=== ram_port_arbiter_flat ===
ram_port_arbiter_flat/gate_families.png
Scale: 3 px per um.
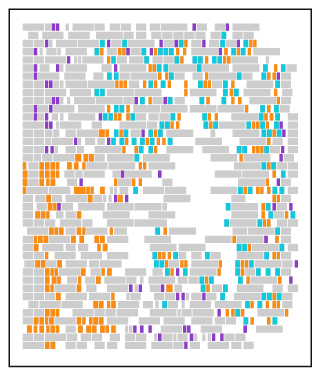
ram_port_arbiter_flat/cell_classes.png
Scale: 3 px per um. Fill, decap, tap and diode cells in grey.
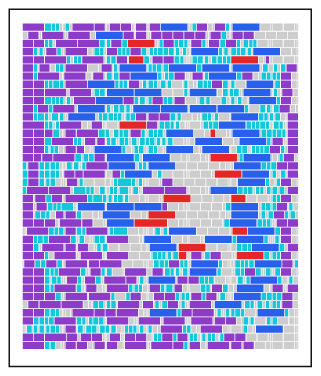
===== src/rtl/ram_port_arbiter_pkg.sv =====
// Shared types for the RAM port arbiter: CPU word, owner encoding and defaults.
package ram_port_arbiter_pkg;

    typedef logic [31:0] cpu_word;

    typedef enum logic [1:0] {
        OWNER_NONE = 2'd0,
        OWNER_IF   = 2'd1,
        OWNER_D    = 2'd2
    } ram_owner_e;

    localparam int unsigned RAM_STARVE_LIMIT_DEFAULT = 4;

endpackage


===== src/rtl/ram_port_arbiter_if.sv =====
// Fetch, data and RAM-side signals of the arbiter; slave = arbiter view, master = core/RAM view.
interface ram_port_arbiter_if;
    import ram_port_arbiter_pkg::*;

    logic    if_req;
    cpu_word if_addr;
    logic    if_gnt;
    logic    if_rvalid;
    cpu_word if_rdata;

    logic    d_req;
    logic    d_we;
    cpu_word d_addr;
    cpu_word d_wdata;
    logic    d_gnt;
    logic    d_rvalid;
    cpu_word d_rdata;

    cpu_word mem_addr;
    logic    mem_we;
    cpu_word mem_wdata;
    cpu_word mem_rdata;

    modport slave (
        input  if_req, if_addr, d_req, d_we, d_addr, d_wdata, mem_rdata,
        output if_gnt, if_rvalid, if_rdata, d_gnt, d_rvalid, d_rdata,
               mem_addr, mem_we, mem_wdata
    );

    modport master (
        output if_req, if_addr, d_req, d_we, d_addr, d_wdata, mem_rdata,
        input  if_gnt, if_rvalid, if_rdata, d_gnt, d_rvalid, d_rdata,
               mem_addr, mem_we, mem_wdata
    );

endinterface


===== src/rtl/ram_port_arbiter_starve_counter.sv =====
// Saturating starvation counter: counts denied fetch cycles, hit marks the force-grant point.
module ram_starve_counter #(
    parameter int unsigned LIMIT = 4,
    parameter int unsigned CNT_W = 4
) (
    input  logic             clk,
    input  logic             rst_n,
    input  logic             inc,
    input  logic             clr,
    output logic [CNT_W-1:0] cnt,
    output logic             hit
);

    logic [CNT_W-1:0] cnt_q;
    logic [CNT_W-1:0] cnt_d;

    assign hit = (cnt_q == CNT_W'(LIMIT));
    assign cnt = cnt_q;

    always_comb begin
        cnt_d = cnt_q;
        if (clr) begin
            cnt_d = '0;
        end else if (inc && !hit) begin
            cnt_d = cnt_q + CNT_W'(1);
        end
    end

    always_ff @(posedge clk or negedge rst_n) begin
        if (!rst_n) begin
            cnt_q <= '0;
        end else begin
            cnt_q <= cnt_d;
        end
    end

endmodule


===== src/rtl/ram_port_arbiter.sv =====
// Shares one single-port synchronous RAM between fetch and load/store; data has priority,
// fetch is force-granted after STARVE_LIMIT denied cycles.
module ram_port_arbiter
    import ram_port_arbiter_pkg::*;
#(
    parameter int unsigned STARVE_LIMIT = RAM_STARVE_LIMIT_DEFAULT,
    parameter int unsigned CNT_W        = 4
) (
    input  logic                clk,
    input  logic                rst_n,
    ram_port_arbiter_if.slave   bus
);

    logic             if_gnt;
    logic             d_gnt;
    logic             force_if;
    logic             starve_hit;
    logic [CNT_W-1:0] starve_cnt;

    ram_owner_e owner_q, owner_d;
    logic       if_rvalid_q, if_rvalid_d;
    logic       d_rvalid_q, d_rvalid_d;
    cpu_word    if_hold_q, if_hold_d;
    cpu_word    d_hold_q, d_hold_d;

    assign force_if = bus.if_req && starve_hit;
    assign if_gnt   = bus.if_req && (!bus.d_req || force_if);
    assign d_gnt    = bus.d_req && !if_gnt;

    assign bus.if_gnt = if_gnt;
    assign bus.d_gnt  = d_gnt;

    ram_starve_counter #(
        .LIMIT (STARVE_LIMIT),
        .CNT_W (CNT_W)
    ) u_starve (
        .clk   (clk),
        .rst_n (rst_n),
        .inc   (bus.if_req && !if_gnt),
        .clr   (if_gnt || !bus.if_req),
        .cnt   (starve_cnt),
        .hit   (starve_hit)
    );

    always_comb begin
        bus.mem_addr  = '0;
        bus.mem_we    = 1'b0;
        bus.mem_wdata = '0;
        if (d_gnt) begin
            bus.mem_addr  = bus.d_addr;
            bus.mem_we    = bus.d_we;
            bus.mem_wdata = bus.d_wdata;
        end else if (if_gnt) begin
            bus.mem_addr  = bus.if_addr;
        end
    end

    // RAM data arrives in the response cycle, so rdata forwards mem_rdata then and holds afterwards.
    always_comb begin
        owner_d = OWNER_NONE;
        if (if_gnt) begin
            owner_d = OWNER_IF;
        end else if (d_gnt && !bus.d_we) begin
            owner_d = OWNER_D;
        end
        if_rvalid_d = (owner_d == OWNER_IF);
        d_rvalid_d  = (owner_d == OWNER_D);
        if_hold_d   = (owner_q == OWNER_IF) ? bus.mem_rdata : if_hold_q;
        d_hold_d    = (owner_q == OWNER_D)  ? bus.mem_rdata : d_hold_q;
    end

    always_ff @(posedge clk or negedge rst_n) begin
        if (!rst_n) begin
            owner_q     <= OWNER_NONE;
            if_rvalid_q <= 1'b0;
            d_rvalid_q  <= 1'b0;
            if_hold_q   <= '0;
            d_hold_q    <= '0;
        end else begin
            owner_q     <= owner_d;
            if_rvalid_q <= if_rvalid_d;
            d_rvalid_q  <= d_rvalid_d;
            if_hold_q   <= if_hold_d;
            d_hold_q    <= d_hold_d;
        end
    end

    assign bus.if_rvalid = if_rvalid_q;
    assign bus.d_rvalid  = d_rvalid_q;
    assign bus.if_rdata  = if_rvalid_q ? bus.mem_rdata : if_hold_q;
    assign bus.d_rdata   = d_rvalid_q  ? bus.mem_rdata : d_hold_q;

endmodule

===== src/flat_wrapper.sv =====
// flat-port wrapper written by rule: the top's interface ports become plain ports
module ram_port_arbiter_flat import ram_port_arbiter_pkg::*;
#(
    parameter int unsigned STARVE_LIMIT = RAM_STARVE_LIMIT_DEFAULT,
    parameter int unsigned CNT_W        = 4
)
  (clk, rst_n, bus_if_req, bus_if_addr, bus_d_req, bus_d_we, bus_d_addr, bus_d_wdata, bus_mem_rdata, bus_if_gnt, bus_if_rvalid, bus_if_rdata, bus_d_gnt, bus_d_rvalid, bus_d_rdata, bus_mem_addr, bus_mem_we, bus_mem_wdata);
  ram_port_arbiter_if bus_i ();
  input  logic clk;
  input  logic rst_n;
  input wire logic [$bits(bus_i.if_req)-1:0] bus_if_req;
  input wire logic [$bits(bus_i.if_addr)-1:0] bus_if_addr;
  input wire logic [$bits(bus_i.d_req)-1:0] bus_d_req;
  input wire logic [$bits(bus_i.d_we)-1:0] bus_d_we;
  input wire logic [$bits(bus_i.d_addr)-1:0] bus_d_addr;
  input wire logic [$bits(bus_i.d_wdata)-1:0] bus_d_wdata;
  input wire logic [$bits(bus_i.mem_rdata)-1:0] bus_mem_rdata;
  output wire logic [$bits(bus_i.if_gnt)-1:0] bus_if_gnt;
  output wire logic [$bits(bus_i.if_rvalid)-1:0] bus_if_rvalid;
  output wire logic [$bits(bus_i.if_rdata)-1:0] bus_if_rdata;
  output wire logic [$bits(bus_i.d_gnt)-1:0] bus_d_gnt;
  output wire logic [$bits(bus_i.d_rvalid)-1:0] bus_d_rvalid;
  output wire logic [$bits(bus_i.d_rdata)-1:0] bus_d_rdata;
  output wire logic [$bits(bus_i.mem_addr)-1:0] bus_mem_addr;
  output wire logic [$bits(bus_i.mem_we)-1:0] bus_mem_we;
  output wire logic [$bits(bus_i.mem_wdata)-1:0] bus_mem_wdata;
  assign bus_i.if_req = bus_if_req;
  assign bus_i.if_addr = bus_if_addr;
  assign bus_i.d_req = bus_d_req;
  assign bus_i.d_we = bus_d_we;
  assign bus_i.d_addr = bus_d_addr;
  assign bus_i.d_wdata = bus_d_wdata;
  assign bus_i.mem_rdata = bus_mem_rdata;
  assign bus_if_gnt = bus_i.if_gnt;
  assign bus_if_rvalid = bus_i.if_rvalid;
  assign bus_if_rdata = bus_i.if_rdata;
  assign bus_d_gnt = bus_i.d_gnt;
  assign bus_d_rvalid = bus_i.d_rvalid;
  assign bus_d_rdata = bus_i.d_rdata;
  assign bus_mem_addr = bus_i.mem_addr;
  assign bus_mem_we = bus_i.mem_we;
  assign bus_mem_wdata = bus_i.mem_wdata;
  ram_port_arbiter #(.STARVE_LIMIT(STARVE_LIMIT), .CNT_W(CNT_W)) u_core (.clk(clk), .rst_n(rst_n), .bus(bus_i));
endmodule

===== config.mk =====
export PLATFORM = sky130hd
export DESIGN_NAME = ram_port_arbiter_flat
export DESIGN_NICKNAME = d
export VERILOG_FILES = /design/src/rtl/ram_port_arbiter_pkg.sv /design/src/rtl/ram_port_arbiter_if.sv /design/src/rtl/ram_port_arbiter_starve_counter.sv /design/src/rtl/ram_port_arbiter.sv /design/src/flat_wrapper.sv
export SDC_FILE = /design/constraint.sdc
export NUM_CORES = 1
export LEC_CHECK = 0
export ABC_AREA = 1
export CORE_ASPECT_RATIO = 1.2
export CORE_MARGIN = 4
export CORE_UTILIZATION = 40
export DETAILED_ROUTE_END_ITERATION = 12
export PLACE_DENSITY = 0.88
export RECOVER_POWER = 50
export SLEW_MARGIN = 20
export SYNTH_ARGS = -nofsm -noshare
export SYNTH_HDL_FRONTEND = slang
export SYNTH_SLANG_ARGS = --single-unit

===== constraint.sdc =====
create_clock -name clk -period 3.3 [get_ports clk]
set_input_delay 0.33 -clock clk [delete_from_list [all_inputs] [get_ports clk]]
set_output_delay 0.33 -clock clk [all_outputs]
set_load 0.05 [all_outputs]

==> run summary <==
The layout was made with Yosys and OpenROAD.

The flow ran to the end, but the final reports show violations. Counting flops with a built-in enable in the synthesized netlist gives 0. The final reports fail on capacitance limit, slew limit. The finished design was reported to have a net count of 964. The final worst slack is 0.544 ns. The clock transition at the registers of the reported paths is 0.06 ns. The number of register bits inferred by synthesis is 70.

The share of the Yosys chip area taken by registers is 43.0%. Sequential power for this build is 1060 uW. The area of the multi-input gates is 1820 um^2. In this run the tools logged warnings totalling 27. The fraction of synthesis flops using an asynchronous set or reset pin is 100%. Averaged over all synthesized cells, the footprint is 6.91 um^2.

The family with the most delay on the worst path is buffers and inverters. The tally of max-capacitance violations is 1. The highest supply drop recorded on VDD is 215 uV. The final tally of max-slew violations is 36.

The die boundary height is 119 um. During tapcell insertion the tool placed 126 well taps. Listed in order, past its start point the critical path passes clkinv_1, buf_4, nand2_1, o21ai_0, clkdlybuf4s50_1.

The capture point of the worst register-to-register path is recorded as u_core.if_hold_q[6]. In the layout the commonest cells are 194 x sky130_fd_sc_hd__clkdlybuf4s50_1, 161 x sky130_fd_sc_hd__nand2_1, 128 x sky130_fd_sc_hd__o21ai_0, 70 x sky130_fd_sc_hd__dfrtp_1, 69 x sky130_fd_sc_hd__inv_1. The minimum hold slack is 0.479 ns.

The initialized floorplan defines 40 standard-cell rows. The mux contribution to synthesized area is 0%. The number of buffers inserted for hold repair after clock tree synthesis is 0. The number of antenna violations at the first check in global routing is 0. Per the Yosys statistics, synthesis produced 590 cells.
## Picture notes: ram_port_arbiter_flat/gate_families.png
Key: NAND gates = orange [cells 231, where all over the die]; inverting AOI/OAI gates = cyan [cells 128]; inverters = purple [cells 73, where all over the die]
logic share of the area: 23.8%
most numerous logic cell after layout: sky130_fd_sc_hd__clkdlybuf4s50_1
Layout Cells excl Fill: 959

## Picture notes: ram_port_arbiter_flat/cell_classes.png
Key: all other logic = cyan [cells 476, share of their area 28%]; flip-flops = blue [cells 70, share of their area 23%]; clock drivers and dummy loads = red [cells 15, share of their area 4.1%]; other buffers and delay cells = purple [cells 272, share of their area 45%]
design area: 7670 um^2
sequential share of cell area: 22.8%
utilization after layout: 76.6%


=== a2d_scan_controller ===
--- config.mk ---
export PLATFORM = sky130hd
export DESIGN_NAME = a2d_scan_controller
export DESIGN_NICKNAME = d
export VERILOG_FILES = /design/src/rtl/a2d_pkg.sv /design/src/rtl/a2d_sync.sv /design/src/rtl/a2d_scan_controller.sv
export SDC_FILE = /design/constraint.sdc
export NUM_CORES = 1
export LEC_CHECK = 0
export CAP_MARGIN = 10
export CORE_ASPECT_RATIO = 0.6
export CORE_MARGIN = 2
export CORE_UTILIZATION = 45
export CTS_CLUSTER_DIAMETER = 50
export DETAILED_ROUTE_END_ITERATION = 10
export GPL_TIMING_DRIVEN = 0
export PLACE_DENSITY_LB_ADDON = 0.05
export SLEW_MARGIN = 15
export SYNTH_ARGS = -nofsm -noshare
export SYNTH_HDL_FRONTEND = slang
export SYNTH_SLANG_ARGS = --single-unit
--- constraint.sdc ---
create_clock -name clk -period 2.14 [get_ports clk]
set_clock_uncertainty 0.05 [all_clocks]
set_input_delay 0.642 -clock clk [delete_from_list [all_inputs] [get_ports clk]]
set_output_delay 0.642 -clock clk [all_outputs]
set_load 0.02 [all_outputs]
--- src/rtl/a2d_pkg.sv ---
// Shared definitions for the multi-channel A/D scan controller:
// FSM state encoding and default bus widths.
package a2d_pkg;

    localparam int STATE_W    = 3;
    localparam int DEF_DATA_W = 8;
    localparam int DEF_ADDR_W = 3;

    typedef enum logic [STATE_W-1:0] {
        IDLE    = 3'd0,
        ALE     = 3'd1,
        START   = 3'd2,
        WAIT_LO = 3'd3,
        WAIT_HI = 3'd4,
        READ    = 3'd5,
        DONE    = 3'd6
    } a2d_state_t;

endpackage

--- src/rtl/a2d_sync.sv ---
// Two-flop single-bit synchroniser for signals arriving from outside clk.
module a2d_sync (
    input  logic clk,
    input  logic rst_n,
    input  logic d,
    output logic q
);

    logic meta_reg;
    logic sync_reg;

    // Shift the asynchronous input through two flops to settle metastability.
    always_ff @(posedge clk or negedge rst_n) begin
        if (!rst_n) begin
            meta_reg <= 1'b0;
            sync_reg <= 1'b0;
        end else begin
            meta_reg <= d;
            sync_reg <= meta_reg;
        end
    end

    assign q = sync_reg;

endmodule

--- src/rtl/a2d_scan_controller.sv ---
// Round-robin multi-channel ALE/START/EOC/OE A/D scan controller.
// Optional build macro: A2D_TIMEOUT_EN adds a conversion-abort watchdog
// (TIMEOUT_CYC); without it timeout_err is tied low and waits are unbounded.
module a2d_scan_controller
    import a2d_pkg::*;
#(
    parameter int NUM_CH      = 8,
    parameter int ADDR_W      = DEF_ADDR_W,
    parameter int DATA_W      = DEF_DATA_W,
    parameter int START_CYC   = 1,
    parameter int OE_CYC      = 2,
    parameter int TIMEOUT_CYC = 1024
) (
    input  logic              clk,
    input  logic              rst_n,
    input  logic              enable,
    input  logic [NUM_CH-1:0] ch_mask,
    input  logic              eoc,
    input  logic [DATA_W-1:0] adc_data,
    output logic [ADDR_W-1:0] addr,
    output logic              ale,
    output logic              start,
    output logic              oe,
    output logic              busy,
    output logic              sample_valid,
    output logic [DATA_W-1:0] sample_data,
    output logic [ADDR_W-1:0] sample_ch,
    output logic              timeout_err
);

    localparam int PH_MAX = (START_CYC > OE_CYC) ? START_CYC : OE_CYC;
    localparam int PH_W   = $clog2(PH_MAX + 1);

    // Reject configurations the address bus or watchdog cannot represent.
    if (NUM_CH < 2 || NUM_CH > 16 || (1 << ADDR_W) < NUM_CH ||
        START_CYC < 1 || OE_CYC < 1 || TIMEOUT_CYC < 2) begin : g_bad_cfg
        $error("a2d_scan_controller: illegal parameter set");
    end

    logic                eoc_s;
    a2d_state_t          state_reg, state_next;
    logic [ADDR_W-1:0]   ptr_reg, ptr_next;
    logic [ADDR_W-1:0]   addr_reg, addr_next;
    logic [PH_W-1:0]     ph_cnt_reg, ph_cnt_next;
    logic [DATA_W-1:0]   sample_data_reg, sample_data_next;
    logic [ADDR_W-1:0]   sample_ch_reg, sample_ch_next;
    logic [NUM_CH-1:0]   upper_mask;
    logic [ADDR_W-1:0]   sel_ch;
    logic [ADDR_W-1:0]   ptr_after;
    logic                timeout_hit;

    a2d_sync u_eoc_sync (
        .clk   (clk),
        .rst_n (rst_n),
        .d     (eoc),
        .q     (eoc_s)
    );

    // Channels at or above the pointer that are still enabled.
    for (genvar gi = 0; gi < NUM_CH; gi++) begin : g_upper
        assign upper_mask[gi] = ch_mask[gi] && (32'(gi) >= 32'(ptr_reg));
    end

    // Lowest enabled channel >= pointer, else wrap to lowest enabled overall.
    always_comb begin
        sel_ch = '0;
        for (int i = NUM_CH - 1; i >= 0; i--) begin
            if (ch_mask[i]) sel_ch = ADDR_W'(i);
        end
        for (int i = NUM_CH - 1; i >= 0; i--) begin
            if (upper_mask[i]) sel_ch = ADDR_W'(i);
        end
    end

    assign ptr_after = (addr_reg == ADDR_W'(NUM_CH - 1)) ? '0 : addr_reg + 1'b1;

`ifdef A2D_TIMEOUT_EN
    localparam int TMO_W = $clog2(TIMEOUT_CYC) + 1;
    logic [TMO_W-1:0] tmo_cnt_reg;
    logic             in_conv;

    assign in_conv = (state_reg == START) || (state_reg == WAIT_LO) ||
                     (state_reg == WAIT_HI);

    // Watchdog: cleared as START is entered, counts while awaiting EOC.
    always_ff @(posedge clk or negedge rst_n) begin
        if (!rst_n) begin
            tmo_cnt_reg <= '0;
        end else if (state_reg == ALE) begin
            tmo_cnt_reg <= '0;
        end else if (in_conv) begin
            tmo_cnt_reg <= tmo_cnt_reg + 1'b1;
        end
    end

    assign timeout_hit = in_conv && (tmo_cnt_reg == TMO_W'(TIMEOUT_CYC - 1));
`else
    assign timeout_hit = 1'b0;
`endif

    // State and datapath registers.
    always_ff @(posedge clk or negedge rst_n) begin
        if (!rst_n) begin
            state_reg       <= IDLE;
            ptr_reg         <= '0;
            addr_reg        <= '0;
            ph_cnt_reg      <= '0;
            sample_data_reg <= '0;
            sample_ch_reg   <= '0;
        end else begin
            state_reg       <= state_next;
            ptr_reg         <= ptr_next;
            addr_reg        <= addr_next;
            ph_cnt_reg      <= ph_cnt_next;
            sample_data_reg <= sample_data_next;
            sample_ch_reg   <= sample_ch_next;
        end
    end

    // Next-state logic and strobe decode; strobes come straight from state
    // so an asynchronous reset drops them without waiting for a clock.
    always_comb begin
        state_next       = state_reg;
        ptr_next         = ptr_reg;
        addr_next        = addr_reg;
        ph_cnt_next      = ph_cnt_reg;
        sample_data_next = sample_data_reg;
        sample_ch_next   = sample_ch_reg;
        ale              = 1'b0;
        start            = 1'b0;
        oe               = 1'b0;
        sample_valid     = 1'b0;
        busy             = (state_reg != IDLE);

        case (state_reg)
            IDLE: begin
                if (enable && |ch_mask) begin
                    addr_next  = sel_ch;
                    state_next = ALE;
                end
            end
            ALE: begin
                ale         = 1'b1;
                ph_cnt_next = '0;
                state_next  = START;
            end
            START: begin
                start = 1'b1;
                if (ph_cnt_reg == PH_W'(START_CYC - 1)) begin
                    state_next = WAIT_LO;
                end else begin
                    ph_cnt_next = ph_cnt_reg + 1'b1;
                end
            end
            WAIT_LO: begin
                if (!eoc_s) state_next = WAIT_HI;
            end
            WAIT_HI: begin
                if (eoc_s) begin
                    ph_cnt_next = '0;
                    state_next  = READ;
                end
            end
            READ: begin
                oe = 1'b1;
                if (ph_cnt_reg == PH_W'(OE_CYC - 1)) begin
                    sample_data_next = adc_data;
                    sample_ch_next   = addr_reg;
                    state_next       = DONE;
                end else begin
                    ph_cnt_next = ph_cnt_reg + 1'b1;
                end
            end
            DONE: begin
                sample_valid = 1'b1;
                ptr_next     = ptr_after;
                state_next   = IDLE;
            end
            default: begin
                state_next = IDLE;
            end
        endcase

        // A stalled conversion is abandoned and the scan moves on.
        if (timeout_hit) begin
            ptr_next   = ptr_after;
            state_next = IDLE;
        end
    end

    assign addr        = addr_reg;
    assign sample_data = sample_data_reg;
    assign sample_ch   = sample_ch_reg;
    assign timeout_err = timeout_hit;

endmodule

a2d_scan_controller/cell_classes.png
Scale: 6 px per um. Fill, decap, tap and diode cells in grey.
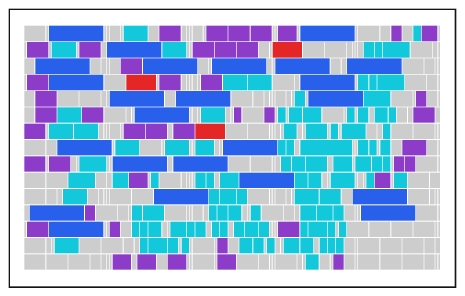
Key: flip-flops = blue [cells 24, share of their area 35%]; cells driving clock nets = red [cells 3, share of their area 2.4%]; other buffers and delay cells = purple [cells 44, share of their area 22%]; all other logic = cyan [cells 102, share of their area 41%]
# rows: 15
area inside the core boundary: 2830 um^2
sequential share of cell area: 33.8%

==> run summary <==
The layout was made with Yosys and OpenROAD.

Per report_power, the Clock row totals 253 uW. The startpoint of the worst-slack reg-to-reg timing path is ph_cnt_reg[1]. Per the OpenROAD floorplan log, the height of the die is 46.1 um. The routed wire length on met2 is 1340 um.

Summing all multiplexer cells gives an area fraction of 13.4%. The warning count from the yosys run is 0. The number of input and output port buffers inserted is 38. The required time at the endpoint of the critical path is 2.24 ns. The run finished with clean final reports.

The startpoint kind of the worst setup timing path is an input port. Of the cells placed in the final design, the portion with a size suffix greater than 1 is 20.8%. For reference, the top cells by area after synthesis are sky130_fd_sc_hd__dfrtp_1 45%, sky130_fd_sc_hd__mux2_2 12%, sky130_fd_sc_hd__o21ai_0 4.9%. The met2 global-route usage is 28.7%. The buffer count from post-CTS setup fixing is 0. Entering global routing, the biggest net connects 25 pins.

Final hold analysis gives a worst-case slack of 0.303 ns. The floorplan report gives the top-level pin count as 40. The global routing report lists met1 layer usage as 28.2%. Counting the buffers created by CTS gives 3. The synthesized design devotes to its leading area cell type 45.2% of total area. The final tally of max-slew violations is 0.

The multi-input combinational cell count is 96. The final worst slack is 0.0543 ns. The clock tree from TritonCTS is done.

=== pipe_decode_stage ===
pipe_decode_stage/drive_strength.png
Scale: 6 px per um.
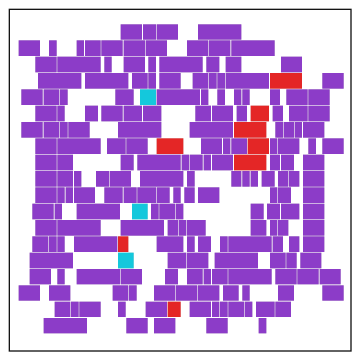
pipe_decode_stage/gate_families.png
Scale: 6 px per um.
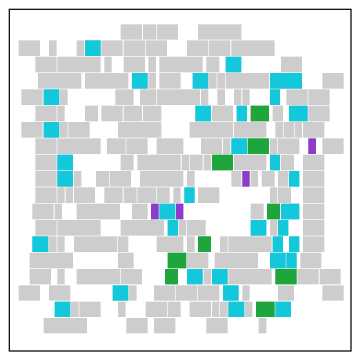
--- config.mk ---
export PLATFORM = sky130hd
export DESIGN_NAME = pipe_decode_stage
export DESIGN_NICKNAME = d
export VERILOG_FILES = /design/src/rtl/pipe_decode_stage.sv
export SDC_FILE = /design/constraint.sdc
export NUM_CORES = 1
export LEC_CHECK = 0
export CORE_UTILIZATION = 45
export DETAILED_ROUTE_END_ITERATION = 8
export GPL_ROUTABILITY_DRIVEN = 0
export PLACE_DENSITY = 0.89
export SYNTH_ARGS = -nofsm -noshare
export SYNTH_HDL_FRONTEND = slang
export SYNTH_SLANG_ARGS = --single-unit
--- constraint.sdc ---
create_clock -name clk -period 3.4 [get_ports clk]
set_input_delay 0.68 -clock clk [delete_from_list [all_inputs] [get_ports clk]]
set_output_delay 0.68 -clock clk [all_outputs]
set_load 0.02 [all_outputs]
--- src/rtl/pipe_decode_stage.sv ---
// Decode stage between fetch and the ALU stage. Holds one instruction word,
// decodes its opcode into ALU control selects, flags back-to-back register
// dependencies against the previously issued instruction, and holds fetch
// off for a few cycles after a jump.
module pipe_decode_stage #(
  parameter int DATA_WIDTH      = 16,
  parameter int OPCODE_WIDTH    = 7,
  parameter int REG_ADDR_WIDTH  = 3,
  parameter int SUPPRESS_CYCLES = 2
) (
  input  logic                      clk,
  input  logic                      rst_n,
  input  logic [DATA_WIDTH-1:0]     PipeIn,
  input  logic                      in_valid,
  input  logic                      stall,
  input  logic                      flush,
  output logic                      in_ready,
  output logic [DATA_WIDTH-1:0]     PipeOut,
  output logic                      out_valid,
  output logic [REG_ADDR_WIDTH-1:0] lhs,
  output logic [REG_ADDR_WIDTH-1:0] rhs,
  output logic [1:0]                out_shift,
  output logic [2:0]                out_logic,
  output logic [1:0]                out_carry,
  output logic                      out_wr_en,
  output logic                      out_flags_we,
  output logic                      fwd_lhs,
  output logic                      fwd_rhs,
  output logic                      out_FetchSuppress
);

  localparam int CNT_W  = $clog2(SUPPRESS_CYCLES + 1);
  localparam int RHS_LO = OPCODE_WIDTH;
  localparam int LHS_LO = OPCODE_WIDTH + REG_ADDR_WIDTH;

  localparam logic [OPCODE_WIDTH-1:0] OP_JMP = OPCODE_WIDTH'(2);
  localparam logic [OPCODE_WIDTH-1:0] OP_CMP = OPCODE_WIDTH'(3);
  localparam logic [OPCODE_WIDTH-1:0] OP_ADD = OPCODE_WIDTH'(96);
  localparam logic [OPCODE_WIDTH-1:0] OP_SUB = OPCODE_WIDTH'(97);
  localparam logic [OPCODE_WIDTH-1:0] OP_INC = OPCODE_WIDTH'(98);
  localparam logic [OPCODE_WIDTH-1:0] OP_DEC = OPCODE_WIDTH'(99);
  localparam logic [OPCODE_WIDTH-1:0] OP_SHL = OPCODE_WIDTH'(100);
  localparam logic [OPCODE_WIDTH-1:0] OP_SHR = OPCODE_WIDTH'(101);
  localparam logic [OPCODE_WIDTH-1:0] OP_AND = OPCODE_WIDTH'(102);
  localparam logic [OPCODE_WIDTH-1:0] OP_OR  = OPCODE_WIDTH'(103);
  localparam logic [OPCODE_WIDTH-1:0] OP_XOR = OPCODE_WIDTH'(104);
  localparam logic [OPCODE_WIDTH-1:0] OP_NOT = OPCODE_WIDTH'(105);

  localparam logic [CNT_W-1:0] SUP_LOAD = CNT_W'(SUPPRESS_CYCLES);

  typedef struct packed {
    logic [1:0] shift;
    logic [2:0] lgc;
    logic [1:0] carry;
    logic       wr_en;
    logic       flags_we;
  } ctrl_t;

  // Logic select 4 passes the adder result through; it is the idle selection.
  localparam ctrl_t CTRL_NOP = '{shift: 2'd0, lgc: 3'd4, carry: 2'd0,
                                 wr_en: 1'b0, flags_we: 1'b0};

  function automatic ctrl_t decode_ctrl(input logic [OPCODE_WIDTH-1:0] op);
    ctrl_t c;
    c = CTRL_NOP;
    case (op)
      OP_ADD: c = '{2'd0, 3'd4, 2'd0, 1'b1, 1'b1};
      OP_SUB: c = '{2'd0, 3'd1, 2'd1, 1'b1, 1'b1};
      OP_CMP: c = '{2'd0, 3'd1, 2'd1, 1'b0, 1'b1};
      OP_INC: c = '{2'd0, 3'd0, 2'd1, 1'b1, 1'b1};
      OP_DEC: c = '{2'd0, 3'd6, 2'd0, 1'b1, 1'b1};
      OP_SHL: c = '{2'd1, 3'd0, 2'd0, 1'b1, 1'b1};
      OP_SHR: c = '{2'd2, 3'd0, 2'd0, 1'b1, 1'b1};
      OP_AND: c = '{2'd3, 3'd3, 2'd0, 1'b1, 1'b1};
      OP_OR:  c = '{2'd3, 3'd5, 2'd0, 1'b1, 1'b1};
      OP_XOR: c = '{2'd3, 3'd2, 2'd0, 1'b1, 1'b1};
      OP_NOT: c = '{2'd0, 3'd1, 2'd0, 1'b1, 1'b1};
      default: c = CTRL_NOP;
    endcase
    return c;
  endfunction

  logic [DATA_WIDTH-1:0]     word_p0;
  logic                      vld_p0;
  logic [REG_ADDR_WIDTH-1:0] prev_dest_p0;
  logic                      prev_we_p0;
  logic [CNT_W-1:0]          sup_cnt_p0;

  logic [OPCODE_WIDTH-1:0]   opcode_p0;
  ctrl_t                     ctrl_p0;
  logic                      advance;
  logic                      jump_in;

  assign advance = !flush && !stall;
  assign jump_in = in_valid && (PipeIn[OPCODE_WIDTH-1:0] == OP_JMP);

  // ---- stage p0: instruction latch ----
  // Capture the fetched word on advance; flush only kills validity.
  always_ff @(posedge clk) begin
    if (!rst_n) begin
      word_p0 <= '0;
      vld_p0  <= 1'b0;
    end else if (flush) begin
      vld_p0  <= 1'b0;
    end else if (!stall) begin
      word_p0 <= PipeIn;
      vld_p0  <= in_valid;
    end
  end

  // Remember the destination of the instruction leaving this stage.
  always_ff @(posedge clk) begin
    if (!rst_n) begin
      prev_dest_p0 <= '0;
      prev_we_p0   <= 1'b0;
    end else if (flush) begin
      prev_we_p0   <= 1'b0;
    end else if (advance) begin
      prev_we_p0   <= ctrl_p0.wr_en;
      if (vld_p0) prev_dest_p0 <= lhs;
    end
  end

  // Post-jump fetch-suppress countdown; reloads on every captured jump.
  always_ff @(posedge clk) begin
    if (!rst_n) begin
      sup_cnt_p0 <= '0;
    end else if (flush) begin
      sup_cnt_p0 <= '0;
    end else if (!stall) begin
      if (jump_in) sup_cnt_p0 <= SUP_LOAD;
      else if (sup_cnt_p0 != '0) sup_cnt_p0 <= sup_cnt_p0 - CNT_W'(1);
    end
  end

  // Combinational decode from the latched word.
  always_comb begin
    opcode_p0 = word_p0[OPCODE_WIDTH-1:0];
    ctrl_p0   = vld_p0 ? decode_ctrl(opcode_p0) : CTRL_NOP;
  end

  assign in_ready          = ~stall;
  assign PipeOut           = word_p0;
  assign out_valid         = vld_p0;
  assign lhs               = word_p0[LHS_LO +: REG_ADDR_WIDTH];
  assign rhs               = word_p0[RHS_LO +: REG_ADDR_WIDTH];
  assign out_shift         = ctrl_p0.shift;
  assign out_logic         = ctrl_p0.lgc;
  assign out_carry         = ctrl_p0.carry;
  assign out_wr_en         = ctrl_p0.wr_en;
  assign out_flags_we      = ctrl_p0.flags_we;
  assign fwd_lhs           = vld_p0 && prev_we_p0 && (lhs == prev_dest_p0);
  assign fwd_rhs           = vld_p0 && prev_we_p0 && (rhs == prev_dest_p0);
  assign out_FetchSuppress = (vld_p0 && (opcode_p0 == OP_JMP)) || (sup_cnt_p0 != '0);

endmodule

==> run summary <==
The layout was made with Yosys and OpenROAD.

Measured on the final layout, the clock distribution area share stands at 1.49%. After synthesis, the cell types taking the most area are sky130_fd_sc_hd__dfxtp_1 34%, sky130_fd_sc_hd__nand2_1 11%, sky130_fd_sc_hd__a21boi_1 8.9%. The setup-violating endpoint count in the final report is 0. The worst-margin pin slew is 0.629 ns. The tool flagged a number of max-cap violations equal to 0. The fraction of synthesis flops using an asynchronous set or reset pin is 0%. In the final layout, the multi-input gates occupy 756 um^2. The total routing resource utilization after global routing is 22.9%. The met2 global-route usage is 43.7%.

The number of input and output port buffers inserted is 55. The die is 56.7 um wide. The number of well taps is 31. The final reports fail on DRC. The run finished, with violations left. The via count of the first global-routing pass is 1349. In this run, the combinational gates consume 20.7% of the power. Post-synth the commonest register cell is sky130_fd_sc_hd__dfxtp_1.

In this run the static leakage power is 0.000698 uW. The worst-case register-to-register setup slack is 1.96 ns. The synthesized netlist was found by Yosys to have 165 cells. The first global-routing pass estimated 5730 um of wire. The die boundary height is 56.7 um.

The clock transition at the registers of the reported paths is 0.12 ns. The count of unresolved DRC violations after routing is 10. Data on the critical path is required at its endpoint by 2.72 ns.

On the final layout, the worst hold slack is 0.458 ns. The power report lists the clock group at 126 uW. In this run, placement finished with an instance count of 234. The violation count after the first detailed-route iteration is 36.
## Picture notes: pipe_decode_stage/drive_strength.png
Key: drive 2 = red [cells 8]; drive 1 or less = purple [cells 196]; drive 3 to 4 = cyan [cells 3]
worst setup margin: 0.344 ns
Area Overhead vs Synth: 37.3%
design area: 1850 um^2

## Picture notes: pipe_decode_stage/gate_families.png
Key: AND and OR gates = green [cells 9]; inverters = purple [cells 4]; inverting AOI/OAI gates = cyan [cells 34, where all over the die]
logic share of the area: 40.9%
most numerous logic cell after layout: sky130_fd_sc_hd__clkdlybuf4s50_1


=== mode_select ===
## src/rtl/mode_select_pkg.sv

```systemverilog
// Shared types and helpers for the front-panel mode selector.
package mode_select_pkg;

  // Widest button vector the priority helper accepts.
  localparam int MAX_BTN = 32;

  typedef enum logic {
    ST_IDLE,
    ST_GUARD
  } state_t;

  // Index of the lowest set bit (bit 0 has highest priority); 0 when none set.
  function automatic int unsigned lowest_set(input logic [MAX_BTN-1:0] v);
    lowest_set = 0;
    for (int i = MAX_BTN - 1; i >= 0; i--) begin
      if (v[i]) lowest_set = unsigned'(i);
    end
  endfunction

endpackage

```

## src/rtl/btn_edge_detect.sv

```systemverilog
// Press-edge detector: one history register per input, reset to all-ones.
// rise is combinational from the current input; a level held through reset never produces an edge.
module btn_edge_detect #(
  parameter int W = 1
) (
  input  logic         clk,
  input  logic         rst_n,
  input  logic [W-1:0] btn,
  output logic [W-1:0] rise
);

  logic [W-1:0] btn_q;

  always_ff @(posedge clk or negedge rst_n) begin
    if (!rst_n) btn_q <= '1;
    else        btn_q <= btn;
  end

  assign rise = btn & ~btn_q;

endmodule

```

## src/rtl/mode_select.sv

```systemverilog
// Front-panel mode selector: press edges pick a mode, fixed priority, lockout guard after each change.
// mode/mode_chg update one cycle after a press; presses during the guard are dropped. Option: MODE_SEL_STEP_EN.
module mode_select
  import mode_select_pkg::*;
#(
  parameter int N_BTN        = 4,
  parameter int GUARD_CYCLES = 50000,
  parameter int RESET_MODE   = 0,
  localparam int SW = (N_BTN > 1) ? $clog2(N_BTN) : 1,
  localparam int CW = ($clog2(GUARD_CYCLES + 1) > 0) ? $clog2(GUARD_CYCLES + 1) : 1
) (
  input  logic             clk_50MHz,
  input  logic             rst_n,
  input  logic [N_BTN-1:0] btn,
`ifdef MODE_SEL_STEP_EN
  input  logic             btn_next,
  input  logic             btn_prev,
`endif
  output logic [SW-1:0]    mode,
  output logic             mode_chg,
  output logic             busy
);

  state_t          state, state_d;
  logic [CW-1:0]   cnt, cnt_d;
  logic [SW-1:0]   mode_d;
  logic            mode_chg_d;
  logic            busy_d;
  logic [N_BTN-1:0] rise;
  logic [SW-1:0]   sel;
  logic [SW-1:0]   req_mode;
  logic            req_vld;

  btn_edge_detect #(.W(N_BTN)) u_btn_edge (
    .clk   (clk_50MHz),
    .rst_n (rst_n),
    .btn   (btn),
    .rise  (rise)
  );

  assign sel = SW'(lowest_set(MAX_BTN'(rise)));

`ifdef MODE_SEL_STEP_EN
  logic [1:0] step_rise;

  btn_edge_detect #(.W(2)) u_step_edge (
    .clk   (clk_50MHz),
    .rst_n (rst_n),
    .btn   ({btn_next, btn_prev}),
    .rise  (step_rise)
  );

  // Direct select beats stepping; simultaneous next+prev cancel out.
  always_comb begin
    req_mode = mode;
    req_vld  = 1'b0;
    if (|rise) begin
      req_mode = sel;
      req_vld  = (sel != mode);
    end else if (step_rise == 2'b10) begin
      req_mode = (mode == SW'(N_BTN - 1)) ? '0 : mode + SW'(1);
      req_vld  = 1'b1;
    end else if (step_rise == 2'b01) begin
      req_mode = (mode == '0) ? SW'(N_BTN - 1) : mode - SW'(1);
      req_vld  = 1'b1;
    end
  end
`else
  always_comb begin
    req_mode = sel;
    req_vld  = (|rise) && (sel != mode);
  end
`endif

  always_ff @(posedge clk_50MHz or negedge rst_n) begin
    if (!rst_n) state <= ST_IDLE;
    else        state <= state_d;
  end

  always_comb begin
    state_d    = state;
    cnt_d      = cnt;
    mode_d     = mode;
    mode_chg_d = 1'b0;
    busy_d     = busy;
    case (state)
      ST_IDLE: begin
        if (req_vld) begin
          mode_d     = req_mode;
          mode_chg_d = 1'b1;
          if (GUARD_CYCLES > 0) begin
            state_d = ST_GUARD;
            cnt_d   = CW'(GUARD_CYCLES - 1);
            busy_d  = 1'b1;
          end
        end
      end
      ST_GUARD: begin
        // Edges seen here are discarded; history still advances so held buttons stay quiet.
        if (cnt == '0) begin
          state_d = ST_IDLE;
          busy_d  = 1'b0;
        end else begin
          cnt_d = cnt - CW'(1);
        end
      end
      default: begin
        state_d = ST_IDLE;
        busy_d  = 1'b0;
        cnt_d   = '0;
      end
    endcase
  end

  always_ff @(posedge clk_50MHz or negedge rst_n) begin
    if (!rst_n) begin
      mode     <= SW'(RESET_MODE);
      mode_chg <= 1'b0;
      busy     <= 1'b0;
      cnt      <= '0;
    end else begin
      mode     <= mode_d;
      mode_chg <= mode_chg_d;
      busy     <= busy_d;
      cnt      <= cnt_d;
    end
  end

endmodule
```

## config.mk

```make
export PLATFORM = sky130hd
export DESIGN_NAME = mode_select
export DESIGN_NICKNAME = d
export VERILOG_FILES = /design/src/rtl/mode_select_pkg.sv /design/src/rtl/btn_edge_detect.sv /design/src/rtl/mode_select.sv
export SDC_FILE = /design/constraint.sdc
export NUM_CORES = 1
export LEC_CHECK = 0
export ABC_AREA = 1
export CORE_AREA = 4 4 53 55
export CTS_BUF_LIST = sky130_fd_sc_hd__clkbuf_8
export CTS_CLUSTER_SIZE = 24
export DETAILED_ROUTE_END_ITERATION = 12
export DIE_AREA = 0 0 57 59
export GPL_ROUTABILITY_DRIVEN = 0
export GPL_TIMING_DRIVEN = 0
export PLACE_DENSITY = 0.95
export SETUP_SLACK_MARGIN = 0.1
export SLEW_MARGIN = 20
export SYNTH_ARGS = -nofsm -noshare
export SYNTH_HDL_FRONTEND = slang
export SYNTH_SLANG_ARGS = --single-unit
```

## constraint.sdc

```tcl
create_clock -name clk_50MHz -period 4.3 [get_ports clk_50MHz]
set_input_delay 1.29 -clock clk_50MHz [delete_from_list [all_inputs] [get_ports clk_50MHz]]
set_output_delay 1.29 -clock clk_50MHz [all_outputs]
set_load 0.03 [all_outputs]
```

mode_select/gate_families.png
Scale: 6 px per um.
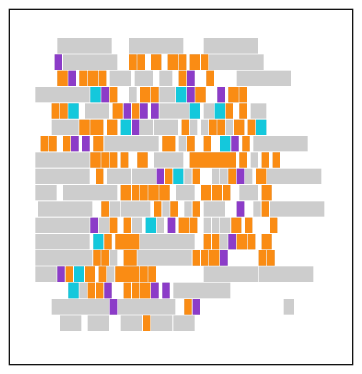
Key: inverting AOI/OAI gates = cyan [cells 13]; NAND gates = orange [cells 104]; inverters = purple [cells 26]
logic share of the area: 43.0%
Layout Cells excl Fill: 248

==> run summary <==
The layout was made with Yosys and OpenROAD.

The flow ran to the end, and the final reports show no timing, DRC or antenna violations. In this run the register-to-register setup slack is 2.40 ns. For reference, compound AND-OR and OR-AND cells occupy 4.92% of the area reported after synthesis. The worst setup path is captured at a primary output. Per the cell usage report, the commonest logic cells after layout are 69 x sky130_fd_sc_hd__nand2_1, 29 x sky130_fd_sc_hd__nand3_1, 23 x sky130_fd_sc_hd__inv_1, 21 x sky130_fd_sc_hd__dfrtp_1, 20 x sky130_fd_sc_hd__nor2_1.

CTS saw 25 sinks. Entering global routing, the biggest net connects 26 pins. In the hold report, the worst path ends at cnt[1]. The H-tree level count is 1. Post-synth the commonest register cell is sky130_fd_sc_hd__dfrtp_1. The max-slew headroom at the worst pin is 64.3%. After detailed routing, the average wire length per cell comes to 12.0 um. The length of routed wiring on met1 is 1300 um. Per the layout report, the design carries 202 filler cells. The flow reports that the clock network draws 12.3% of the design power. The net count after synthesis is 212. In the finished design, the share of the clock period the worst path needs comes to 61.6%. In the final layout, flip-flops and latches take up 38.3% of the cell area. The number of antenna violations at the first check in global routing is 0. For this run, global-route usage on met1 was measured as 27.4%. Power spread over the standard cell area amounts to 707 nW/um^2.

The clock tree root buffer cell is sky130_fd_sc_hd__clkbuf_8. The analysis reports a worst IR drop on VDD of 516 uV. The maximum net fanout on the critical path is 4. The total routing resource utilization after global routing is 20.8%. The largest total area in the synthesized netlist belongs to sky130_fd_sc_hd__dfrtp_1. Nets still carrying antenna violations after routing amount to 0.

=== ex ===
===== config.mk =====
export PLATFORM = sky130hd
export DESIGN_NAME = ex
export DESIGN_NICKNAME = d
export VERILOG_FILES = /design/src/rtl/ex.sv
export SDC_FILE = /design/constraint.sdc
export NUM_CORES = 2
export LEC_CHECK = 0
export ABC_CLOCK_PERIOD_IN_PS = 11100
export CORE_MARGIN = 8
export CORE_UTILIZATION = 43
export CTS_CLUSTER_DIAMETER = 50
export DETAILED_ROUTE_END_ITERATION = 12
export PLACE_DENSITY = 0.63
export SLEW_MARGIN = 10
export SYNTH_ARGS = -nofsm -noshare
export SYNTH_HDL_FRONTEND = slang
export SYNTH_SLANG_ARGS = --single-unit

===== constraint.sdc =====
create_clock -name clk -period 11.1 [get_ports clk]
set_input_delay 1.11 -clock clk [delete_from_list [all_inputs] [get_ports clk]]
set_output_delay 1.11 -clock clk [all_outputs]
set_load 0.005 [all_outputs]

===== src/rtl/ex.sv =====
`timescale 1ns/1ps
// Execute stage: logic/shift/arith/move/HI-LO ops plus single-cycle multiply and a restoring divider.
// Latency: combinational for everything except DIV/DIVU (34 cycles, 3 on divide-by-zero).
// Backpressure: raises stallreq_o while a divide is busy; upstream holds the operands until the result cycle.
// Ports: clk/rst; aluop_i/alusel_i, reg1_i/reg2_i, wd_i/wreg_i from ID/EX; hi_i/lo_i plus MEM/WB HI-LO
//        forwarding; flush_i; GPR write (wd_o/wreg_o/wdata_o), HI-LO write (whilo_o/hi_o/lo_o), stallreq_o.
module ex (
    input  logic        clk,
    input  logic        rst,
    input  logic [7:0]  aluop_i,
    input  logic [2:0]  alusel_i,
    input  logic [31:0] reg1_i,
    input  logic [31:0] reg2_i,
    input  logic [4:0]  wd_i,
    input  logic        wreg_i,
    input  logic [31:0] hi_i,
    input  logic [31:0] lo_i,
    input  logic        mem_whilo_i,
    input  logic [31:0] mem_hi_i,
    input  logic [31:0] mem_lo_i,
    input  logic        wb_whilo_i,
    input  logic [31:0] wb_hi_i,
    input  logic [31:0] wb_lo_i,
    input  logic        flush_i,
    output logic [4:0]  wd_o,
    output logic        wreg_o,
    output logic [31:0] wdata_o,
    output logic        whilo_o,
    output logic [31:0] hi_o,
    output logic [31:0] lo_o,
    output logic        stallreq_o
);
    localparam logic [7:0] OP_AND  = 8'b0010_0100, OP_OR   = 8'b0010_0101;
    localparam logic [7:0] OP_XOR  = 8'b0010_0110, OP_NOR  = 8'b0010_0111;
    localparam logic [7:0] OP_SLL  = 8'b0111_1100, OP_SRL  = 8'b0000_0010, OP_SRA = 8'b0000_0011;
    localparam logic [7:0] OP_MOVZ = 8'b0000_1010, OP_MOVN = 8'b0000_1011;
    localparam logic [7:0] OP_MFHI = 8'b0001_0000, OP_MTHI = 8'b0001_0001;
    localparam logic [7:0] OP_MFLO = 8'b0001_0010, OP_MTLO = 8'b0001_0011;
    localparam logic [7:0] OP_SLT  = 8'b0010_1010, OP_SLTU = 8'b0010_1011;
    localparam logic [7:0] OP_ADD  = 8'b0010_0000, OP_ADDU = 8'b0010_0001;
    localparam logic [7:0] OP_SUB  = 8'b0010_0010, OP_SUBU = 8'b0010_0011, OP_ADDI = 8'b0101_0101;
    localparam logic [7:0] OP_MULT = 8'b0001_1000, OP_MULTU = 8'b0001_1001;
    localparam logic [7:0] OP_DIV  = 8'b0001_1010, OP_DIVU = 8'b0001_1011;

    localparam logic [2:0] SEL_NOP   = 3'b000, SEL_LOGIC = 3'b001, SEL_SHIFT = 3'b010;
    localparam logic [2:0] SEL_MOVE  = 3'b011, SEL_ARITH = 3'b100;

    typedef enum logic [1:0] {DIV_FREE, DIV_BYZERO, DIV_ON, DIV_END} div_state_t;

    div_state_t  state_q, state_d;
    logic [5:0]  cnt_q;
    logic [31:0] quo_q, rem_q, dsr_q;
    logic        neg_quo_q, neg_rem_q;

    // HI/LO as this instruction must see them: youngest in-flight write wins.
    logic [31:0] hi_res, lo_res;
    always_comb begin
        hi_res = hi_i;
        lo_res = lo_i;
        if (mem_whilo_i) begin
            hi_res = mem_hi_i;
            lo_res = mem_lo_i;
        end else if (wb_whilo_i) begin
            hi_res = wb_hi_i;
            lo_res = wb_lo_i;
        end
    end

    logic [31:0] sum, diff;
    logic        ov_add, ov_sub;
    assign sum    = reg1_i + reg2_i;
    assign diff   = reg1_i - reg2_i;
    assign ov_add = (reg1_i[31] == reg2_i[31]) && (sum[31] != reg1_i[31]);
    assign ov_sub = (reg1_i[31] != reg2_i[31]) && (diff[31] != reg1_i[31]);

    // Extending to 64 bits first makes the low 64 bits of the product correct for both signednesses.
    logic        mul_signed;
    logic [63:0] mul_a, mul_b, prod;
    assign mul_signed = (aluop_i == OP_MULT);
    assign mul_a = mul_signed ? {{32{reg1_i[31]}}, reg1_i} : {32'd0, reg1_i};
    assign mul_b = mul_signed ? {{32{reg2_i[31]}}, reg2_i} : {32'd0, reg2_i};
    assign prod  = mul_a * mul_b;

    logic        is_div, div_signed;
    logic [31:0] dvd_mag, dsr_mag;
    assign is_div     = (alusel_i == SEL_NOP) && ((aluop_i == OP_DIV) || (aluop_i == OP_DIVU));
    assign div_signed = (aluop_i == OP_DIV);
    assign dvd_mag    = (div_signed && reg1_i[31]) ? (~reg1_i + 32'd1) : reg1_i;
    assign dsr_mag    = (div_signed && reg2_i[31]) ? (~reg2_i + 32'd1) : reg2_i;

    // One restoring step: shift the next dividend bit into the remainder, subtract if it fits.
    // The shifted remainder is always below 2*divisor, so the difference fits in 32 bits.
    logic [32:0] sh;
    logic        div_ge;
    logic [31:0] rem_step, quo_step;
    always_comb begin
        sh       = {rem_q, quo_q[31]};
        div_ge   = (sh >= {1'b0, dsr_q});
        rem_step = div_ge ? (sh[31:0] - dsr_q) : sh[31:0];
        quo_step = {quo_q[30:0], div_ge};
    end

    always_comb begin
        state_d = state_q;
        case (state_q)
            DIV_FREE:   if (is_div) state_d = (reg2_i == 32'd0) ? DIV_BYZERO : DIV_ON;
            DIV_BYZERO: state_d = DIV_END;
            DIV_ON:     if (cnt_q == 6'd31) state_d = DIV_END;
            DIV_END:    state_d = DIV_FREE;
            default:    state_d = DIV_FREE;
        endcase
    end

    always_ff @(posedge clk) begin
        if (rst || flush_i) begin
            state_q   <= DIV_FREE;
            cnt_q     <= 6'd0;
            quo_q     <= 32'd0;
            rem_q     <= 32'd0;
            dsr_q     <= 32'd0;
            neg_quo_q <= 1'b0;
            neg_rem_q <= 1'b0;
        end else begin
            state_q <= state_d;
            case (state_q)
                DIV_FREE: begin
                    cnt_q <= 6'd0;
                    if (is_div) begin
                        // Divide-by-zero leaves a zero quotient and remainder.
                        quo_q     <= (reg2_i == 32'd0) ? 32'd0 : dvd_mag;
                        rem_q     <= 32'd0;
                        dsr_q     <= dsr_mag;
                        neg_quo_q <= (reg2_i != 32'd0) && div_signed && (reg1_i[31] ^ reg2_i[31]);
                        neg_rem_q <= (reg2_i != 32'd0) && div_signed && reg1_i[31];
                    end
                end
                DIV_ON: begin
                    quo_q <= quo_step;
                    rem_q <= rem_step;
                    cnt_q <= cnt_q + 6'd1;
                end
                default: cnt_q <= 6'd0;
            endcase
        end
    end

    logic [31:0] quo_out, rem_out;
    assign quo_out = neg_quo_q ? (~quo_q + 32'd1) : quo_q;
    assign rem_out = neg_rem_q ? (~rem_q + 32'd1) : rem_q;

    logic valid;
    always_comb begin
        valid      = 1'b0;
        wd_o       = 5'd0;
        wreg_o     = 1'b0;
        wdata_o    = 32'd0;
        whilo_o    = 1'b0;
        hi_o       = 32'd0;
        lo_o       = 32'd0;
        stallreq_o = 1'b0;
        if (!rst) begin
            wd_o   = wd_i;
            wreg_o = wreg_i;
            case (aluop_i)
                OP_OR, OP_AND, OP_XOR, OP_NOR: if (alusel_i == SEL_LOGIC) begin
                    valid = 1'b1;
                    case (aluop_i)
                        OP_OR:   wdata_o = reg1_i | reg2_i;
                        OP_AND:  wdata_o = reg1_i & reg2_i;
                        OP_XOR:  wdata_o = reg1_i ^ reg2_i;
                        default: wdata_o = ~(reg1_i | reg2_i);
                    endcase
                end
                OP_SLL, OP_SRL, OP_SRA: if (alusel_i == SEL_SHIFT) begin
                    valid = 1'b1;
                    case (aluop_i)
                        OP_SLL:  wdata_o = reg2_i << reg1_i[4:0];
                        OP_SRL:  wdata_o = reg2_i >> reg1_i[4:0];
                        default: wdata_o = $signed(reg2_i) >>> reg1_i[4:0];
                    endcase
                end
                OP_ADD, OP_ADDI, OP_ADDU, OP_SUB, OP_SUBU, OP_SLT, OP_SLTU: if (alusel_i == SEL_ARITH) begin
                    valid = 1'b1;
                    case (aluop_i)
                        OP_ADD, OP_ADDI: begin
                            wdata_o = sum;
                            if (ov_add) wreg_o = 1'b0;
                        end
                        OP_ADDU: wdata_o = sum;
                        OP_SUB: begin
                            wdata_o = diff;
                            if (ov_sub) wreg_o = 1'b0;
                        end
                        OP_SUBU: wdata_o = diff;
                        OP_SLT:  wdata_o = {31'd0, $signed(reg1_i) < $signed(reg2_i)};
                        default: wdata_o = {31'd0, reg1_i < reg2_i};
                    endcase
                end
                OP_MFHI, OP_MFLO, OP_MOVZ, OP_MOVN: if (alusel_i == SEL_MOVE) begin
                    valid = 1'b1;
                    case (aluop_i)
                        OP_MFHI: wdata_o = hi_res;
                        OP_MFLO: wdata_o = lo_res;
                        default: wdata_o = reg1_i;
                    endcase
                end
                OP_MTHI, OP_MTLO, OP_MULT, OP_MULTU: if (alusel_i == SEL_NOP) begin
                    valid   = 1'b1;
                    whilo_o = 1'b1;
                    case (aluop_i)
                        OP_MTHI: begin hi_o = reg1_i; lo_o = lo_res; end
                        OP_MTLO: begin hi_o = hi_res; lo_o = reg1_i; end
                        default: begin hi_o = prod[63:32]; lo_o = prod[31:0]; end
                    endcase
                end
                OP_DIV, OP_DIVU: if (alusel_i == SEL_NOP) begin
                    valid = 1'b1;
                    if (state_q == DIV_END) begin
                        whilo_o = 1'b1;
                        hi_o    = rem_out;
                        lo_o    = quo_out;
                    end else begin
                        stallreq_o = 1'b1;
                    end
                end
                default: valid = 1'b0;
            endcase
            if (!valid) begin
                wd_o   = 5'd0;
                wreg_o = 1'b0;
            end
            if (flush_i) begin
                wreg_o     = 1'b0;
                whilo_o    = 1'b0;
                stallreq_o = 1'b0;
            end
        end
    end
endmodule


ex/cell_classes.png
Scale: 1 px per um. Fill, decap, tap and diode cells in grey.
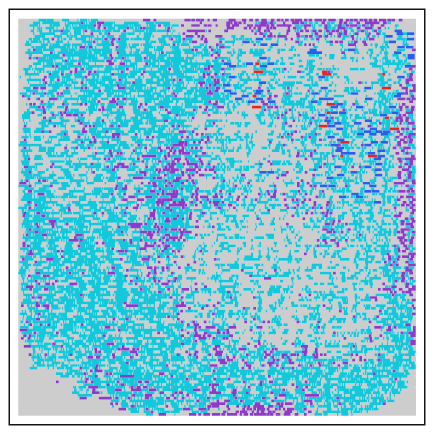
Key: flip-flops = blue [cells 106, share of their area 2.5%]; clock drivers and dummy loads = red [cells 16, share of their area 0.36%]; all other logic = cyan [cells 7766, share of their area 80%]; other buffers and delay cells = purple [cells 1604, share of their area 17%]
sequential share of cell area: 2.46%
utilization after layout: 54.5%
# rows: 146
design area: 86100 um^2
area inside the core boundary: 158000 um^2

ex/met3.png
Scale: 1 px per um.
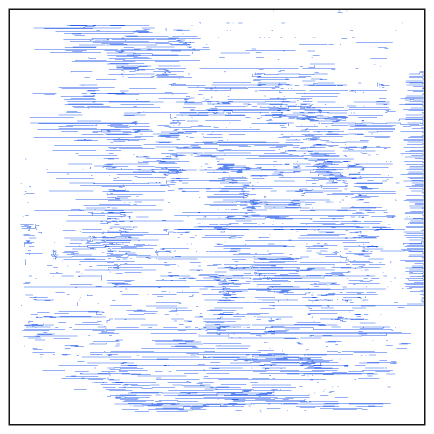
The wires run mostly horizontal. The layer carries 36.8 mm of wire. 1357 nets have wire on it.
global routing met3 resource utilization: 9.55%
Vias: 67800

ex/final_congestion.png
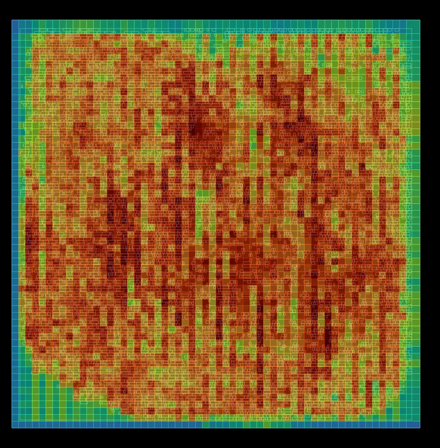
most crowded layer after global routing: met2
Routed wire per std cell: 30.1 um
M1 GR Usage: 50.2%
Global Route Usage Sum: 40.2%
met2 Usage GRT: 61.8%

==> run summary <==
The layout was made with Yosys and OpenROAD.

The post-synthesis instance area is 68100 um^2. The data required time reported for the critical path is 9.99 ns. The number of buffers other than clock buffers in the final layout is 1604. The CTS report gives the tree buffer count as 9. The setup-violating endpoint count in the final report is 28. The detailed-routing iteration count for the pre-antenna-repair pass is 7.

The area of the multi-input gates is 60200 um^2. The cell type of the slowest stage on the worst timing path is sky130_fd_sc_hd__fa_2. The family with the most delay on the worst path is adder cells. The element type at the critical path end is a primary output. Per the layout area report, the combinational fraction of cell area is 69.9%. The run finished, with violations left. The latest clock arrival within the worst-skew pair is 0.39 ns. The first global-routing pass estimated 498000 um of wire. The final reports fail on setup timing. The boundary pin count is 382. The net count after synthesis is 10500. Entering global routing, the biggest net connects 72 pins. The total wirelength of the detailed-routed design is 348000 um.

The worst path buffer plus inverter count is 21. The XOR/XNOR share of the synthesized area is 3.51%. The final timing report gives a worst setup slack of -0.824 ns.

The worst register-to-register path ends at rem_q[14]. The layout sequential cell count is 106.

=== divisor_restaurador ===
### config.mk
export PLATFORM = sky130hd
export DESIGN_NAME = divisor_restaurador
export DESIGN_NICKNAME = d
export VERILOG_FILES = /design/src/rtl/divisor_restaurador_pkg.sv /design/src/rtl/divisor_restaurador_controle.sv /design/src/rtl/divisor_restaurador.sv
export SDC_FILE = /design/constraint.sdc
export NUM_CORES = 1
export LEC_CHECK = 0
export CORE_ASPECT_RATIO = 2
export CORE_MARGIN = 2
export CORE_UTILIZATION = 30
export CTS_BUF_LIST = sky130_fd_sc_hd__clkbuf_4
export DETAILED_ROUTE_END_ITERATION = 8
export SETUP_SLACK_MARGIN = 0.15
export SYNTH_ARGS = -nofsm -noshare
export SYNTH_HDL_FRONTEND = slang
export SYNTH_SLANG_ARGS = --single-unit
### constraint.sdc
create_clock -name Clk -period 4.9 [get_ports Clk]
set_clock_uncertainty 0.2 [all_clocks]
set_input_delay 0.98 -clock Clk [delete_from_list [all_inputs] [get_ports Clk]]
set_output_delay 0.98 -clock Clk [all_outputs]
set_load 0.02 [all_outputs]
### src/rtl/divisor_restaurador_pkg.sv
// Shared arithmetic constants for the serial multiplier and divider blocks.
// Operand width, frame length in clocks and the frame-counter width live here.
package divisor_restaurador_pkg;

    localparam int ARITH_N     = 16;
    localparam int ARITH_FRAME = 2 * ARITH_N;
    localparam int CNT_W       = 5;

endpackage

### src/rtl/divisor_restaurador_controle.sv
// Frame counter and step decode for the restoring divider: produces the
// load / subtract / shift strobes and marks the final subtract of a frame.
module controle_divisor
    import divisor_restaurador_pkg::*;
#(
    parameter int FRAME = ARITH_FRAME
) (
    input  logic Clk,
    input  logic Reset,
    input  logic Sy,
    output logic load,
    output logic sub,
    output logic shift,
    output logic last
);

    localparam logic [CNT_W-1:0] ULTIMO = CNT_W'(FRAME - 1);

    logic [CNT_W-1:0] contador;

    // NOTE: sequential state is written with <= so every register samples
    // the pre-edge values, independent of statement order.
    always_ff @(posedge Clk or negedge Reset) begin
        if (!Reset) begin
            contador <= '0;
        end else if (!Sy) begin
            contador <= '0;
        end else if (contador == ULTIMO) begin
            contador <= '0;
        end else begin
            contador <= contador + 1'b1;
        end
    end

    // Even nonzero counts shift, odd counts subtract, zero loads a new frame.
    assign load  = Sy && (contador == '0);
    assign sub   = Sy && contador[0];
    assign shift = Sy && !contador[0] && (contador != '0);
    assign last  = Sy && (contador == ULTIMO);

endmodule

### src/rtl/divisor_restaurador.sv
// Serial restoring divider: one subtract and one shift per bit, one result per
// 2*N-clock frame, framed by Sy. Datapath here, sequencing in controle_divisor.
module divisor_restaurador
    import divisor_restaurador_pkg::*;
#(
    parameter int N     = ARITH_N,
    parameter int FRAME = ARITH_FRAME
) (
    input  logic         Clk,
    input  logic         Reset,
    input  logic         Sy,
    input  logic [N-1:0] Dividendo,
    input  logic [N-1:0] Divisor,
    output logic [N-1:0] Quociente,
    output logic [N-1:0] Resto,
    output logic         DivZero,
    output logic         Pronto
);

    logic load, sub, shift, last;

    controle_divisor #(.FRAME(FRAME)) u_ctrl (
        .Clk   (Clk),
        .Reset (Reset),
        .Sy    (Sy),
        .load  (load),
        .sub   (sub),
        .shift (shift),
        .last  (last)
    );

    // w holds {partial remainder (N+1 bits), dividend bits / quotient bits}.
    logic [2*N:0]   w;
    logic [N-1:0]   divisor_reg;
    logic           divzero_reg;
    logic           frame_valid;

    logic [N:0]     diff;
    logic           ge;
    logic [2*N:0]   w_sub;

    always_comb begin
        diff  = w[2*N:N] - {1'b0, divisor_reg};
        ge    = w[2*N:N] >= {1'b0, divisor_reg};
        w_sub = ge ? {diff, w[N-1:1], 1'b1} : w;
    end

    // NOTE: every register, including the work register, is cleared by the
    // asynchronous reset so an aborted frame can never leak into a result.
    always_ff @(posedge Clk or negedge Reset) begin
        if (!Reset) begin
            w           <= '0;
            divisor_reg <= '0;
            divzero_reg <= 1'b0;
            frame_valid <= 1'b0;
            Quociente   <= '0;
            Resto       <= '0;
            DivZero     <= 1'b0;
            Pronto      <= 1'b0;
        end else if (!Sy) begin
            w           <= '0;
            frame_valid <= 1'b0;
            Pronto      <= 1'b0;
        end else begin
            Pronto <= 1'b0;
            if (load) begin
                w           <= {{N{1'b0}}, Dividendo, 1'b0};
                divisor_reg <= Divisor;
                divzero_reg <= (Divisor == '0);
                frame_valid <= 1'b1;
            end else if (sub) begin
                w <= w_sub;
                // Results come from the post-subtract value of the final step.
                if (last && frame_valid) begin
                    Quociente <= w_sub[N-1:0];
                    Resto     <= w_sub[2*N-1:N];
                    DivZero   <= divzero_reg;
                    Pronto    <= 1'b1;
                end
            end else if (shift) begin
                w <= {w[2*N-1:0], 1'b0};
            end
        end
    end

endmodule

divisor_restaurador/gate_families.png
Scale: 3 px per um.
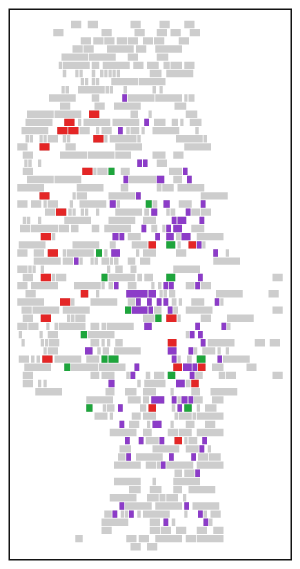
Key: inverting AOI/OAI gates = purple [cells 88]; AND and OR gates = green [cells 16]; AND-OR and OR-AND gates = red [cells 25]
logic share of the area: 40.3%
Layout Cells excl Fill: 750

divisor_restaurador/final_congestion.png
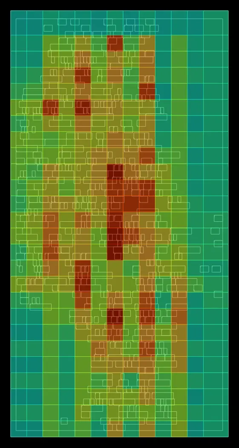
M1 GR Usage: 15.5%
met2 Usage GRT: 28.6%
Global Route Usage Sum: 15.5%
utilization after layout: 36.8%

==> run summary <==
The layout was made with Yosys and OpenROAD.

For this floorplan the total number of well-tap instances is 201. The final layout reports a setup TNS of 0 ns. The clock transition at the registers of the reported paths is 0.16 ns.

Global routing finished with a remaining overflow of 0. The area of the multi-input gates is 2330 um^2. Per the repair_timing log after CTS, setup buffers inserted total 0. The worst setup path is launched from a flop. The most used routing layer in global routing is met2. The H-tree level count is 3. The first-pass GRT wire length is 20400 um. The final layout contains a sequential cell count of 90.

The area occupied by registers is 2250 um^2. The family with the most delay on the worst path is AND-OR/OR-AND gates. The endpoint of the worst register-to-register path is w[16]. The share of the core area taken by cells at floorplan is 30.6%. In this run the critical path is formed by inv_1, ha_1, and4_1, a21oi_1, a21bo_1, a2bb2oi_2, buf_4, mux2_1, a31oi_1. For reference, the most critical setup path is categorized as reg -> reg. Of all the cell area in the finished design, the clock network holds 2.26%. The final weighted congestion in routability-driven placement is 0.888. The register with the highest flop count is w. The count of nets left with antenna violations once routing finished came out at 0. Combinational logic burns 28.4% of the power. The flow ran to the end, and the final reports show no timing, DRC or antenna violations. For reference, compound AND-OR and OR-AND cells occupy 15.7% of the area reported after synthesis. For the worst reg-to-reg path, the startpoint reported by OpenROAD is divisor_reg[10]. The highest routed metal layer is met4. Hold timing on the final database bottoms out at a slack of 0.294 ns.

Dividing the final minimum period by the clock period gives 64.3%.

=== cmp_search_ctrl ===
**src/rtl/cmp_search_pkg.sv**
```systemverilog
// Shared types for the GT/EQ/LT binary-search initiator.
// Holds the FSM state encoding, the decoded comparator flag codes and the probe-counter width.
// Pure declarations; no logic.
package cmp_search_pkg;

  localparam int PCNT_W = 4;

  typedef enum logic [1:0] {
    IDLE   = 2'd0,
    SETTLE = 2'd1,
    SAMPLE = 2'd2,
    DONE   = 2'd3
  } state_t;

  typedef enum logic [1:0] {
    F_GT  = 2'd0,
    F_EQ  = 2'd1,
    F_LT  = 2'd2,
    F_BAD = 2'd3
  } flag_t;

endpackage

```
**src/rtl/cmp_flag_decode.sv**
```systemverilog
// Decodes the comparator's GT/EQ/LT flags into a single code.
// Purely combinational, zero latency.
// Anything other than exactly one flag set (000, or two or more set) maps to F_BAD.
module cmp_flag_decode
  import cmp_search_pkg::*;
(
  input  logic  in_gt,
  input  logic  in_eq,
  input  logic  in_lt,
  output flag_t code
);

  // One-hot check and decode of the three comparator flags
  always_comb begin
    code = F_BAD;
    case ({in_gt, in_eq, in_lt})
      3'b100:  code = F_GT;
      3'b010:  code = F_EQ;
      3'b001:  code = F_LT;
      default: code = F_BAD;
    endcase
  end

endmodule

```
**src/rtl/cmp_search_ctrl.sv**
```systemverilog
// Binary-search initiator: drives comparator B operand (guess) and narrows [lo,hi] until EQ.
// Latency: 2 cycles per probe (SETTLE then SAMPLE); N probes -> done 2N edges after start.
// No backpressure: start is only honoured in IDLE/DONE and ignored while busy.
module cmp_search_ctrl
  import cmp_search_pkg::*;
#(
  parameter int WIDTH = 2
) (
  input  logic              clk,
  input  logic              reset,
  input  logic              start,
  output logic [WIDTH-1:0]  guess,
  input  logic              inGT,
  input  logic              inEQ,
  input  logic              inLT,
  output logic              busy,
  output logic              done,
  output logic              found,
  output logic              err,
  output logic [WIDTH-1:0]  result,
  output logic [PCNT_W-1:0] probes
);

  localparam logic [WIDTH-1:0] MAX = '1;

  // Midpoint with one extra carry bit so lo+hi never wraps at the top of the range
  function automatic logic [WIDTH-1:0] mid(input logic [WIDTH-1:0] a, input logic [WIDTH-1:0] b);
    logic [WIDTH:0] s;
    s = {1'b0, a} + {1'b0, b};
    return s[WIDTH:1];
  endfunction

  state_t              state_q, state_d;
  logic [WIDTH-1:0]    lo_q, lo_d;
  logic [WIDTH-1:0]    hi_q, hi_d;
  logic [WIDTH-1:0]    guess_q, guess_d;
  logic                found_q, found_d;
  logic                err_q, err_d;
  logic [WIDTH-1:0]    result_q, result_d;
  logic [PCNT_W-1:0]   probes_q, probes_d;
  logic [WIDTH-1:0]    g_inc, g_dec;
  flag_t               flag;

  cmp_flag_decode u_dec (
    .in_gt (inGT),
    .in_eq (inEQ),
    .in_lt (inLT),
    .code  (flag)
  );

  assign g_inc = guess_q + WIDTH'(1);
  assign g_dec = guess_q - WIDTH'(1);

  // Next-state and datapath: start initialises, SAMPLE narrows the range or terminates
  always_comb begin
    state_d  = state_q;
    lo_d     = lo_q;
    hi_d     = hi_q;
    guess_d  = guess_q;
    found_d  = found_q;
    err_d    = err_q;
    result_d = result_q;
    probes_d = probes_q;
    case (state_q)
      IDLE, DONE: begin
        if (start) begin
          state_d  = SETTLE;
          lo_d     = '0;
          hi_d     = MAX;
          guess_d  = mid('0, MAX);
          probes_d = '0;
          found_d  = 1'b0;
          err_d    = 1'b0;
          result_d = '0;
        end
      end
      SETTLE: state_d = SAMPLE;
      SAMPLE: begin
        probes_d = probes_q + PCNT_W'(1);
        state_d  = DONE;
        case (flag)
          F_EQ: begin
            found_d  = 1'b1;
            result_d = guess_q;
          end
          F_GT: begin
            if (guess_q == hi_q) begin
              err_d = 1'b1;
            end else begin
              lo_d    = g_inc;
              guess_d = mid(g_inc, hi_q);
              state_d = SETTLE;
            end
          end
          F_LT: begin
            // guess==lo also catches guess==0, where guess-1 would wrap
            if (guess_q == lo_q) begin
              err_d = 1'b1;
            end else begin
              hi_d    = g_dec;
              guess_d = mid(lo_q, g_dec);
              state_d = SETTLE;
            end
          end
          default: err_d = 1'b1;
        endcase
      end
      default: state_d = IDLE;
    endcase
  end

  // State and datapath registers; reset aborts any search in progress
  always_ff @(posedge clk or posedge reset) begin
    if (reset) begin
      state_q  <= IDLE;
      lo_q     <= '0;
      hi_q     <= MAX;
      guess_q  <= '0;
      found_q  <= 1'b0;
      err_q    <= 1'b0;
      result_q <= '0;
      probes_q <= '0;
    end else begin
      state_q  <= state_d;
      lo_q     <= lo_d;
      hi_q     <= hi_d;
      guess_q  <= guess_d;
      found_q  <= found_d;
      err_q    <= err_d;
      result_q <= result_d;
      probes_q <= probes_d;
    end
  end

  assign guess  = guess_q;
  assign busy   = (state_q == SETTLE) || (state_q == SAMPLE);
  assign done   = (state_q == DONE);
  assign found  = found_q;
  assign err    = err_q;
  assign result = result_q;
  assign probes = probes_q;

endmodule

```
**config.mk**
```make
export PLATFORM = sky130hd
export DESIGN_NAME = cmp_search_ctrl
export DESIGN_NICKNAME = d
export VERILOG_FILES = /design/src/rtl/cmp_search_pkg.sv /design/src/rtl/cmp_flag_decode.sv /design/src/rtl/cmp_search_ctrl.sv
export SDC_FILE = /design/constraint.sdc
export NUM_CORES = 1
export LEC_CHECK = 0
export CORE_MARGIN = 1
export CORE_UTILIZATION = 45
export DETAILED_ROUTE_END_ITERATION = 8
export GPL_TIMING_DRIVEN = 0
export HOLD_SLACK_MARGIN = 0.02
export MAX_ROUTING_LAYER = met4
export PLACE_DENSITY = 0.69
export SETUP_SLACK_MARGIN = 0.4
export SLEW_MARGIN = 20
export SYNTH_ARGS = -nofsm -noshare
export SYNTH_HDL_FRONTEND = slang
export SYNTH_SLANG_ARGS = --single-unit
```
**constraint.sdc**
```tcl
create_clock -name clk -period 2.3 [get_ports clk]
set_input_delay 0.23 -clock clk [delete_from_list [all_inputs] [get_ports clk]]
set_output_delay 0.23 -clock clk [all_outputs]
set_load 0.01 [all_outputs]
```
cmp_search_ctrl/final_congestion.png
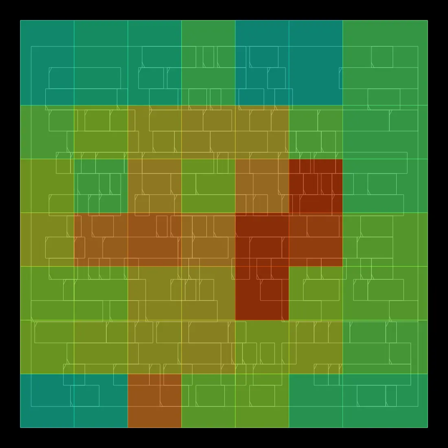
Routed wire per std cell: 15.4 um
global routing met3 resource utilization: 4.35%

==> run summary <==
The layout was made with Yosys and OpenROAD.

The flow ran to the end, and the final reports show no timing, DRC or antenna violations. The layout net count is 160. The clock share of power is 10.7%.

Endpoints with negative setup slack in the final report add up to 0. Ranked by instance count, the synthesized netlist is headed by 14 x sky130_fd_sc_hd__dfrtp_1, 11 x sky130_fd_sc_hd__nand2_1, 9 x sky130_fd_sc_hd__nor2_1, 8 x sky130_fd_sc_hd__inv_1. In this run the power spent charging and discharging nets is 788 uW. The delay contributed by the slowest stage of the critical path is 0.44 ns. The deepest clock path buffer count is 2. The count of placed standard cells in the final layout, fillers left out is 172.

For reference, the critical path cell chain is buf_6, xor2_4, inv_2, fa_1, mux2i_1, nand3_1, o221a_2. Summed over the clock group, the power is 191 uW. After layout, the buffer instance count without clock buffers stands at 29. The type of the worst min-delay path is in -> async. Of the total synthesized cell area, the portion taken by AND, OR, NAND and NOR gates is 15.8%. The effective utilization at floorplan is 49.6%.

In this run the tightest slew margin relative to its limit is 58.9%.
cmp_search_ctrl/cell_classes.png
Scale: 8 px per um. Fill, decap, tap and diode cells in grey.
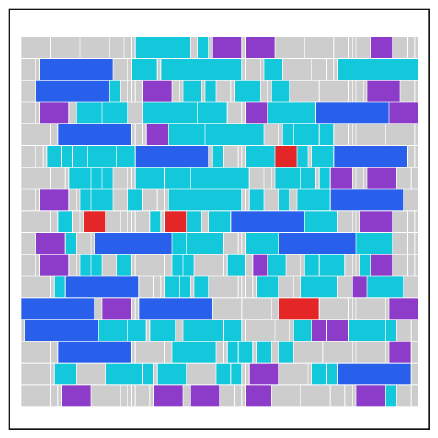
Key: flip-flops = blue [cells 16, share of their area 28%]; clock drivers and dummy loads = red [cells 4, share of their area 2.5%]; other buffers and delay cells = purple [cells 29, share of their area 18%]; all other logic = cyan [cells 95, share of their area 52%]
utilization after layout: 64.8%
design area: 1490 um^2
sequential share of cell area: 27.1%
# rows: 17
area inside the core boundary: 2300 um^2


=== uart_tx_queue_flat ===
<file path="src/rtl/uart_tx_queue_pkg.sv">
// -----------------------------------------------------------------------------
// utils : shared constants and types for the UART blocks.
//   CLK_PER_HALF_BIT    - transmitter bit-timing constant (existing).
//   UART_TXQ_DEPTH_LOG2 - default log2 depth of the UART TX byte queue.
//   txq_state_t         - dispatcher FSM states of uart_tx_queue.
// -----------------------------------------------------------------------------
package utils;

  localparam int CLK_PER_HALF_BIT    = 54;
  localparam int UART_TXQ_DEPTH_LOG2 = 4;

  typedef enum logic [1:0] {
    IDLE      = 2'd0,
    ISSUE     = 2'd1,
    WAIT_DONE = 2'd2
  } txq_state_t;

endpackage

</file>
<file path="src/rtl/uart_tx_queue_if.sv">
// -----------------------------------------------------------------------------
// uart_tx_queue_if : bundle between uart_tx_queue and its surroundings.
//   wr_data/wr_valid/wr_ready - byte write handshake from the core / arbiter.
//   sdata/tx_start/tx_busy    - link to the UART transmitter.
//   count/drained             - queue status.
// Modports:
//   master - the environment (byte source plus transmitter).
//   slave  - the queue itself.
// DEPTH_LOG2 must match the DEPTH_LOG2 of the attached uart_tx_queue.
// -----------------------------------------------------------------------------
interface uart_tx_queue_if #(
  parameter int DEPTH_LOG2 = utils::UART_TXQ_DEPTH_LOG2
);

  logic [7:0]          wr_data;
  logic                wr_valid;
  logic                wr_ready;
  logic [7:0]          sdata;
  logic                tx_start;
  logic                tx_busy;
  logic [DEPTH_LOG2:0] count;
  logic                drained;

  modport master (
    output wr_data, wr_valid, tx_busy,
    input  wr_ready, sdata, tx_start, count, drained
  );

  modport slave (
    input  wr_data, wr_valid, tx_busy,
    output wr_ready, sdata, tx_start, count, drained
  );

endinterface

</file>
<file path="src/rtl/uart_tx_queue_fifo.sv">
// -----------------------------------------------------------------------------
// sync_fifo : single-clock circular-buffer FIFO, first-word-fall-through.
//   clk, rstn - clock, synchronous active-low reset.
//   push      - store push_data (ignored when full).
//   push_data - data to store.
//   pop       - drop the head entry (ignored when empty).
//   head      - oldest stored entry, valid whenever count != 0.
//   count     - number of stored entries, 0..2**DEPTH_LOG2.
// -----------------------------------------------------------------------------
module sync_fifo #(
  parameter int WIDTH      = 8,
  parameter int DEPTH_LOG2 = 4
) (
  input  logic                  clk,
  input  logic                  rstn,
  input  logic                  push,
  input  logic [WIDTH-1:0]      push_data,
  input  logic                  pop,
  output logic [WIDTH-1:0]      head,
  output logic [DEPTH_LOG2:0]   count
);

  localparam int DEPTH = 1 << DEPTH_LOG2;
  localparam logic [DEPTH_LOG2:0] FULL = {1'b1, {DEPTH_LOG2{1'b0}}};
  localparam logic [DEPTH_LOG2:0] ONE  = {{DEPTH_LOG2{1'b0}}, 1'b1};

  logic [WIDTH-1:0]      r_mem [DEPTH];
  logic [DEPTH_LOG2-1:0] r_wr_ptr;
  logic [DEPTH_LOG2-1:0] r_rd_ptr;
  logic [DEPTH_LOG2:0]   r_count;

  logic w_do_push;
  logic w_do_pop;

  assign w_do_push = push && (r_count != FULL);
  assign w_do_pop  = pop  && (r_count != '0);

  // NOTE: storage is deliberately not reset; only the pointers and count
  // define which entries are meaningful, and an unreset array maps to RAM.
  always_ff @(posedge clk) begin
    if (w_do_push) begin
      r_mem[r_wr_ptr] <= push_data;
    end
  end

  // Pointers are exactly DEPTH_LOG2 bits wide, so they wrap modulo depth.
  // NOTE: every register written on a clock edge uses <=, so all processes
  // see the pre-edge values regardless of evaluation order.
  always_ff @(posedge clk) begin
    if (!rstn) begin
      r_wr_ptr <= '0;
      r_rd_ptr <= '0;
      r_count  <= '0;
    end else begin
      if (w_do_push) r_wr_ptr <= r_wr_ptr + 1'b1;
      if (w_do_pop)  r_rd_ptr <= r_rd_ptr + 1'b1;
      case ({w_do_push, w_do_pop})
        2'b10:   r_count <= r_count + ONE;
        2'b01:   r_count <= r_count - ONE;
        default: r_count <= r_count;
      endcase
    end
  end

  assign head  = r_mem[r_rd_ptr];
  assign count = r_count;

endmodule

</file>
<file path="src/rtl/uart_tx_queue.sv">
// -----------------------------------------------------------------------------
// uart_tx_queue : byte queue and dispatcher in front of the UART transmitter.
//   clk  - clock.
//   rstn - synchronous active-low reset (shared with the transmitter).
//   bus  - uart_tx_queue_if.slave:
//     wr_data/wr_valid/wr_ready : byte push handshake.
//     sdata    : byte presented to the transmitter, loaded on every pop.
//     tx_start : one-cycle start pulse, never issued while tx_busy is high.
//     tx_busy  : transmitter busy (registered, rises the cycle after tx_start).
//     count    : bytes stored in the FIFO (byte in flight excluded).
//     drained  : FIFO empty, dispatcher idle and transmitter not busy.
// The transmitter restarts on any tx_start, even mid-frame, so the dispatcher
// only pops when tx_busy is low and only pulses tx_start from ISSUE.
// -----------------------------------------------------------------------------
module uart_tx_queue
  import utils::*;
#(
  parameter int DEPTH_LOG2 = UART_TXQ_DEPTH_LOG2
) (
  input  logic             clk,
  input  logic             rstn,
  uart_tx_queue_if.slave   bus
);

  localparam logic [DEPTH_LOG2:0] FULL = {1'b1, {DEPTH_LOG2{1'b0}}};

  txq_state_t          r_state;
  txq_state_t          w_state_next;
  logic [7:0]          r_sdata;
  logic [7:0]          w_head;
  logic [DEPTH_LOG2:0] w_count;
  logic                w_push;
  logic                w_pop;
  logic                w_tx_start;

  // Ready comes from the registered count, so a pop opens a slot only from
  // the following cycle.
  assign bus.wr_ready = (w_count != FULL);
  assign w_push       = bus.wr_valid && bus.wr_ready;

  sync_fifo #(
    .WIDTH      (8),
    .DEPTH_LOG2 (DEPTH_LOG2)
  ) u_fifo (
    .clk       (clk),
    .rstn      (rstn),
    .push      (w_push),
    .push_data (bus.wr_data),
    .pop       (w_pop),
    .head      (w_head),
    .count     (w_count)
  );

  always_ff @(posedge clk) begin
    if (!rstn) begin
      r_state <= IDLE;
    end else begin
      r_state <= w_state_next;
    end
  end

  // NOTE: every output of this block gets a default before the case, so no
  // path leaves a signal unassigned and no latch is inferred.
  always_comb begin
    w_state_next = r_state;
    w_pop        = 1'b0;
    w_tx_start   = 1'b0;
    case (r_state)
      IDLE: begin
        if ((w_count != '0) && !bus.tx_busy) begin
          w_pop        = 1'b1;
          w_state_next = ISSUE;
        end
      end
      ISSUE: begin
        w_tx_start   = 1'b1;
        w_state_next = WAIT_DONE;
      end
      WAIT_DONE: begin
        // tx_busy is already high on entry, since ISSUE preceded this state.
        if (!bus.tx_busy) begin
          if (w_count != '0) begin
            w_pop        = 1'b1;
            w_state_next = ISSUE;
          end else begin
            w_state_next = IDLE;
          end
        end
      end
      default: begin
        w_state_next = IDLE;
      end
    endcase
  end

  // Loaded only on a pop, so sdata is stable throughout ISSUE.
  always_ff @(posedge clk) begin
    if (!rstn) begin
      r_sdata <= 8'h00;
    end else if (w_pop) begin
      r_sdata <= w_head;
    end
  end

  assign bus.sdata    = r_sdata;
  assign bus.tx_start = w_tx_start;
  assign bus.count    = w_count;
  assign bus.drained  = (w_count == '0) && (r_state == IDLE) && !bus.tx_busy;

endmodule

</file>
<file path="src/flat_wrapper.sv">
// flat-port wrapper written by rule: the top's interface ports become plain ports
module uart_tx_queue_flat import utils::*;
#(
  parameter int DEPTH_LOG2 = UART_TXQ_DEPTH_LOG2
)
  (clk, rstn, bus_wr_data, bus_wr_valid, bus_tx_busy, bus_wr_ready, bus_sdata, bus_tx_start, bus_count, bus_drained);
  uart_tx_queue_if #(.DEPTH_LOG2(DEPTH_LOG2)) bus_i ();
  input  logic clk;
  input  logic rstn;
  input wire logic [$bits(bus_i.wr_data)-1:0] bus_wr_data;
  input wire logic [$bits(bus_i.wr_valid)-1:0] bus_wr_valid;
  input wire logic [$bits(bus_i.tx_busy)-1:0] bus_tx_busy;
  output wire logic [$bits(bus_i.wr_ready)-1:0] bus_wr_ready;
  output wire logic [$bits(bus_i.sdata)-1:0] bus_sdata;
  output wire logic [$bits(bus_i.tx_start)-1:0] bus_tx_start;
  output wire logic [$bits(bus_i.count)-1:0] bus_count;
  output wire logic [$bits(bus_i.drained)-1:0] bus_drained;
  assign bus_i.wr_data = bus_wr_data;
  assign bus_i.wr_valid = bus_wr_valid;
  assign bus_i.tx_busy = bus_tx_busy;
  assign bus_wr_ready = bus_i.wr_ready;
  assign bus_sdata = bus_i.sdata;
  assign bus_tx_start = bus_i.tx_start;
  assign bus_count = bus_i.count;
  assign bus_drained = bus_i.drained;
  uart_tx_queue #(.DEPTH_LOG2(DEPTH_LOG2)) u_core (.clk(clk), .rstn(rstn), .bus(bus_i));
endmodule
</file>
<file path="config.mk">
export PLATFORM = sky130hd
export DESIGN_NAME = uart_tx_queue_flat
export DESIGN_NICKNAME = d
export VERILOG_FILES = /design/src/rtl/uart_tx_queue_pkg.sv /design/src/rtl/uart_tx_queue_if.sv /design/src/rtl/uart_tx_queue_fifo.sv /design/src/rtl/uart_tx_queue.sv /design/src/flat_wrapper.sv
export SDC_FILE = /design/constraint.sdc
export NUM_CORES = 1
export LEC_CHECK = 0
export CAP_MARGIN = 20
export CORE_MARGIN = 3
export CORE_UTILIZATION = 55
export DETAILED_ROUTE_END_ITERATION = 8
export GPL_TIMING_DRIVEN = 0
export HOLD_SLACK_MARGIN = 0.02
export PLACE_DENSITY = 0.74
export SETUP_SLACK_MARGIN = 0.5
export SYNTH_ARGS = -nofsm -noshare
export SYNTH_HDL_FRONTEND = slang
export SYNTH_SLANG_ARGS = --single-unit
</file>
<file path="constraint.sdc">
create_clock -name clk -period 3.85 [get_ports clk]
set_input_delay 0.385 -clock clk [delete_from_list [all_inputs] [get_ports clk]]
set_output_delay 0.385 -clock clk [all_outputs]
set_load 0.01 [all_outputs]
</file>
uart_tx_queue_flat/cell_classes.png
Scale: 3 px per um. Fill, decap, tap and diode cells in grey.
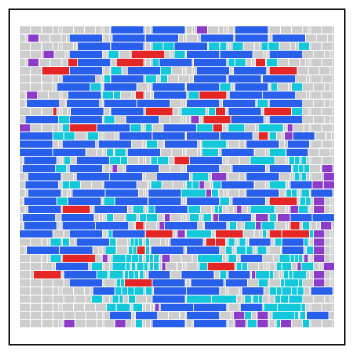
Key: clock drivers and dummy loads = red [cells 32, share of their area 8.3%]; all other logic = cyan [cells 205, share of their area 24%]; other buffers and delay cells = purple [cells 50, share of their area 5.9%]; flip-flops = blue [cells 151, share of their area 62%]
design area: 7150 um^2
# rows: 37
sequential share of cell area: 60.2%
utilization after layout: 67.8%
area inside the core boundary: 10600 um^2

uart_tx_queue_flat/final_congestion.png
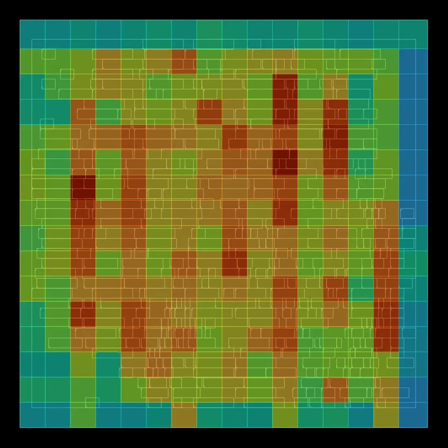
M1 GR Usage: 27.7%
met2 Usage GRT: 32.7%
Global Route Usage Sum: 20.8%
global routing met3 resource utilization: 5.27%

==> run summary <==
The layout was made with Yosys and OpenROAD.

The endpoint identified for the worst register-to-register timing path is u_core.u_fifo.count[4]. The maximum net fanout on the critical path is 10. The worst-case register-to-register setup slack is 0.86 ns. The number of synthesized flops with an enable pin is 128. Per the post-run analysis, buffers plus inverters along the critical path come to 3. The latest clock arrival within the worst-skew pair is 0.54 ns. After synthesis, the share of flip-flops with an asynchronous set or reset is 0%.

Ranking logic cells in the layout by count gives the top entries 128 x sky130_fd_sc_hd__edfxtp_1, 46 x sky130_fd_sc_hd__mux2i_1, 27 x sky130_fd_sc_hd__clkdlybuf4s50_1, 23 x sky130_fd_sc_hd__dfxtp_1, 22 x sky130_fd_sc_hd__o22ai_1. The final clock period utilization by the worst path is 77.8%. The maximum number of pins on one net before global-route repair is 17. The post-route netlist has 16.0% of its cells at a drive strength greater than 1. On the reported timing paths, the clock transition at the registers reads 0.06 ns.

Buffers added to address setup during post-CTS repair amount to 0. The run finished with clean final reports. The synthesis area per yosys is 6100 um^2.

The startpoint kind of the worst setup timing path is a flop. The register with the most flip-flops in the layout has 128 of them. The worst-case reg-to-reg path depth is 12. The number of register bits inferred by synthesis is 151.

The layout net count is 447.

=== link_rx_deframer ===
$ cat src/rtl/link_pkg.sv
// Shared link definitions: beat/word geometry, receive assembly states and the lane interleave map.
package link_pkg;

   localparam int unsigned BEAT_W         = 16;
   localparam int unsigned WORD_W         = 64;
   localparam int unsigned BEATS_PER_WORD = 4;

   typedef enum logic [1:0] {IDLE, B1, B2, B3} asm_state_e;

   // Beat k carries byte k in its low half and byte k+4 in its high half.
   function automatic logic [WORD_W-1:0] lane_place(input logic [WORD_W-1:0] word,
                                                    input logic [BEAT_W-1:0] beat,
                                                    input logic [1:0]        idx);
      logic [WORD_W-1:0] w;
      w                       = word;
      w[8*32'(idx) +: 8]      = beat[7:0];
      w[8*(32'(idx)+4) +: 8]  = beat[15:8];
      return w;
   endfunction

endpackage

$ cat src/rtl/link_rx_fifo.sv
// Word FIFO for the link receiver: DEPTH x 64, occupancy count, head read straight from storage.
module link_rx_fifo
   import link_pkg::*;
#(
   parameter  int unsigned DEPTH = 4,
   localparam int unsigned CNT_W = $clog2(DEPTH) + 1,
   localparam int unsigned PTR_W = $clog2(DEPTH)
) (
   input  logic              clk,
   input  logic              rst,
   input  logic              i_push,
   input  logic [WORD_W-1:0] i_data,
   input  logic              i_pop,
   output logic              o_full,
   output logic              o_empty,
   output logic [WORD_W-1:0] o_head,
   output logic [CNT_W-1:0]  o_count
);

   logic [WORD_W-1:0] r_mem [DEPTH];
   logic [PTR_W-1:0]  r_wr_ptr;
   logic [PTR_W-1:0]  r_rd_ptr;
   logic [CNT_W-1:0]  r_count;
   logic              w_push_ok;
   logic              w_pop_ok;

   assign o_full    = (r_count == CNT_W'(DEPTH));
   assign o_empty   = (r_count == '0);
   assign w_pop_ok  = i_pop && !o_empty;
   // A simultaneous pop frees the slot being written, so a full FIFO still takes the push.
   assign w_push_ok = i_push && (!o_full || w_pop_ok);
   assign o_head    = r_mem[r_rd_ptr];
   assign o_count   = r_count;

   always_ff @(posedge clk) begin
      if (rst) begin
         for (int unsigned i = 0; i < DEPTH; i++) begin
            r_mem[i] <= '0;
         end
         r_wr_ptr <= '0;
         r_rd_ptr <= '0;
         r_count  <= '0;
      end else begin
         if (w_push_ok) begin
            r_mem[r_wr_ptr] <= i_data;
            r_wr_ptr        <= r_wr_ptr + 1'b1;
         end
         if (w_pop_ok) begin
            r_rd_ptr <= r_rd_ptr + 1'b1;
         end
         r_count <= r_count + CNT_W'(w_push_ok) - CNT_W'(w_pop_ok);
      end
   end

endmodule

$ cat src/rtl/link_rx_deframer.sv
// Link receive deframer: four interleaved beats -> 64-bit word -> FIFO -> valid/ready, with credits.
// Define LINK_PARITY_EN to check per-beat even parity and drop words containing a bad beat.
module link_rx_deframer
   import link_pkg::*;
#(
   parameter  int unsigned DEPTH = 4,
   localparam int unsigned CNT_W = $clog2(DEPTH) + 1
) (
   input  logic              clk,
   input  logic              rst,
   input  logic              beat_valid,
   input  logic              beat_sof,
   input  logic [BEAT_W-1:0] beat_data,
   input  logic              beat_par,
   output logic [WORD_W-1:0] data_out,
   output logic              valid_out,
   input  logic              ready,
   output logic              credit_ret,
   output logic [CNT_W-1:0]  count,
   output logic              err_framing,
   output logic              err_overflow,
   output logic              err_parity
);

   asm_state_e        r_state;
   logic [WORD_W-1:0] r_asm;
   logic              r_par_bad;
   logic              r_credit;
   logic              r_err_framing;
   logic              r_err_overflow;
   logic              r_err_parity;

   logic [1:0]        w_idx;
   logic [WORD_W-1:0] w_word;
   logic              w_par_bad;
   logic              w_accept;
   logic              w_last;
   logic              w_push;
   logic              w_pop;
   logic              w_full;
   logic              w_empty;

`ifdef LINK_PARITY_EN
   assign w_par_bad = beat_valid && ((^beat_data) != beat_par);
`else
   logic w_unused_par;
   assign w_unused_par = beat_par;
   assign w_par_bad    = 1'b0;
`endif

   assign w_idx    = r_state;
   assign w_word   = lane_place(r_asm, beat_data, w_idx);
   assign w_accept = beat_valid && (beat_sof || (r_state != IDLE));
   assign w_last   = beat_valid && !beat_sof && (32'(w_idx) == BEATS_PER_WORD - 1);
   assign w_push   = w_last && !(r_par_bad || w_par_bad);
   assign w_pop    = valid_out && ready;

   link_rx_fifo #(
      .DEPTH (DEPTH)
   ) u_fifo (
      .clk     (clk),
      .rst     (rst),
      .i_push  (w_push),
      .i_data  (w_word),
      .i_pop   (w_pop),
      .o_full  (w_full),
      .o_empty (w_empty),
      .o_head  (data_out),
      .o_count (count)
   );

   always_ff @(posedge clk) begin
      if (rst) begin
         r_state        <= IDLE;
         r_asm          <= '0;
         r_par_bad      <= 1'b0;
         r_credit       <= 1'b0;
         r_err_framing  <= 1'b0;
         r_err_overflow <= 1'b0;
         r_err_parity   <= 1'b0;
      end else begin
         r_credit <= w_pop;
         if (w_push && w_full && !w_pop) r_err_overflow <= 1'b1;
         if (w_accept && w_par_bad)      r_err_parity   <= 1'b1;
         if (beat_valid) begin
            if (beat_sof) begin
               // sof always restarts the word; mid-word it is also a framing error.
               if (r_state != IDLE) r_err_framing <= 1'b1;
               r_asm     <= lane_place(r_asm, beat_data, 2'd0);
               r_par_bad <= w_par_bad;
               r_state   <= B1;
            end else begin
               unique case (r_state)
                  IDLE:    r_err_framing <= 1'b1;
                  B1:      r_state <= B2;
                  B2:      r_state <= B3;
                  B3:      r_state <= IDLE;
                  default: r_state <= IDLE;
               endcase
               if (r_state != IDLE) begin
                  r_asm     <= w_word;
                  r_par_bad <= r_par_bad || w_par_bad;
               end
            end
         end
      end
   end

   assign valid_out    = !w_empty;
   assign credit_ret   = r_credit;
   assign err_framing  = r_err_framing;
   assign err_overflow = r_err_overflow;
   assign err_parity   = r_err_parity;

endmodule

$ cat config.mk
export PLATFORM = sky130hd
export DESIGN_NAME = link_rx_deframer
export DESIGN_NICKNAME = d
export VERILOG_FILES = /design/src/rtl/link_pkg.sv /design/src/rtl/link_rx_fifo.sv /design/src/rtl/link_rx_deframer.sv
export SDC_FILE = /design/constraint.sdc
export NUM_CORES = 1
export LEC_CHECK = 0
export CORE_MARGIN = 1
export CORE_UTILIZATION = 54
export CTS_CLUSTER_SIZE = 28
export DETAILED_ROUTE_END_ITERATION = 6
export GPL_TIMING_DRIVEN = 0
export PLACE_DENSITY = 0.77
export SETUP_SLACK_MARGIN = 0.4
export SYNTH_ARGS = -nofsm -noshare
export SYNTH_HDL_FRONTEND = slang
export SYNTH_SLANG_ARGS = --single-unit
$ cat constraint.sdc
create_clock -name clk -period 3.2 [get_ports clk]
set_input_delay 0.32 -clock clk [delete_from_list [all_inputs] [get_ports clk]]
set_output_delay 0.32 -clock clk [all_outputs]
set_load 0.1 [all_outputs]
link_rx_deframer/gate_families.png
Scale: 2 px per um.
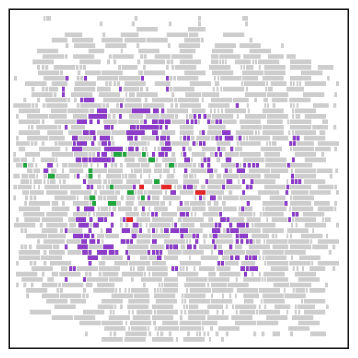
Key: inverting AOI/OAI gates = purple [cells 251]; AND and OR gates = green [cells 16]; AND-OR and OR-AND gates = red [cells 4, where middle]
Layout Cells excl Fill: 1626
most numerous logic cell after layout: sky130_fd_sc_hd__edfxtp_1

link_rx_deframer/cell_classes.png
Scale: 2 px per um. Fill, decap, tap and diode cells in grey.
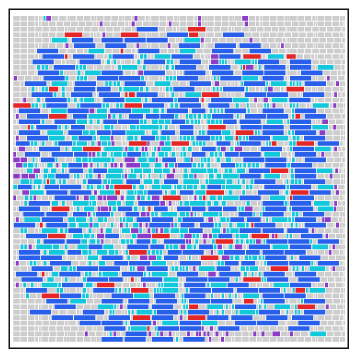
Key: flip-flops = blue [cells 334, share of their area 55%]; clock drivers and dummy loads = red [cells 62, share of their area 6.3%]; all other logic = cyan [cells 677, share of their area 32%]; other buffers and delay cells = purple [cells 180, share of their area 6.7%]
utilization after layout: 63.8%
design area: 17300 um^2

==> run summary <==
The layout was made with Yosys and OpenROAD.

For reference, the top logic cell family by area is simple AND/OR/NAND/NOR gates. Summed over all nets, the half-perimeter wirelength after detailed placement is 24200 um. The clock network power reported by the tool is 3840 uW.

The vertical die dimension reported for this design is 169 um. The register with the most flip-flops in the final layout is u_fifo.r_mem. Per the placement log, port buffering inserted 73 buffers. The clock tree root buffer cell is sky130_fd_sc_hd__clkbuf_16. The post-synthesis to final-layout area growth is 15.1%. Per the timing report, the biggest fanout along the worst path comes to 10. The number of buffers other than clock buffers in the final layout is 180. Looking at the max-slew report, the worst-margin pin has a slew of 1.05 ns. The flow ran to the end, and the final reports show no timing, DRC or antenna violations. The sequential cell area fraction in the yosys report is 61.6%. Derived from the worst setup path, the maximum achievable clock frequency is 361 MHz. The delay contributed by the slowest stage of the critical path is 0.48 ns.

The register with the most flip-flops in the layout has 256 of them. The via count of the first global-routing pass is 10300. The share of the core area taken by cells at floorplan is 55.4%.

The required time at the endpoint of the critical path is 2.88 ns. The final routed wire length divided by cell count is 24.1 um. The final weighted congestion in routability-driven placement is 0.882. The cell-mix breakdown from Yosys lists the simple-gate area share as 10.9%.

The number of sequential cells reported for the layout is 334.
link_rx_deframer/met3.png
Scale: 3 px per um.
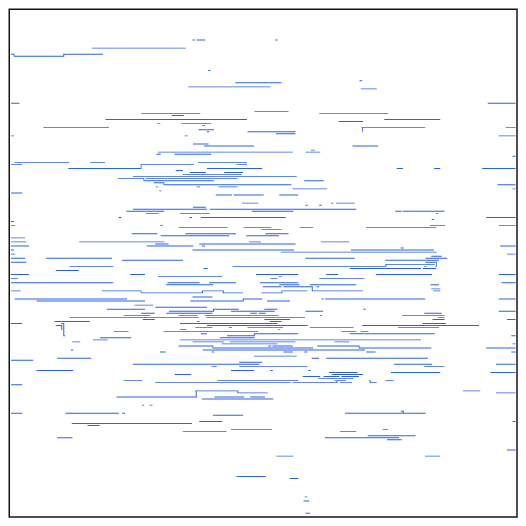
The longest straight run is 80.0 um. The layer holds 9.2% of the routed length. The wires run mostly horizontal. The layer carries 3610 um of wire.
Vias: 10300
wirelength, routed: 39300 um
global routing met3 resource utilization: 5.10%


=== itlb_buffer ===
itlb_buffer/final_congestion.png
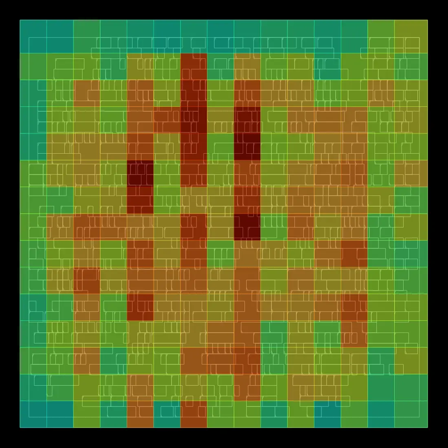
itlb_buffer/met3.png
Scale: 4 px per um.
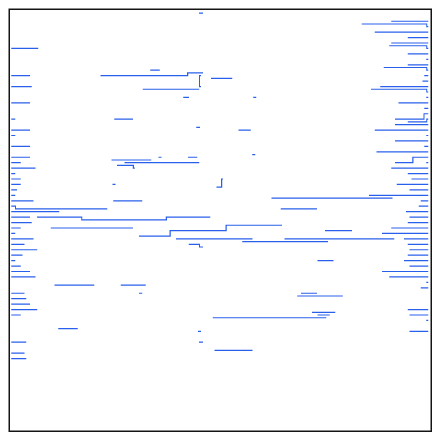
**src/rtl/itlb_buffer.sv**
```systemverilog
// Single-entry instruction micro-TLB: translates unmapped segments directly and checks
// mapped fetches against one buffered TLB entry, refilling it from TLB search port 0 on a miss.

package itlb_buffer_pkg;
  typedef struct packed {
    logic [18:0] vpn2;
    logic [7:0]  asid;
    logic        g;
    logic [19:0] pfn0;
    logic [19:0] pfn1;
    logic [2:0]  c0;
    logic [2:0]  c1;
    logic        d0;
    logic        d1;
    logic        v0;
    logic        v1;
  } tlb_entry_t;
endpackage

module itlb_buffer
  import itlb_buffer_pkg::*;
(
  input  logic        clk,
  input  logic        rst,
  input  logic        i_req,
  input  logic [31:0] i_vaddr,
  input  logic [7:0]  cp0_asid,
  input  logic [2:0]  cp0_k0,
  input  logic        tlb_flush,
  output logic [18:0] o_vpn2,
  input  logic        s0_found,
  input  tlb_entry_t  i_tlbentry,
  output logic        o_ready,
  output logic        o_stall,
  output logic [31:0] o_paddr,
  output logic        o_cacheable,
  output logic        o_exc_refill,
  output logic        o_exc_invalid
);

  typedef enum logic [0:0] {
    ST_IDLE   = 1'b0,
    ST_LOOKUP = 1'b1
  } state_t;

  state_t      state_r, state_nxt_s;
  logic [18:0] lkp_vpn2_r;
  logic [7:0]  lkp_asid_r;
  logic        valid_r, found_r, g_r, v0_r, v1_r;
  logic [18:0] vpn2_r;
  logic [7:0]  asid_r;
  logic [19:0] pfn0_r, pfn1_r;
  logic [2:0]  c0_r, c1_r;

  logic        unmapped_s, hit_s, lkp_load_s;
  logic        ready_s, refill_s, invalid_s, cacheable_s;
  logic [31:0] paddr_s;
  logic [19:0] sel_pfn_s;
  logic [2:0]  sel_c_s;
  logic        sel_v_s;
  logic        unused_entry_s;

  assign unmapped_s = (i_vaddr[31:30] == 2'b10);
  assign hit_s      = valid_r & (vpn2_r == i_vaddr[31:13]) & (g_r | (asid_r == cp0_asid));
  assign sel_pfn_s  = i_vaddr[12] ? pfn1_r : pfn0_r;
  assign sel_c_s    = i_vaddr[12] ? c1_r : c0_r;
  assign sel_v_s    = i_vaddr[12] ? v1_r : v0_r;

  // The buffered tag comes from the lookup VPN2, so a not-found fill still hits and reports refill.
  assign unused_entry_s = ^{i_tlbentry.vpn2, i_tlbentry.asid, i_tlbentry.d0, i_tlbentry.d1};

  // Segment decode, buffer hit evaluation and next-state selection.
  always_comb begin
    state_nxt_s = state_r;
    lkp_load_s  = 1'b0;
    ready_s     = 1'b0;
    refill_s    = 1'b0;
    invalid_s   = 1'b0;
    paddr_s     = 32'h0000_0000;
    cacheable_s = 1'b0;
    case (state_r)
      ST_IDLE: begin
        if (i_req) begin
          if (unmapped_s) begin
            ready_s     = 1'b1;
            paddr_s     = {3'b000, i_vaddr[28:0]};
            cacheable_s = ~i_vaddr[29] & (cp0_k0 == 3'd3);
          end else if (hit_s) begin
            ready_s = 1'b1;
            if (!found_r) begin
              refill_s = 1'b1;
            end else if (!sel_v_s) begin
              invalid_s = 1'b1;
            end else begin
              paddr_s     = {sel_pfn_s, i_vaddr[11:0]};
              cacheable_s = (sel_c_s == 3'd3);
            end
          end else begin
            lkp_load_s  = 1'b1;
            state_nxt_s = ST_LOOKUP;
          end
        end else begin
          state_nxt_s = ST_IDLE;
        end
      end
      ST_LOOKUP: state_nxt_s = ST_IDLE;
      default:   state_nxt_s = ST_IDLE;
    endcase
  end

  // FSM state and lookup key registers.
  always_ff @(posedge clk) begin
    if (rst) begin
      state_r    <= ST_IDLE;
      lkp_vpn2_r <= 19'd0;
      lkp_asid_r <= 8'd0;
    end else begin
      state_r <= state_nxt_s;
      if (lkp_load_s) begin
        lkp_vpn2_r <= i_vaddr[31:13];
        lkp_asid_r <= cp0_asid;
      end
    end
  end

  // Buffered entry: flush wins over the LOOKUP-cycle capture.
  always_ff @(posedge clk) begin
    if (rst) begin
      valid_r <= 1'b0;
      found_r <= 1'b0;
      vpn2_r  <= 19'd0;
      asid_r  <= 8'd0;
      g_r     <= 1'b0;
      pfn0_r  <= 20'd0;
      pfn1_r  <= 20'd0;
      c0_r    <= 3'd0;
      c1_r    <= 3'd0;
      v0_r    <= 1'b0;
      v1_r    <= 1'b0;
    end else if (tlb_flush) begin
      valid_r <= 1'b0;
    end else if (state_r == ST_LOOKUP) begin
      valid_r <= 1'b1;
      found_r <= s0_found;
      vpn2_r  <= lkp_vpn2_r;
      asid_r  <= lkp_asid_r;
      g_r     <= i_tlbentry.g;
      pfn0_r  <= i_tlbentry.pfn0;
      pfn1_r  <= i_tlbentry.pfn1;
      c0_r    <= i_tlbentry.c0;
      c1_r    <= i_tlbentry.c1;
      v0_r    <= i_tlbentry.v0;
      v1_r    <= i_tlbentry.v1;
    end
  end

  assign o_vpn2        = lkp_vpn2_r;
  assign o_ready       = ready_s;
  assign o_stall       = i_req & ~ready_s;
  assign o_paddr       = paddr_s;
  assign o_cacheable   = cacheable_s;
  assign o_exc_refill  = refill_s;
  assign o_exc_invalid = invalid_s;

endmodule
```
**config.mk**
```make
export PLATFORM = sky130hd
export DESIGN_NAME = itlb_buffer
export DESIGN_NICKNAME = d
export VERILOG_FILES = /design/src/rtl/itlb_buffer.sv
export SDC_FILE = /design/constraint.sdc
export NUM_CORES = 1
export LEC_CHECK = 0
export ABC_CLOCK_PERIOD_IN_PS = 5000
export CORE_MARGIN = 2
export CORE_UTILIZATION = 45
export DETAILED_ROUTE_END_ITERATION = 8
export GPL_TIMING_DRIVEN = 0
export PLACE_DENSITY_LB_ADDON = 0.05
export SYNTH_ARGS = -nofsm -noshare
export SYNTH_HDL_FRONTEND = slang
export SYNTH_SLANG_ARGS = --single-unit
```
**constraint.sdc**
```tcl
create_clock -name clk -period 5 [get_ports clk]
set_clock_uncertainty 0.2 [all_clocks]
set_input_delay 1.5 -clock clk [delete_from_list [all_inputs] [get_ports clk]]
set_output_delay 1.5 -clock clk [all_outputs]
set_load 0.01 [all_outputs]
```
==> run summary <==
The layout was made with Yosys and OpenROAD.

The run finished with clean final reports. The chip width is 105 um. Yosys printed 0 warnings. The latest clock arrival within the worst-skew pair is 0.36 ns.

The largest non-sequential cell family by area is simple AND/OR/NAND/NOR gates. The number of register bits inferred by synthesis is 106. The total routing resource utilization after global routing is 25.0%.

The area of the multi-input gates is 2420 um^2. For this run, the detailed router reports a per-instance via density of 5.10. For reference, the top cells by count after synthesis are 174 x sky130_fd_sc_hd__nand2_1, 106 x sky130_fd_sc_hd__dfxtp_1, 82 x sky130_fd_sc_hd__a21oi_1, 44 x sky130_fd_sc_hd__mux2i_1, 35 x sky130_fd_sc_hd__nor2_1. Per the slew report, the remaining headroom to the max-slew limit stands at 49.8%. The final cell utilization of the core is 66.0%.

The sum of negative setup slack is 0 ns. The cell-mix breakdown from Yosys lists the compound-gate area share as 11.8%. The layout has 866 filler cells. From bottom edge to top edge, the die measures 105 um. In this run the worst hold path is classified as reg -> reg. The count of cells along the worst hold path is 2. In this run, power in the clock network comes to 492 uW. The switching power is 424 uW. The share of synthesized cell area in and, or, nand and nor gates is 22.7%. The worst setup path is of the in -> out kind. The number of buffers other than clock buffers in the final layout is 202. The boundary pin count is 182.
About itlb_buffer/final_congestion.png:
Routed wire per std cell: 15.7 um
M1 GR Usage: 32.3%
most crowded layer after global routing: met2

About itlb_buffer/met3.png:
The layer carries 908 um of wire. 123 nets have wire on it. The layer holds 6.6% of the routed length. The longest straight run is 29.9 um.
Vias: 4494
global routing met3 resource utilization: 4.12%


=== bram_port_arbiter ===
bram_port_arbiter/met3.png
Scale: 6 px per um.
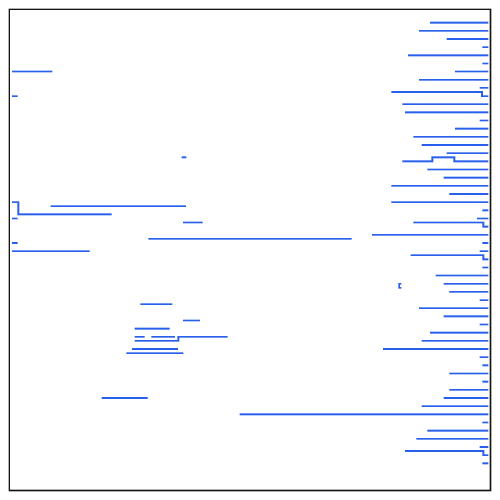
bram_port_arbiter/final_congestion.png
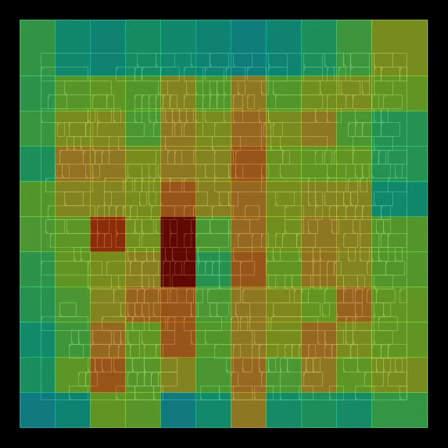
**src/rtl/bram_port_arbiter_pkg.sv**
```systemverilog
// bram_port_arbiter_pkg: shared state encoding and tag sizing for the BRAM port arbiter
package bram_port_arbiter_pkg;

    typedef enum logic {
        ST_CLEAR = 1'b0,
        ST_RUN   = 1'b1
    } state_t;

    // Width of a requester index, at least one bit.
    function automatic int tag_width(input int n);
        return (n > 1) ? $clog2(n) : 1;
    endfunction

endpackage

```
**src/rtl/bram_port_arbiter_rr_arbiter.sv**
```systemverilog
// rr_arbiter: one-hot round-robin picker searching upward from a pointer with wrap
module rr_arbiter
    import bram_port_arbiter_pkg::*;
#(
    parameter  int NUM_REQ = 4,
    localparam int PW      = tag_width(NUM_REQ)
) (
    input  logic [NUM_REQ-1:0] req,
    input  logic [PW-1:0]      ptr,
    input  logic               en,
    output logic [NUM_REQ-1:0] gnt,
    output logic [PW-1:0]      next_ptr
);

    // First requester at or above ptr (wrapping) wins; pointer moves just past it
    always_comb begin
        logic          found;
        logic [PW-1:0] idx;
        gnt      = '0;
        next_ptr = ptr;
        found    = 1'b0;
        idx      = '0;
        for (int k = 0; k < NUM_REQ; k++) begin
            idx = PW'((int'(ptr) + k) % NUM_REQ);
            if (en && !found && req[idx]) begin
                gnt[idx] = 1'b1;
                next_ptr = PW'((int'(idx) + 1) % NUM_REQ);
                found    = 1'b1;
            end
        end
    end

endmodule

```
**src/rtl/bram_port_arbiter.sv**
```systemverilog
// bram_port_arbiter: round-robin sharing of one BRAM port with optional clear sweep after reset
module bram_port_arbiter
    import bram_port_arbiter_pkg::*;
#(
    parameter int                        NUM_REQ        = 4,
    parameter int                        RAM_DATA_WIDTH = 8,
    parameter int                        RAM_ADDR_WIDTH = 4,
    parameter int                        CLEAR_ON_RESET = 1,
    parameter logic [RAM_DATA_WIDTH-1:0] CLEAR_VALUE    = '0
) (
    input  logic                                clk,
    input  logic                                rst,
    input  logic [NUM_REQ-1:0]                  req,
    input  logic [NUM_REQ-1:0]                  req_wr,
    input  logic [NUM_REQ*RAM_ADDR_WIDTH-1:0]   req_addr,
    input  logic [NUM_REQ*RAM_DATA_WIDTH-1:0]   req_data,
    output logic [NUM_REQ-1:0]                  gnt,
    output logic [NUM_REQ-1:0]                  rvalid,
    output logic [RAM_DATA_WIDTH-1:0]           rdata,
    output logic                                busy,
    output logic                                mem_wr,
    output logic [RAM_ADDR_WIDTH-1:0]           mem_addr,
    output logic [RAM_DATA_WIDTH-1:0]           mem_data_in,
    input  logic [RAM_DATA_WIDTH-1:0]           mem_data_out
);

    localparam int TW = tag_width(NUM_REQ);

    state_t                    state, state_nx;
    logic [RAM_ADDR_WIDTH-1:0] clr_addr;
    logic [TW-1:0]             ptr, ptr_nx, sel, tag;
    logic                      arb_en, rd_v;

    rr_arbiter #(.NUM_REQ(NUM_REQ)) u_arb (
        .req      (req),
        .ptr      (ptr),
        .en       (arb_en),
        .gnt      (gnt),
        .next_ptr (ptr_nx)
    );

    // State register; reset lands in CLEAR only when a sweep is wanted
    always_ff @(posedge clk or negedge rst) begin
        if (!rst) state <= (CLEAR_ON_RESET != 0) ? ST_CLEAR : ST_RUN;
        else      state <= state_nx;
    end

    // Leave CLEAR once the top address has been issued
    always_comb state_nx = (state == ST_CLEAR && clr_addr == '1) ? ST_RUN : state;

    // Grants only in RUN and never while reset is held
    always_comb begin
        busy   = state == ST_CLEAR;
        arb_en = state == ST_RUN && rst;
    end

    // Index of the granted requester
    always_comb begin
        sel = '0;
        for (int i = 0; i < NUM_REQ; i++) if (gnt[i]) sel = TW'(i);
    end

    // Sweep address counter and round-robin pointer
    always_ff @(posedge clk or negedge rst) begin
        if (!rst) begin
            clr_addr <= '0;
            ptr      <= '0;
        end else begin
            if (busy) clr_addr <= clr_addr + 1'b1;
            ptr <= ptr_nx;
        end
    end

    // Registered BRAM drive: clear write, granted command, or idle with address/data held
    always_ff @(posedge clk or negedge rst) begin
        if (!rst) begin
            mem_wr      <= 1'b0;
            mem_addr    <= '0;
            mem_data_in <= '0;
        end else if (busy) begin
            mem_wr      <= 1'b1;
            mem_addr    <= clr_addr;
            mem_data_in <= CLEAR_VALUE;
        end else if (|gnt) begin
            mem_wr      <= req_wr[sel];
            mem_addr    <= req_addr[sel*RAM_ADDR_WIDTH +: RAM_ADDR_WIDTH];
            mem_data_in <= req_data[sel*RAM_DATA_WIDTH +: RAM_DATA_WIDTH];
        end else begin
            mem_wr      <= 1'b0;
        end
    end

    // Two-stage read tag pipeline lining rvalid up with the BRAM read latency
    always_ff @(posedge clk or negedge rst) begin
        if (!rst) begin
            rd_v   <= 1'b0;
            tag    <= '0;
            rvalid <= '0;
        end else begin
            rd_v   <= |gnt & ~req_wr[sel];
            tag    <= sel;
            rvalid <= rd_v ? (NUM_REQ'(1) << tag) : '0;
        end
    end

    // Shared read data, forced to zero when no strobe is up
    always_comb rdata = |rvalid ? mem_data_out : '0;

endmodule

```
**config.mk**
```make
export PLATFORM = sky130hd
export DESIGN_NAME = bram_port_arbiter
export DESIGN_NICKNAME = d
export VERILOG_FILES = /design/src/rtl/bram_port_arbiter_pkg.sv /design/src/rtl/bram_port_arbiter_rr_arbiter.sv /design/src/rtl/bram_port_arbiter.sv
export SDC_FILE = /design/constraint.sdc
export NUM_CORES = 1
export LEC_CHECK = 0
export ABC_AREA = 1
export CAP_MARGIN = 20
export CORE_MARGIN = 4
export CORE_UTILIZATION = 43
export CTS_BUF_LIST = sky130_fd_sc_hd__clkbuf_16
export DETAILED_ROUTE_END_ITERATION = 10
export PLACE_DENSITY_LB_ADDON = 0.08
export REMOVE_ABC_BUFFERS = 1
export SETUP_SLACK_MARGIN = 0.15
export SYNTH_ARGS = -nofsm -noshare
export SYNTH_HDL_FRONTEND = slang
export SYNTH_SLANG_ARGS = --single-unit
```
**constraint.sdc**
```tcl
create_clock -name clk -period 3.3 [get_ports clk]
set_input_delay 0.66 -clock clk [delete_from_list [all_inputs] [get_ports clk]]
set_output_delay 0.66 -clock clk [all_outputs]
set_load 0.02 [all_outputs]
```
==> run summary <==
The layout was made with Yosys and OpenROAD.

Logged for this run, the post-placement worst setup slack is 0.0623 ns. The flow ran to the end, and the final reports show no timing, DRC or antenna violations. In this run the vertical extent of the chip is 80.0 um.

The fraction of area in clock buffers and inverters is 2.46%. The cell type contributing the most total cell area after synthesis is sky130_fd_sc_hd__dfrtp_1. The share of synthesized cell area in and, or, nand and nor gates is 43.7%. The final tally of max-slew violations is 0. The final weighted congestion in routability-driven placement is 0.865. The clock tree root buffer cell is sky130_fd_sc_hd__clkbuf_16. The antenna violation net count after detailed routing is 0.

The synthesis run shows the most used standard cells to be 100 x sky130_fd_sc_hd__nand2_1, 46 x sky130_fd_sc_hd__inv_1, 29 x sky130_fd_sc_hd__nor2_1, 27 x sky130_fd_sc_hd__dfrtp_1, 12 x sky130_fd_sc_hd__o21ai_0. The initial utilization of the core area, before any placement, comes to 45.6%. At the worst endpoint, the arrival time is 2.36 ns.

Broken down by cell family, the worst path's largest delay share belongs to simple AND/OR/NAND/NOR gates. Counting flops per register, the top entry is mem_data_in. The longest incremental delay of any stage on the critical path is reported as 0.38 ns.
## Picture notes: bram_port_arbiter/met3.png
72 nets have wire on it. The wires run mostly horizontal. The layer carries 611 um of wire.
wirelength, routed: 6630 um
global routing met3 resource utilization: 4.18%
Vias: 2345

## Picture notes: bram_port_arbiter/final_congestion.png
Routed wire per std cell: 13.6 um
utilization after layout: 68.7%
M1 GR Usage: 27.8%
Global Route Usage Sum: 21.1%


=== sequence_pattern_generator ===
File: config.mk
export PLATFORM = sky130hd
export DESIGN_NAME = sequence_pattern_generator
export DESIGN_NICKNAME = d
export VERILOG_FILES = /design/src/rtl/sequence_pattern_generator.sv
export SDC_FILE = /design/constraint.sdc
export NUM_CORES = 1
export LEC_CHECK = 0
export ABC_AREA = 1
export ABC_CLOCK_PERIOD_IN_PS = 1150
export CAP_MARGIN = 20
export CORE_MARGIN = 1.5
export CORE_UTILIZATION = 43
export DETAILED_ROUTE_END_ITERATION = 16
export PLACE_DENSITY = 0.74
export SLEW_MARGIN = 20
export SYNTH_ARGS = -nofsm -noshare
export SYNTH_HDL_FRONTEND = slang
export SYNTH_SLANG_ARGS = --single-unit
File: constraint.sdc
create_clock -name clk -period 1.15 [get_ports clk]
set_clock_uncertainty 0.15 [all_clocks]
set_input_delay 0.23 -clock clk [delete_from_list [all_inputs] [get_ports clk]]
set_output_delay 0.23 -clock clk [all_outputs]
set_load 0.1 [all_outputs]
File: src/rtl/sequence_pattern_generator.sv
// Serial pattern generator: shifts out one WIDTH-bit pattern per start request.
// Optional SEQ_GEN_REPEAT_EN adds repeat_en for back-to-back pattern repetition.
module sequence_pattern_generator #(
  parameter int                 WIDTH     = 4,
  parameter logic [WIDTH-1:0]   PATTERN   = WIDTH'(4'b1011),
  parameter bit                 MSB_FIRST = 1'b1
) (
  input  logic             clk,
  input  logic             reset,
  input  logic             start,
  input  logic             load_en,
  input  logic [WIDTH-1:0] load_pattern,
`ifdef SEQ_GEN_REPEAT_EN
  input  logic             repeat_en,
`endif
  output logic             out,
  output logic             out_valid,
  output logic             busy,
  output logic             done
);

  localparam int CW = $clog2(WIDTH) + 1;
  localparam logic [CW-1:0] LAST = CW'(WIDTH - 1);

  typedef enum logic [1:0] {IDLE, SEND, DONE} state_t;

  state_t           state_q, state_d;
  logic [WIDTH-1:0] pattern_q, pattern_d;
  logic [WIDTH-1:0] shift_q, shift_d, shifted;
  logic [CW-1:0]    cnt_q, cnt_d;
  logic             rep;

`ifdef SEQ_GEN_REPEAT_EN
  assign rep = repeat_en;
`else
  assign rep = 1'b0;
`endif

  // The bit on the wire always sits at the exit end of the shift register.
  assign shifted = MSB_FIRST ? {shift_q[WIDTH-2:0], 1'b0} : {1'b0, shift_q[WIDTH-1:1]};

  always_ff @(posedge clk) begin
    if (reset) begin
      state_q   <= IDLE;
      pattern_q <= PATTERN;
      shift_q   <= '0;
      cnt_q     <= '0;
    end else begin
      state_q   <= state_d;
      pattern_q <= pattern_d;
      shift_q   <= shift_d;
      cnt_q     <= cnt_d;
    end
  end

  always_comb begin
    state_d   = state_q;
    pattern_d = pattern_q;
    shift_d   = shift_q;
    cnt_d     = cnt_q;
    case (state_q)
      IDLE: begin
        if (load_en) pattern_d = load_pattern;
        if (start) begin
          state_d = SEND;
          // A same-cycle load is what gets sent.
          shift_d = load_en ? load_pattern : pattern_q;
          cnt_d   = '0;
        end
      end
      SEND: begin
        shift_d = shifted;
        cnt_d   = cnt_q + CW'(1);
        if (cnt_q == LAST) begin
          if (rep) begin
            shift_d = pattern_q;
            cnt_d   = '0;
          end else begin
            state_d = DONE;
          end
        end
      end
      DONE:    state_d = IDLE;
      default: state_d = IDLE;
    endcase
  end

  assign out_valid = (state_q == SEND);
  assign out       = out_valid & (MSB_FIRST ? shift_q[WIDTH-1] : shift_q[0]);
  assign busy      = (state_q != IDLE);
  assign done      = (state_q == DONE);

endmodule

sequence_pattern_generator/cell_classes.png
Scale: 10 px per um. Fill, decap, tap and diode cells in grey.
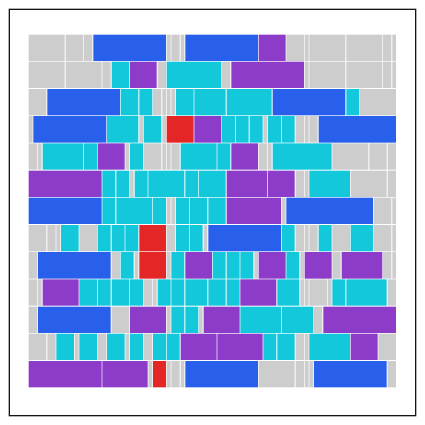
Key: all other logic = cyan [cells 74, share of their area 42%]; other buffers and delay cells = purple [cells 24, share of their area 28%]; flip-flops = blue [cells 13, share of their area 27%]; clock drivers and dummy loads = red [cells 4, share of their area 2.7%]
utilization after layout: 76.0%
area inside the core boundary: 1300 um^2
design area: 988 um^2
sequential share of cell area: 26.8%
# rows: 13

==> run summary <==
The layout was made with Yosys and OpenROAD.

The flow ran to the end, but the final reports show violations. The final reports fail on setup timing. The launch point of the worst min-delay path is recorded as reset. Fill cells in the final layout number 95. The data arrival time of the critical path is 1.09 ns. The post-layout total power is 1110 uW. The final tally of max-slew violations is 0. The post-synthesis instance area is 604 um^2. The setup-violating endpoint count in the final report is 13.

The critical path in the final layout is reported with a setup slack of -0.323 ns. The area share of the largest cell type after synthesis is 43.1%. The achievable frequency is 679 MHz.

The number of gates on the worst path with buffers counted is 4. The leading cell type in the layout, fill and taps excluded is sky130_fd_sc_hd__nand2_1. After detailed routing, the met2 layer carries 705 um of wire.

The critical path class is reg -> out. The worst-margin pin slew is 0.307 ns.
sequence_pattern_generator/drive_strength.png
Scale: 10 px per um.
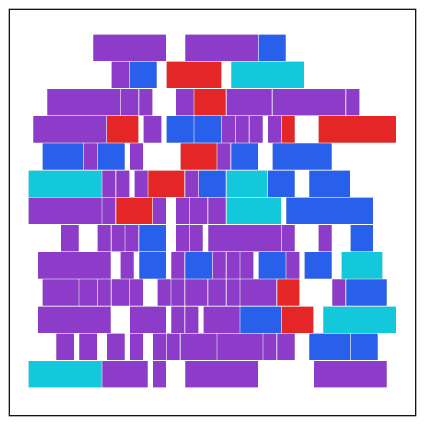
Key: drive 1 or less = purple [cells 76]; drive 2 = red [cells 10]; drive 6 and up = cyan [cells 7]; drive 3 to 4 = blue [cells 22]
Buffers, non-clock: 24
worst setup margin: -0.323 ns
Area Overhead vs Synth: 63.6%



==> gallery <==
Gate-type map.
image #1
Scale: 8 px per um.
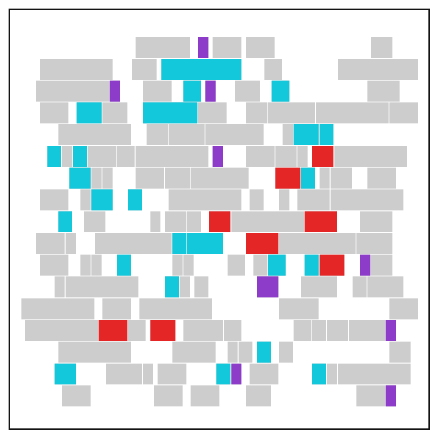
image #2
Scale: 3 px per um.
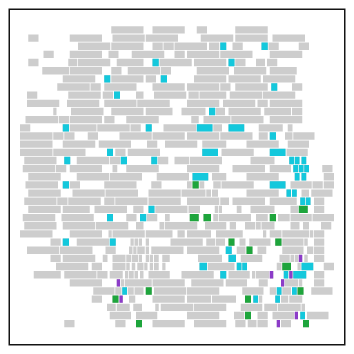
image #3
Scale: 10 px per um.
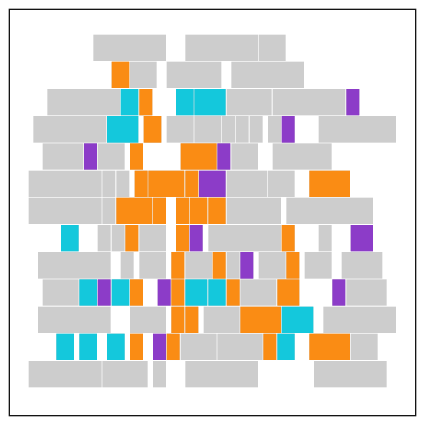
image #4
Scale: 4 px per um.
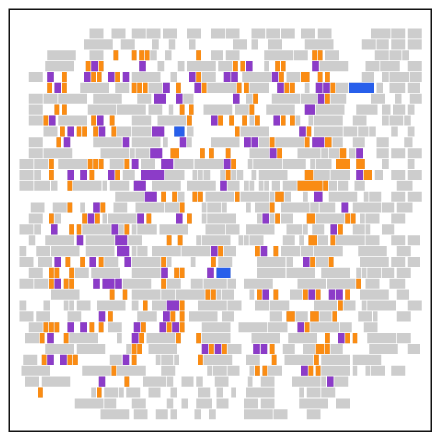
image #5
Scale: 4 px per um.
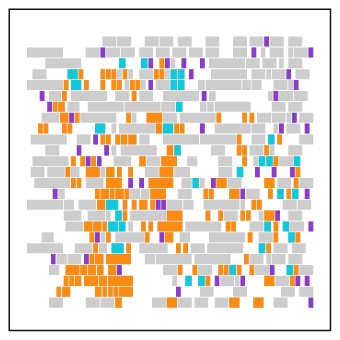
image #6
Scale: 6 px per um.
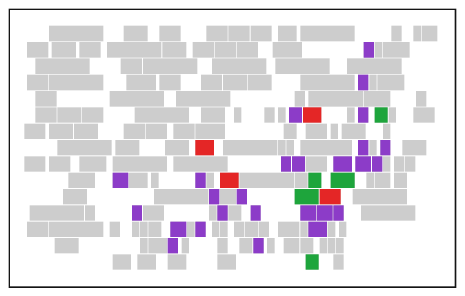
uart_tx_queue_flat is image #2.
sequence_pattern_generator is image #3.
cmp_search_ctrl is image #1.
bram_port_arbiter is image #5.
a2d_scan_controller is image #6.
itlb_buffer is image #4.
The one with the smallest die is image #3.
The one with the fewest cells is image #3.

Key to image #1:
Key: inverting AOI/OAI gates = cyan [cells 24]; inverters = purple [cells 9]; AND-OR and OR-AND gates = red [cells 8]


## Gallery

Drive-strength map.
panel A
Scale: 6 px per um.
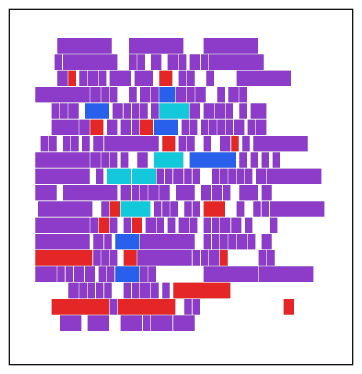
panel B
Scale: 8 px per um.
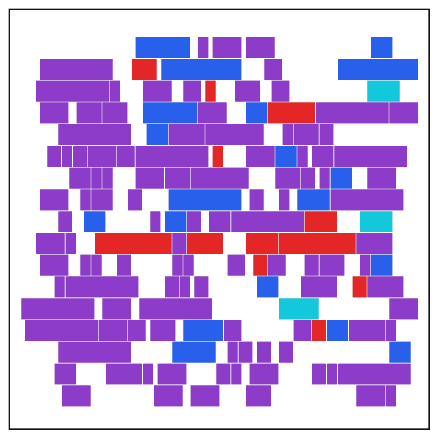
panel C
Scale: 4 px per um.
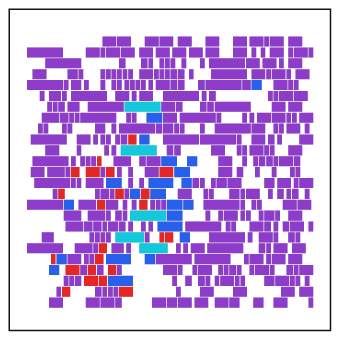
panel D
Scale: 3 px per um.
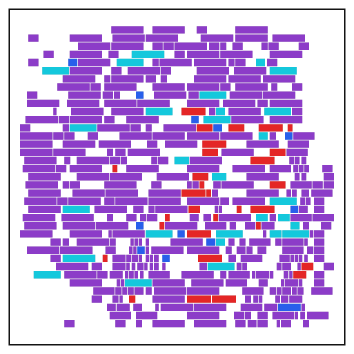
panel E
Scale: 2 px per um.
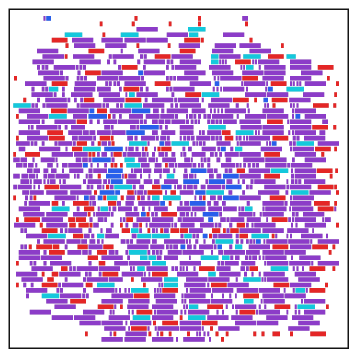
panel F
Scale: 3 px per um.
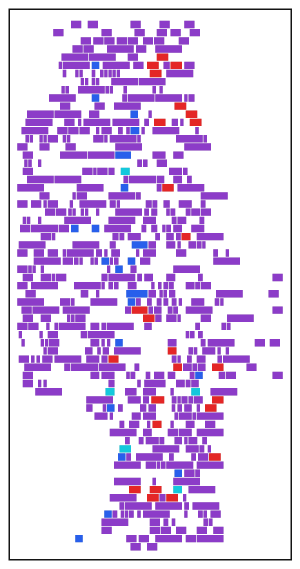
The one with the smallest die is panel B.
The one with the most cells is panel E.
divisor_restaurador is panel F.
bram_port_arbiter is panel C.
link_rx_deframer is panel E.
mode_select is panel A.
cmp_search_ctrl is panel B.
uart_tx_queue_flat is panel D.

Key to panel F:
Key: drive 6 and up = cyan [cells 5]; drive 2 = red [cells 25]; drive 3 to 4 = blue [cells 21]; drive 1 or less = purple [cells 497]

Power figures rest on the tool's default switching activity, not on a simulated workload.
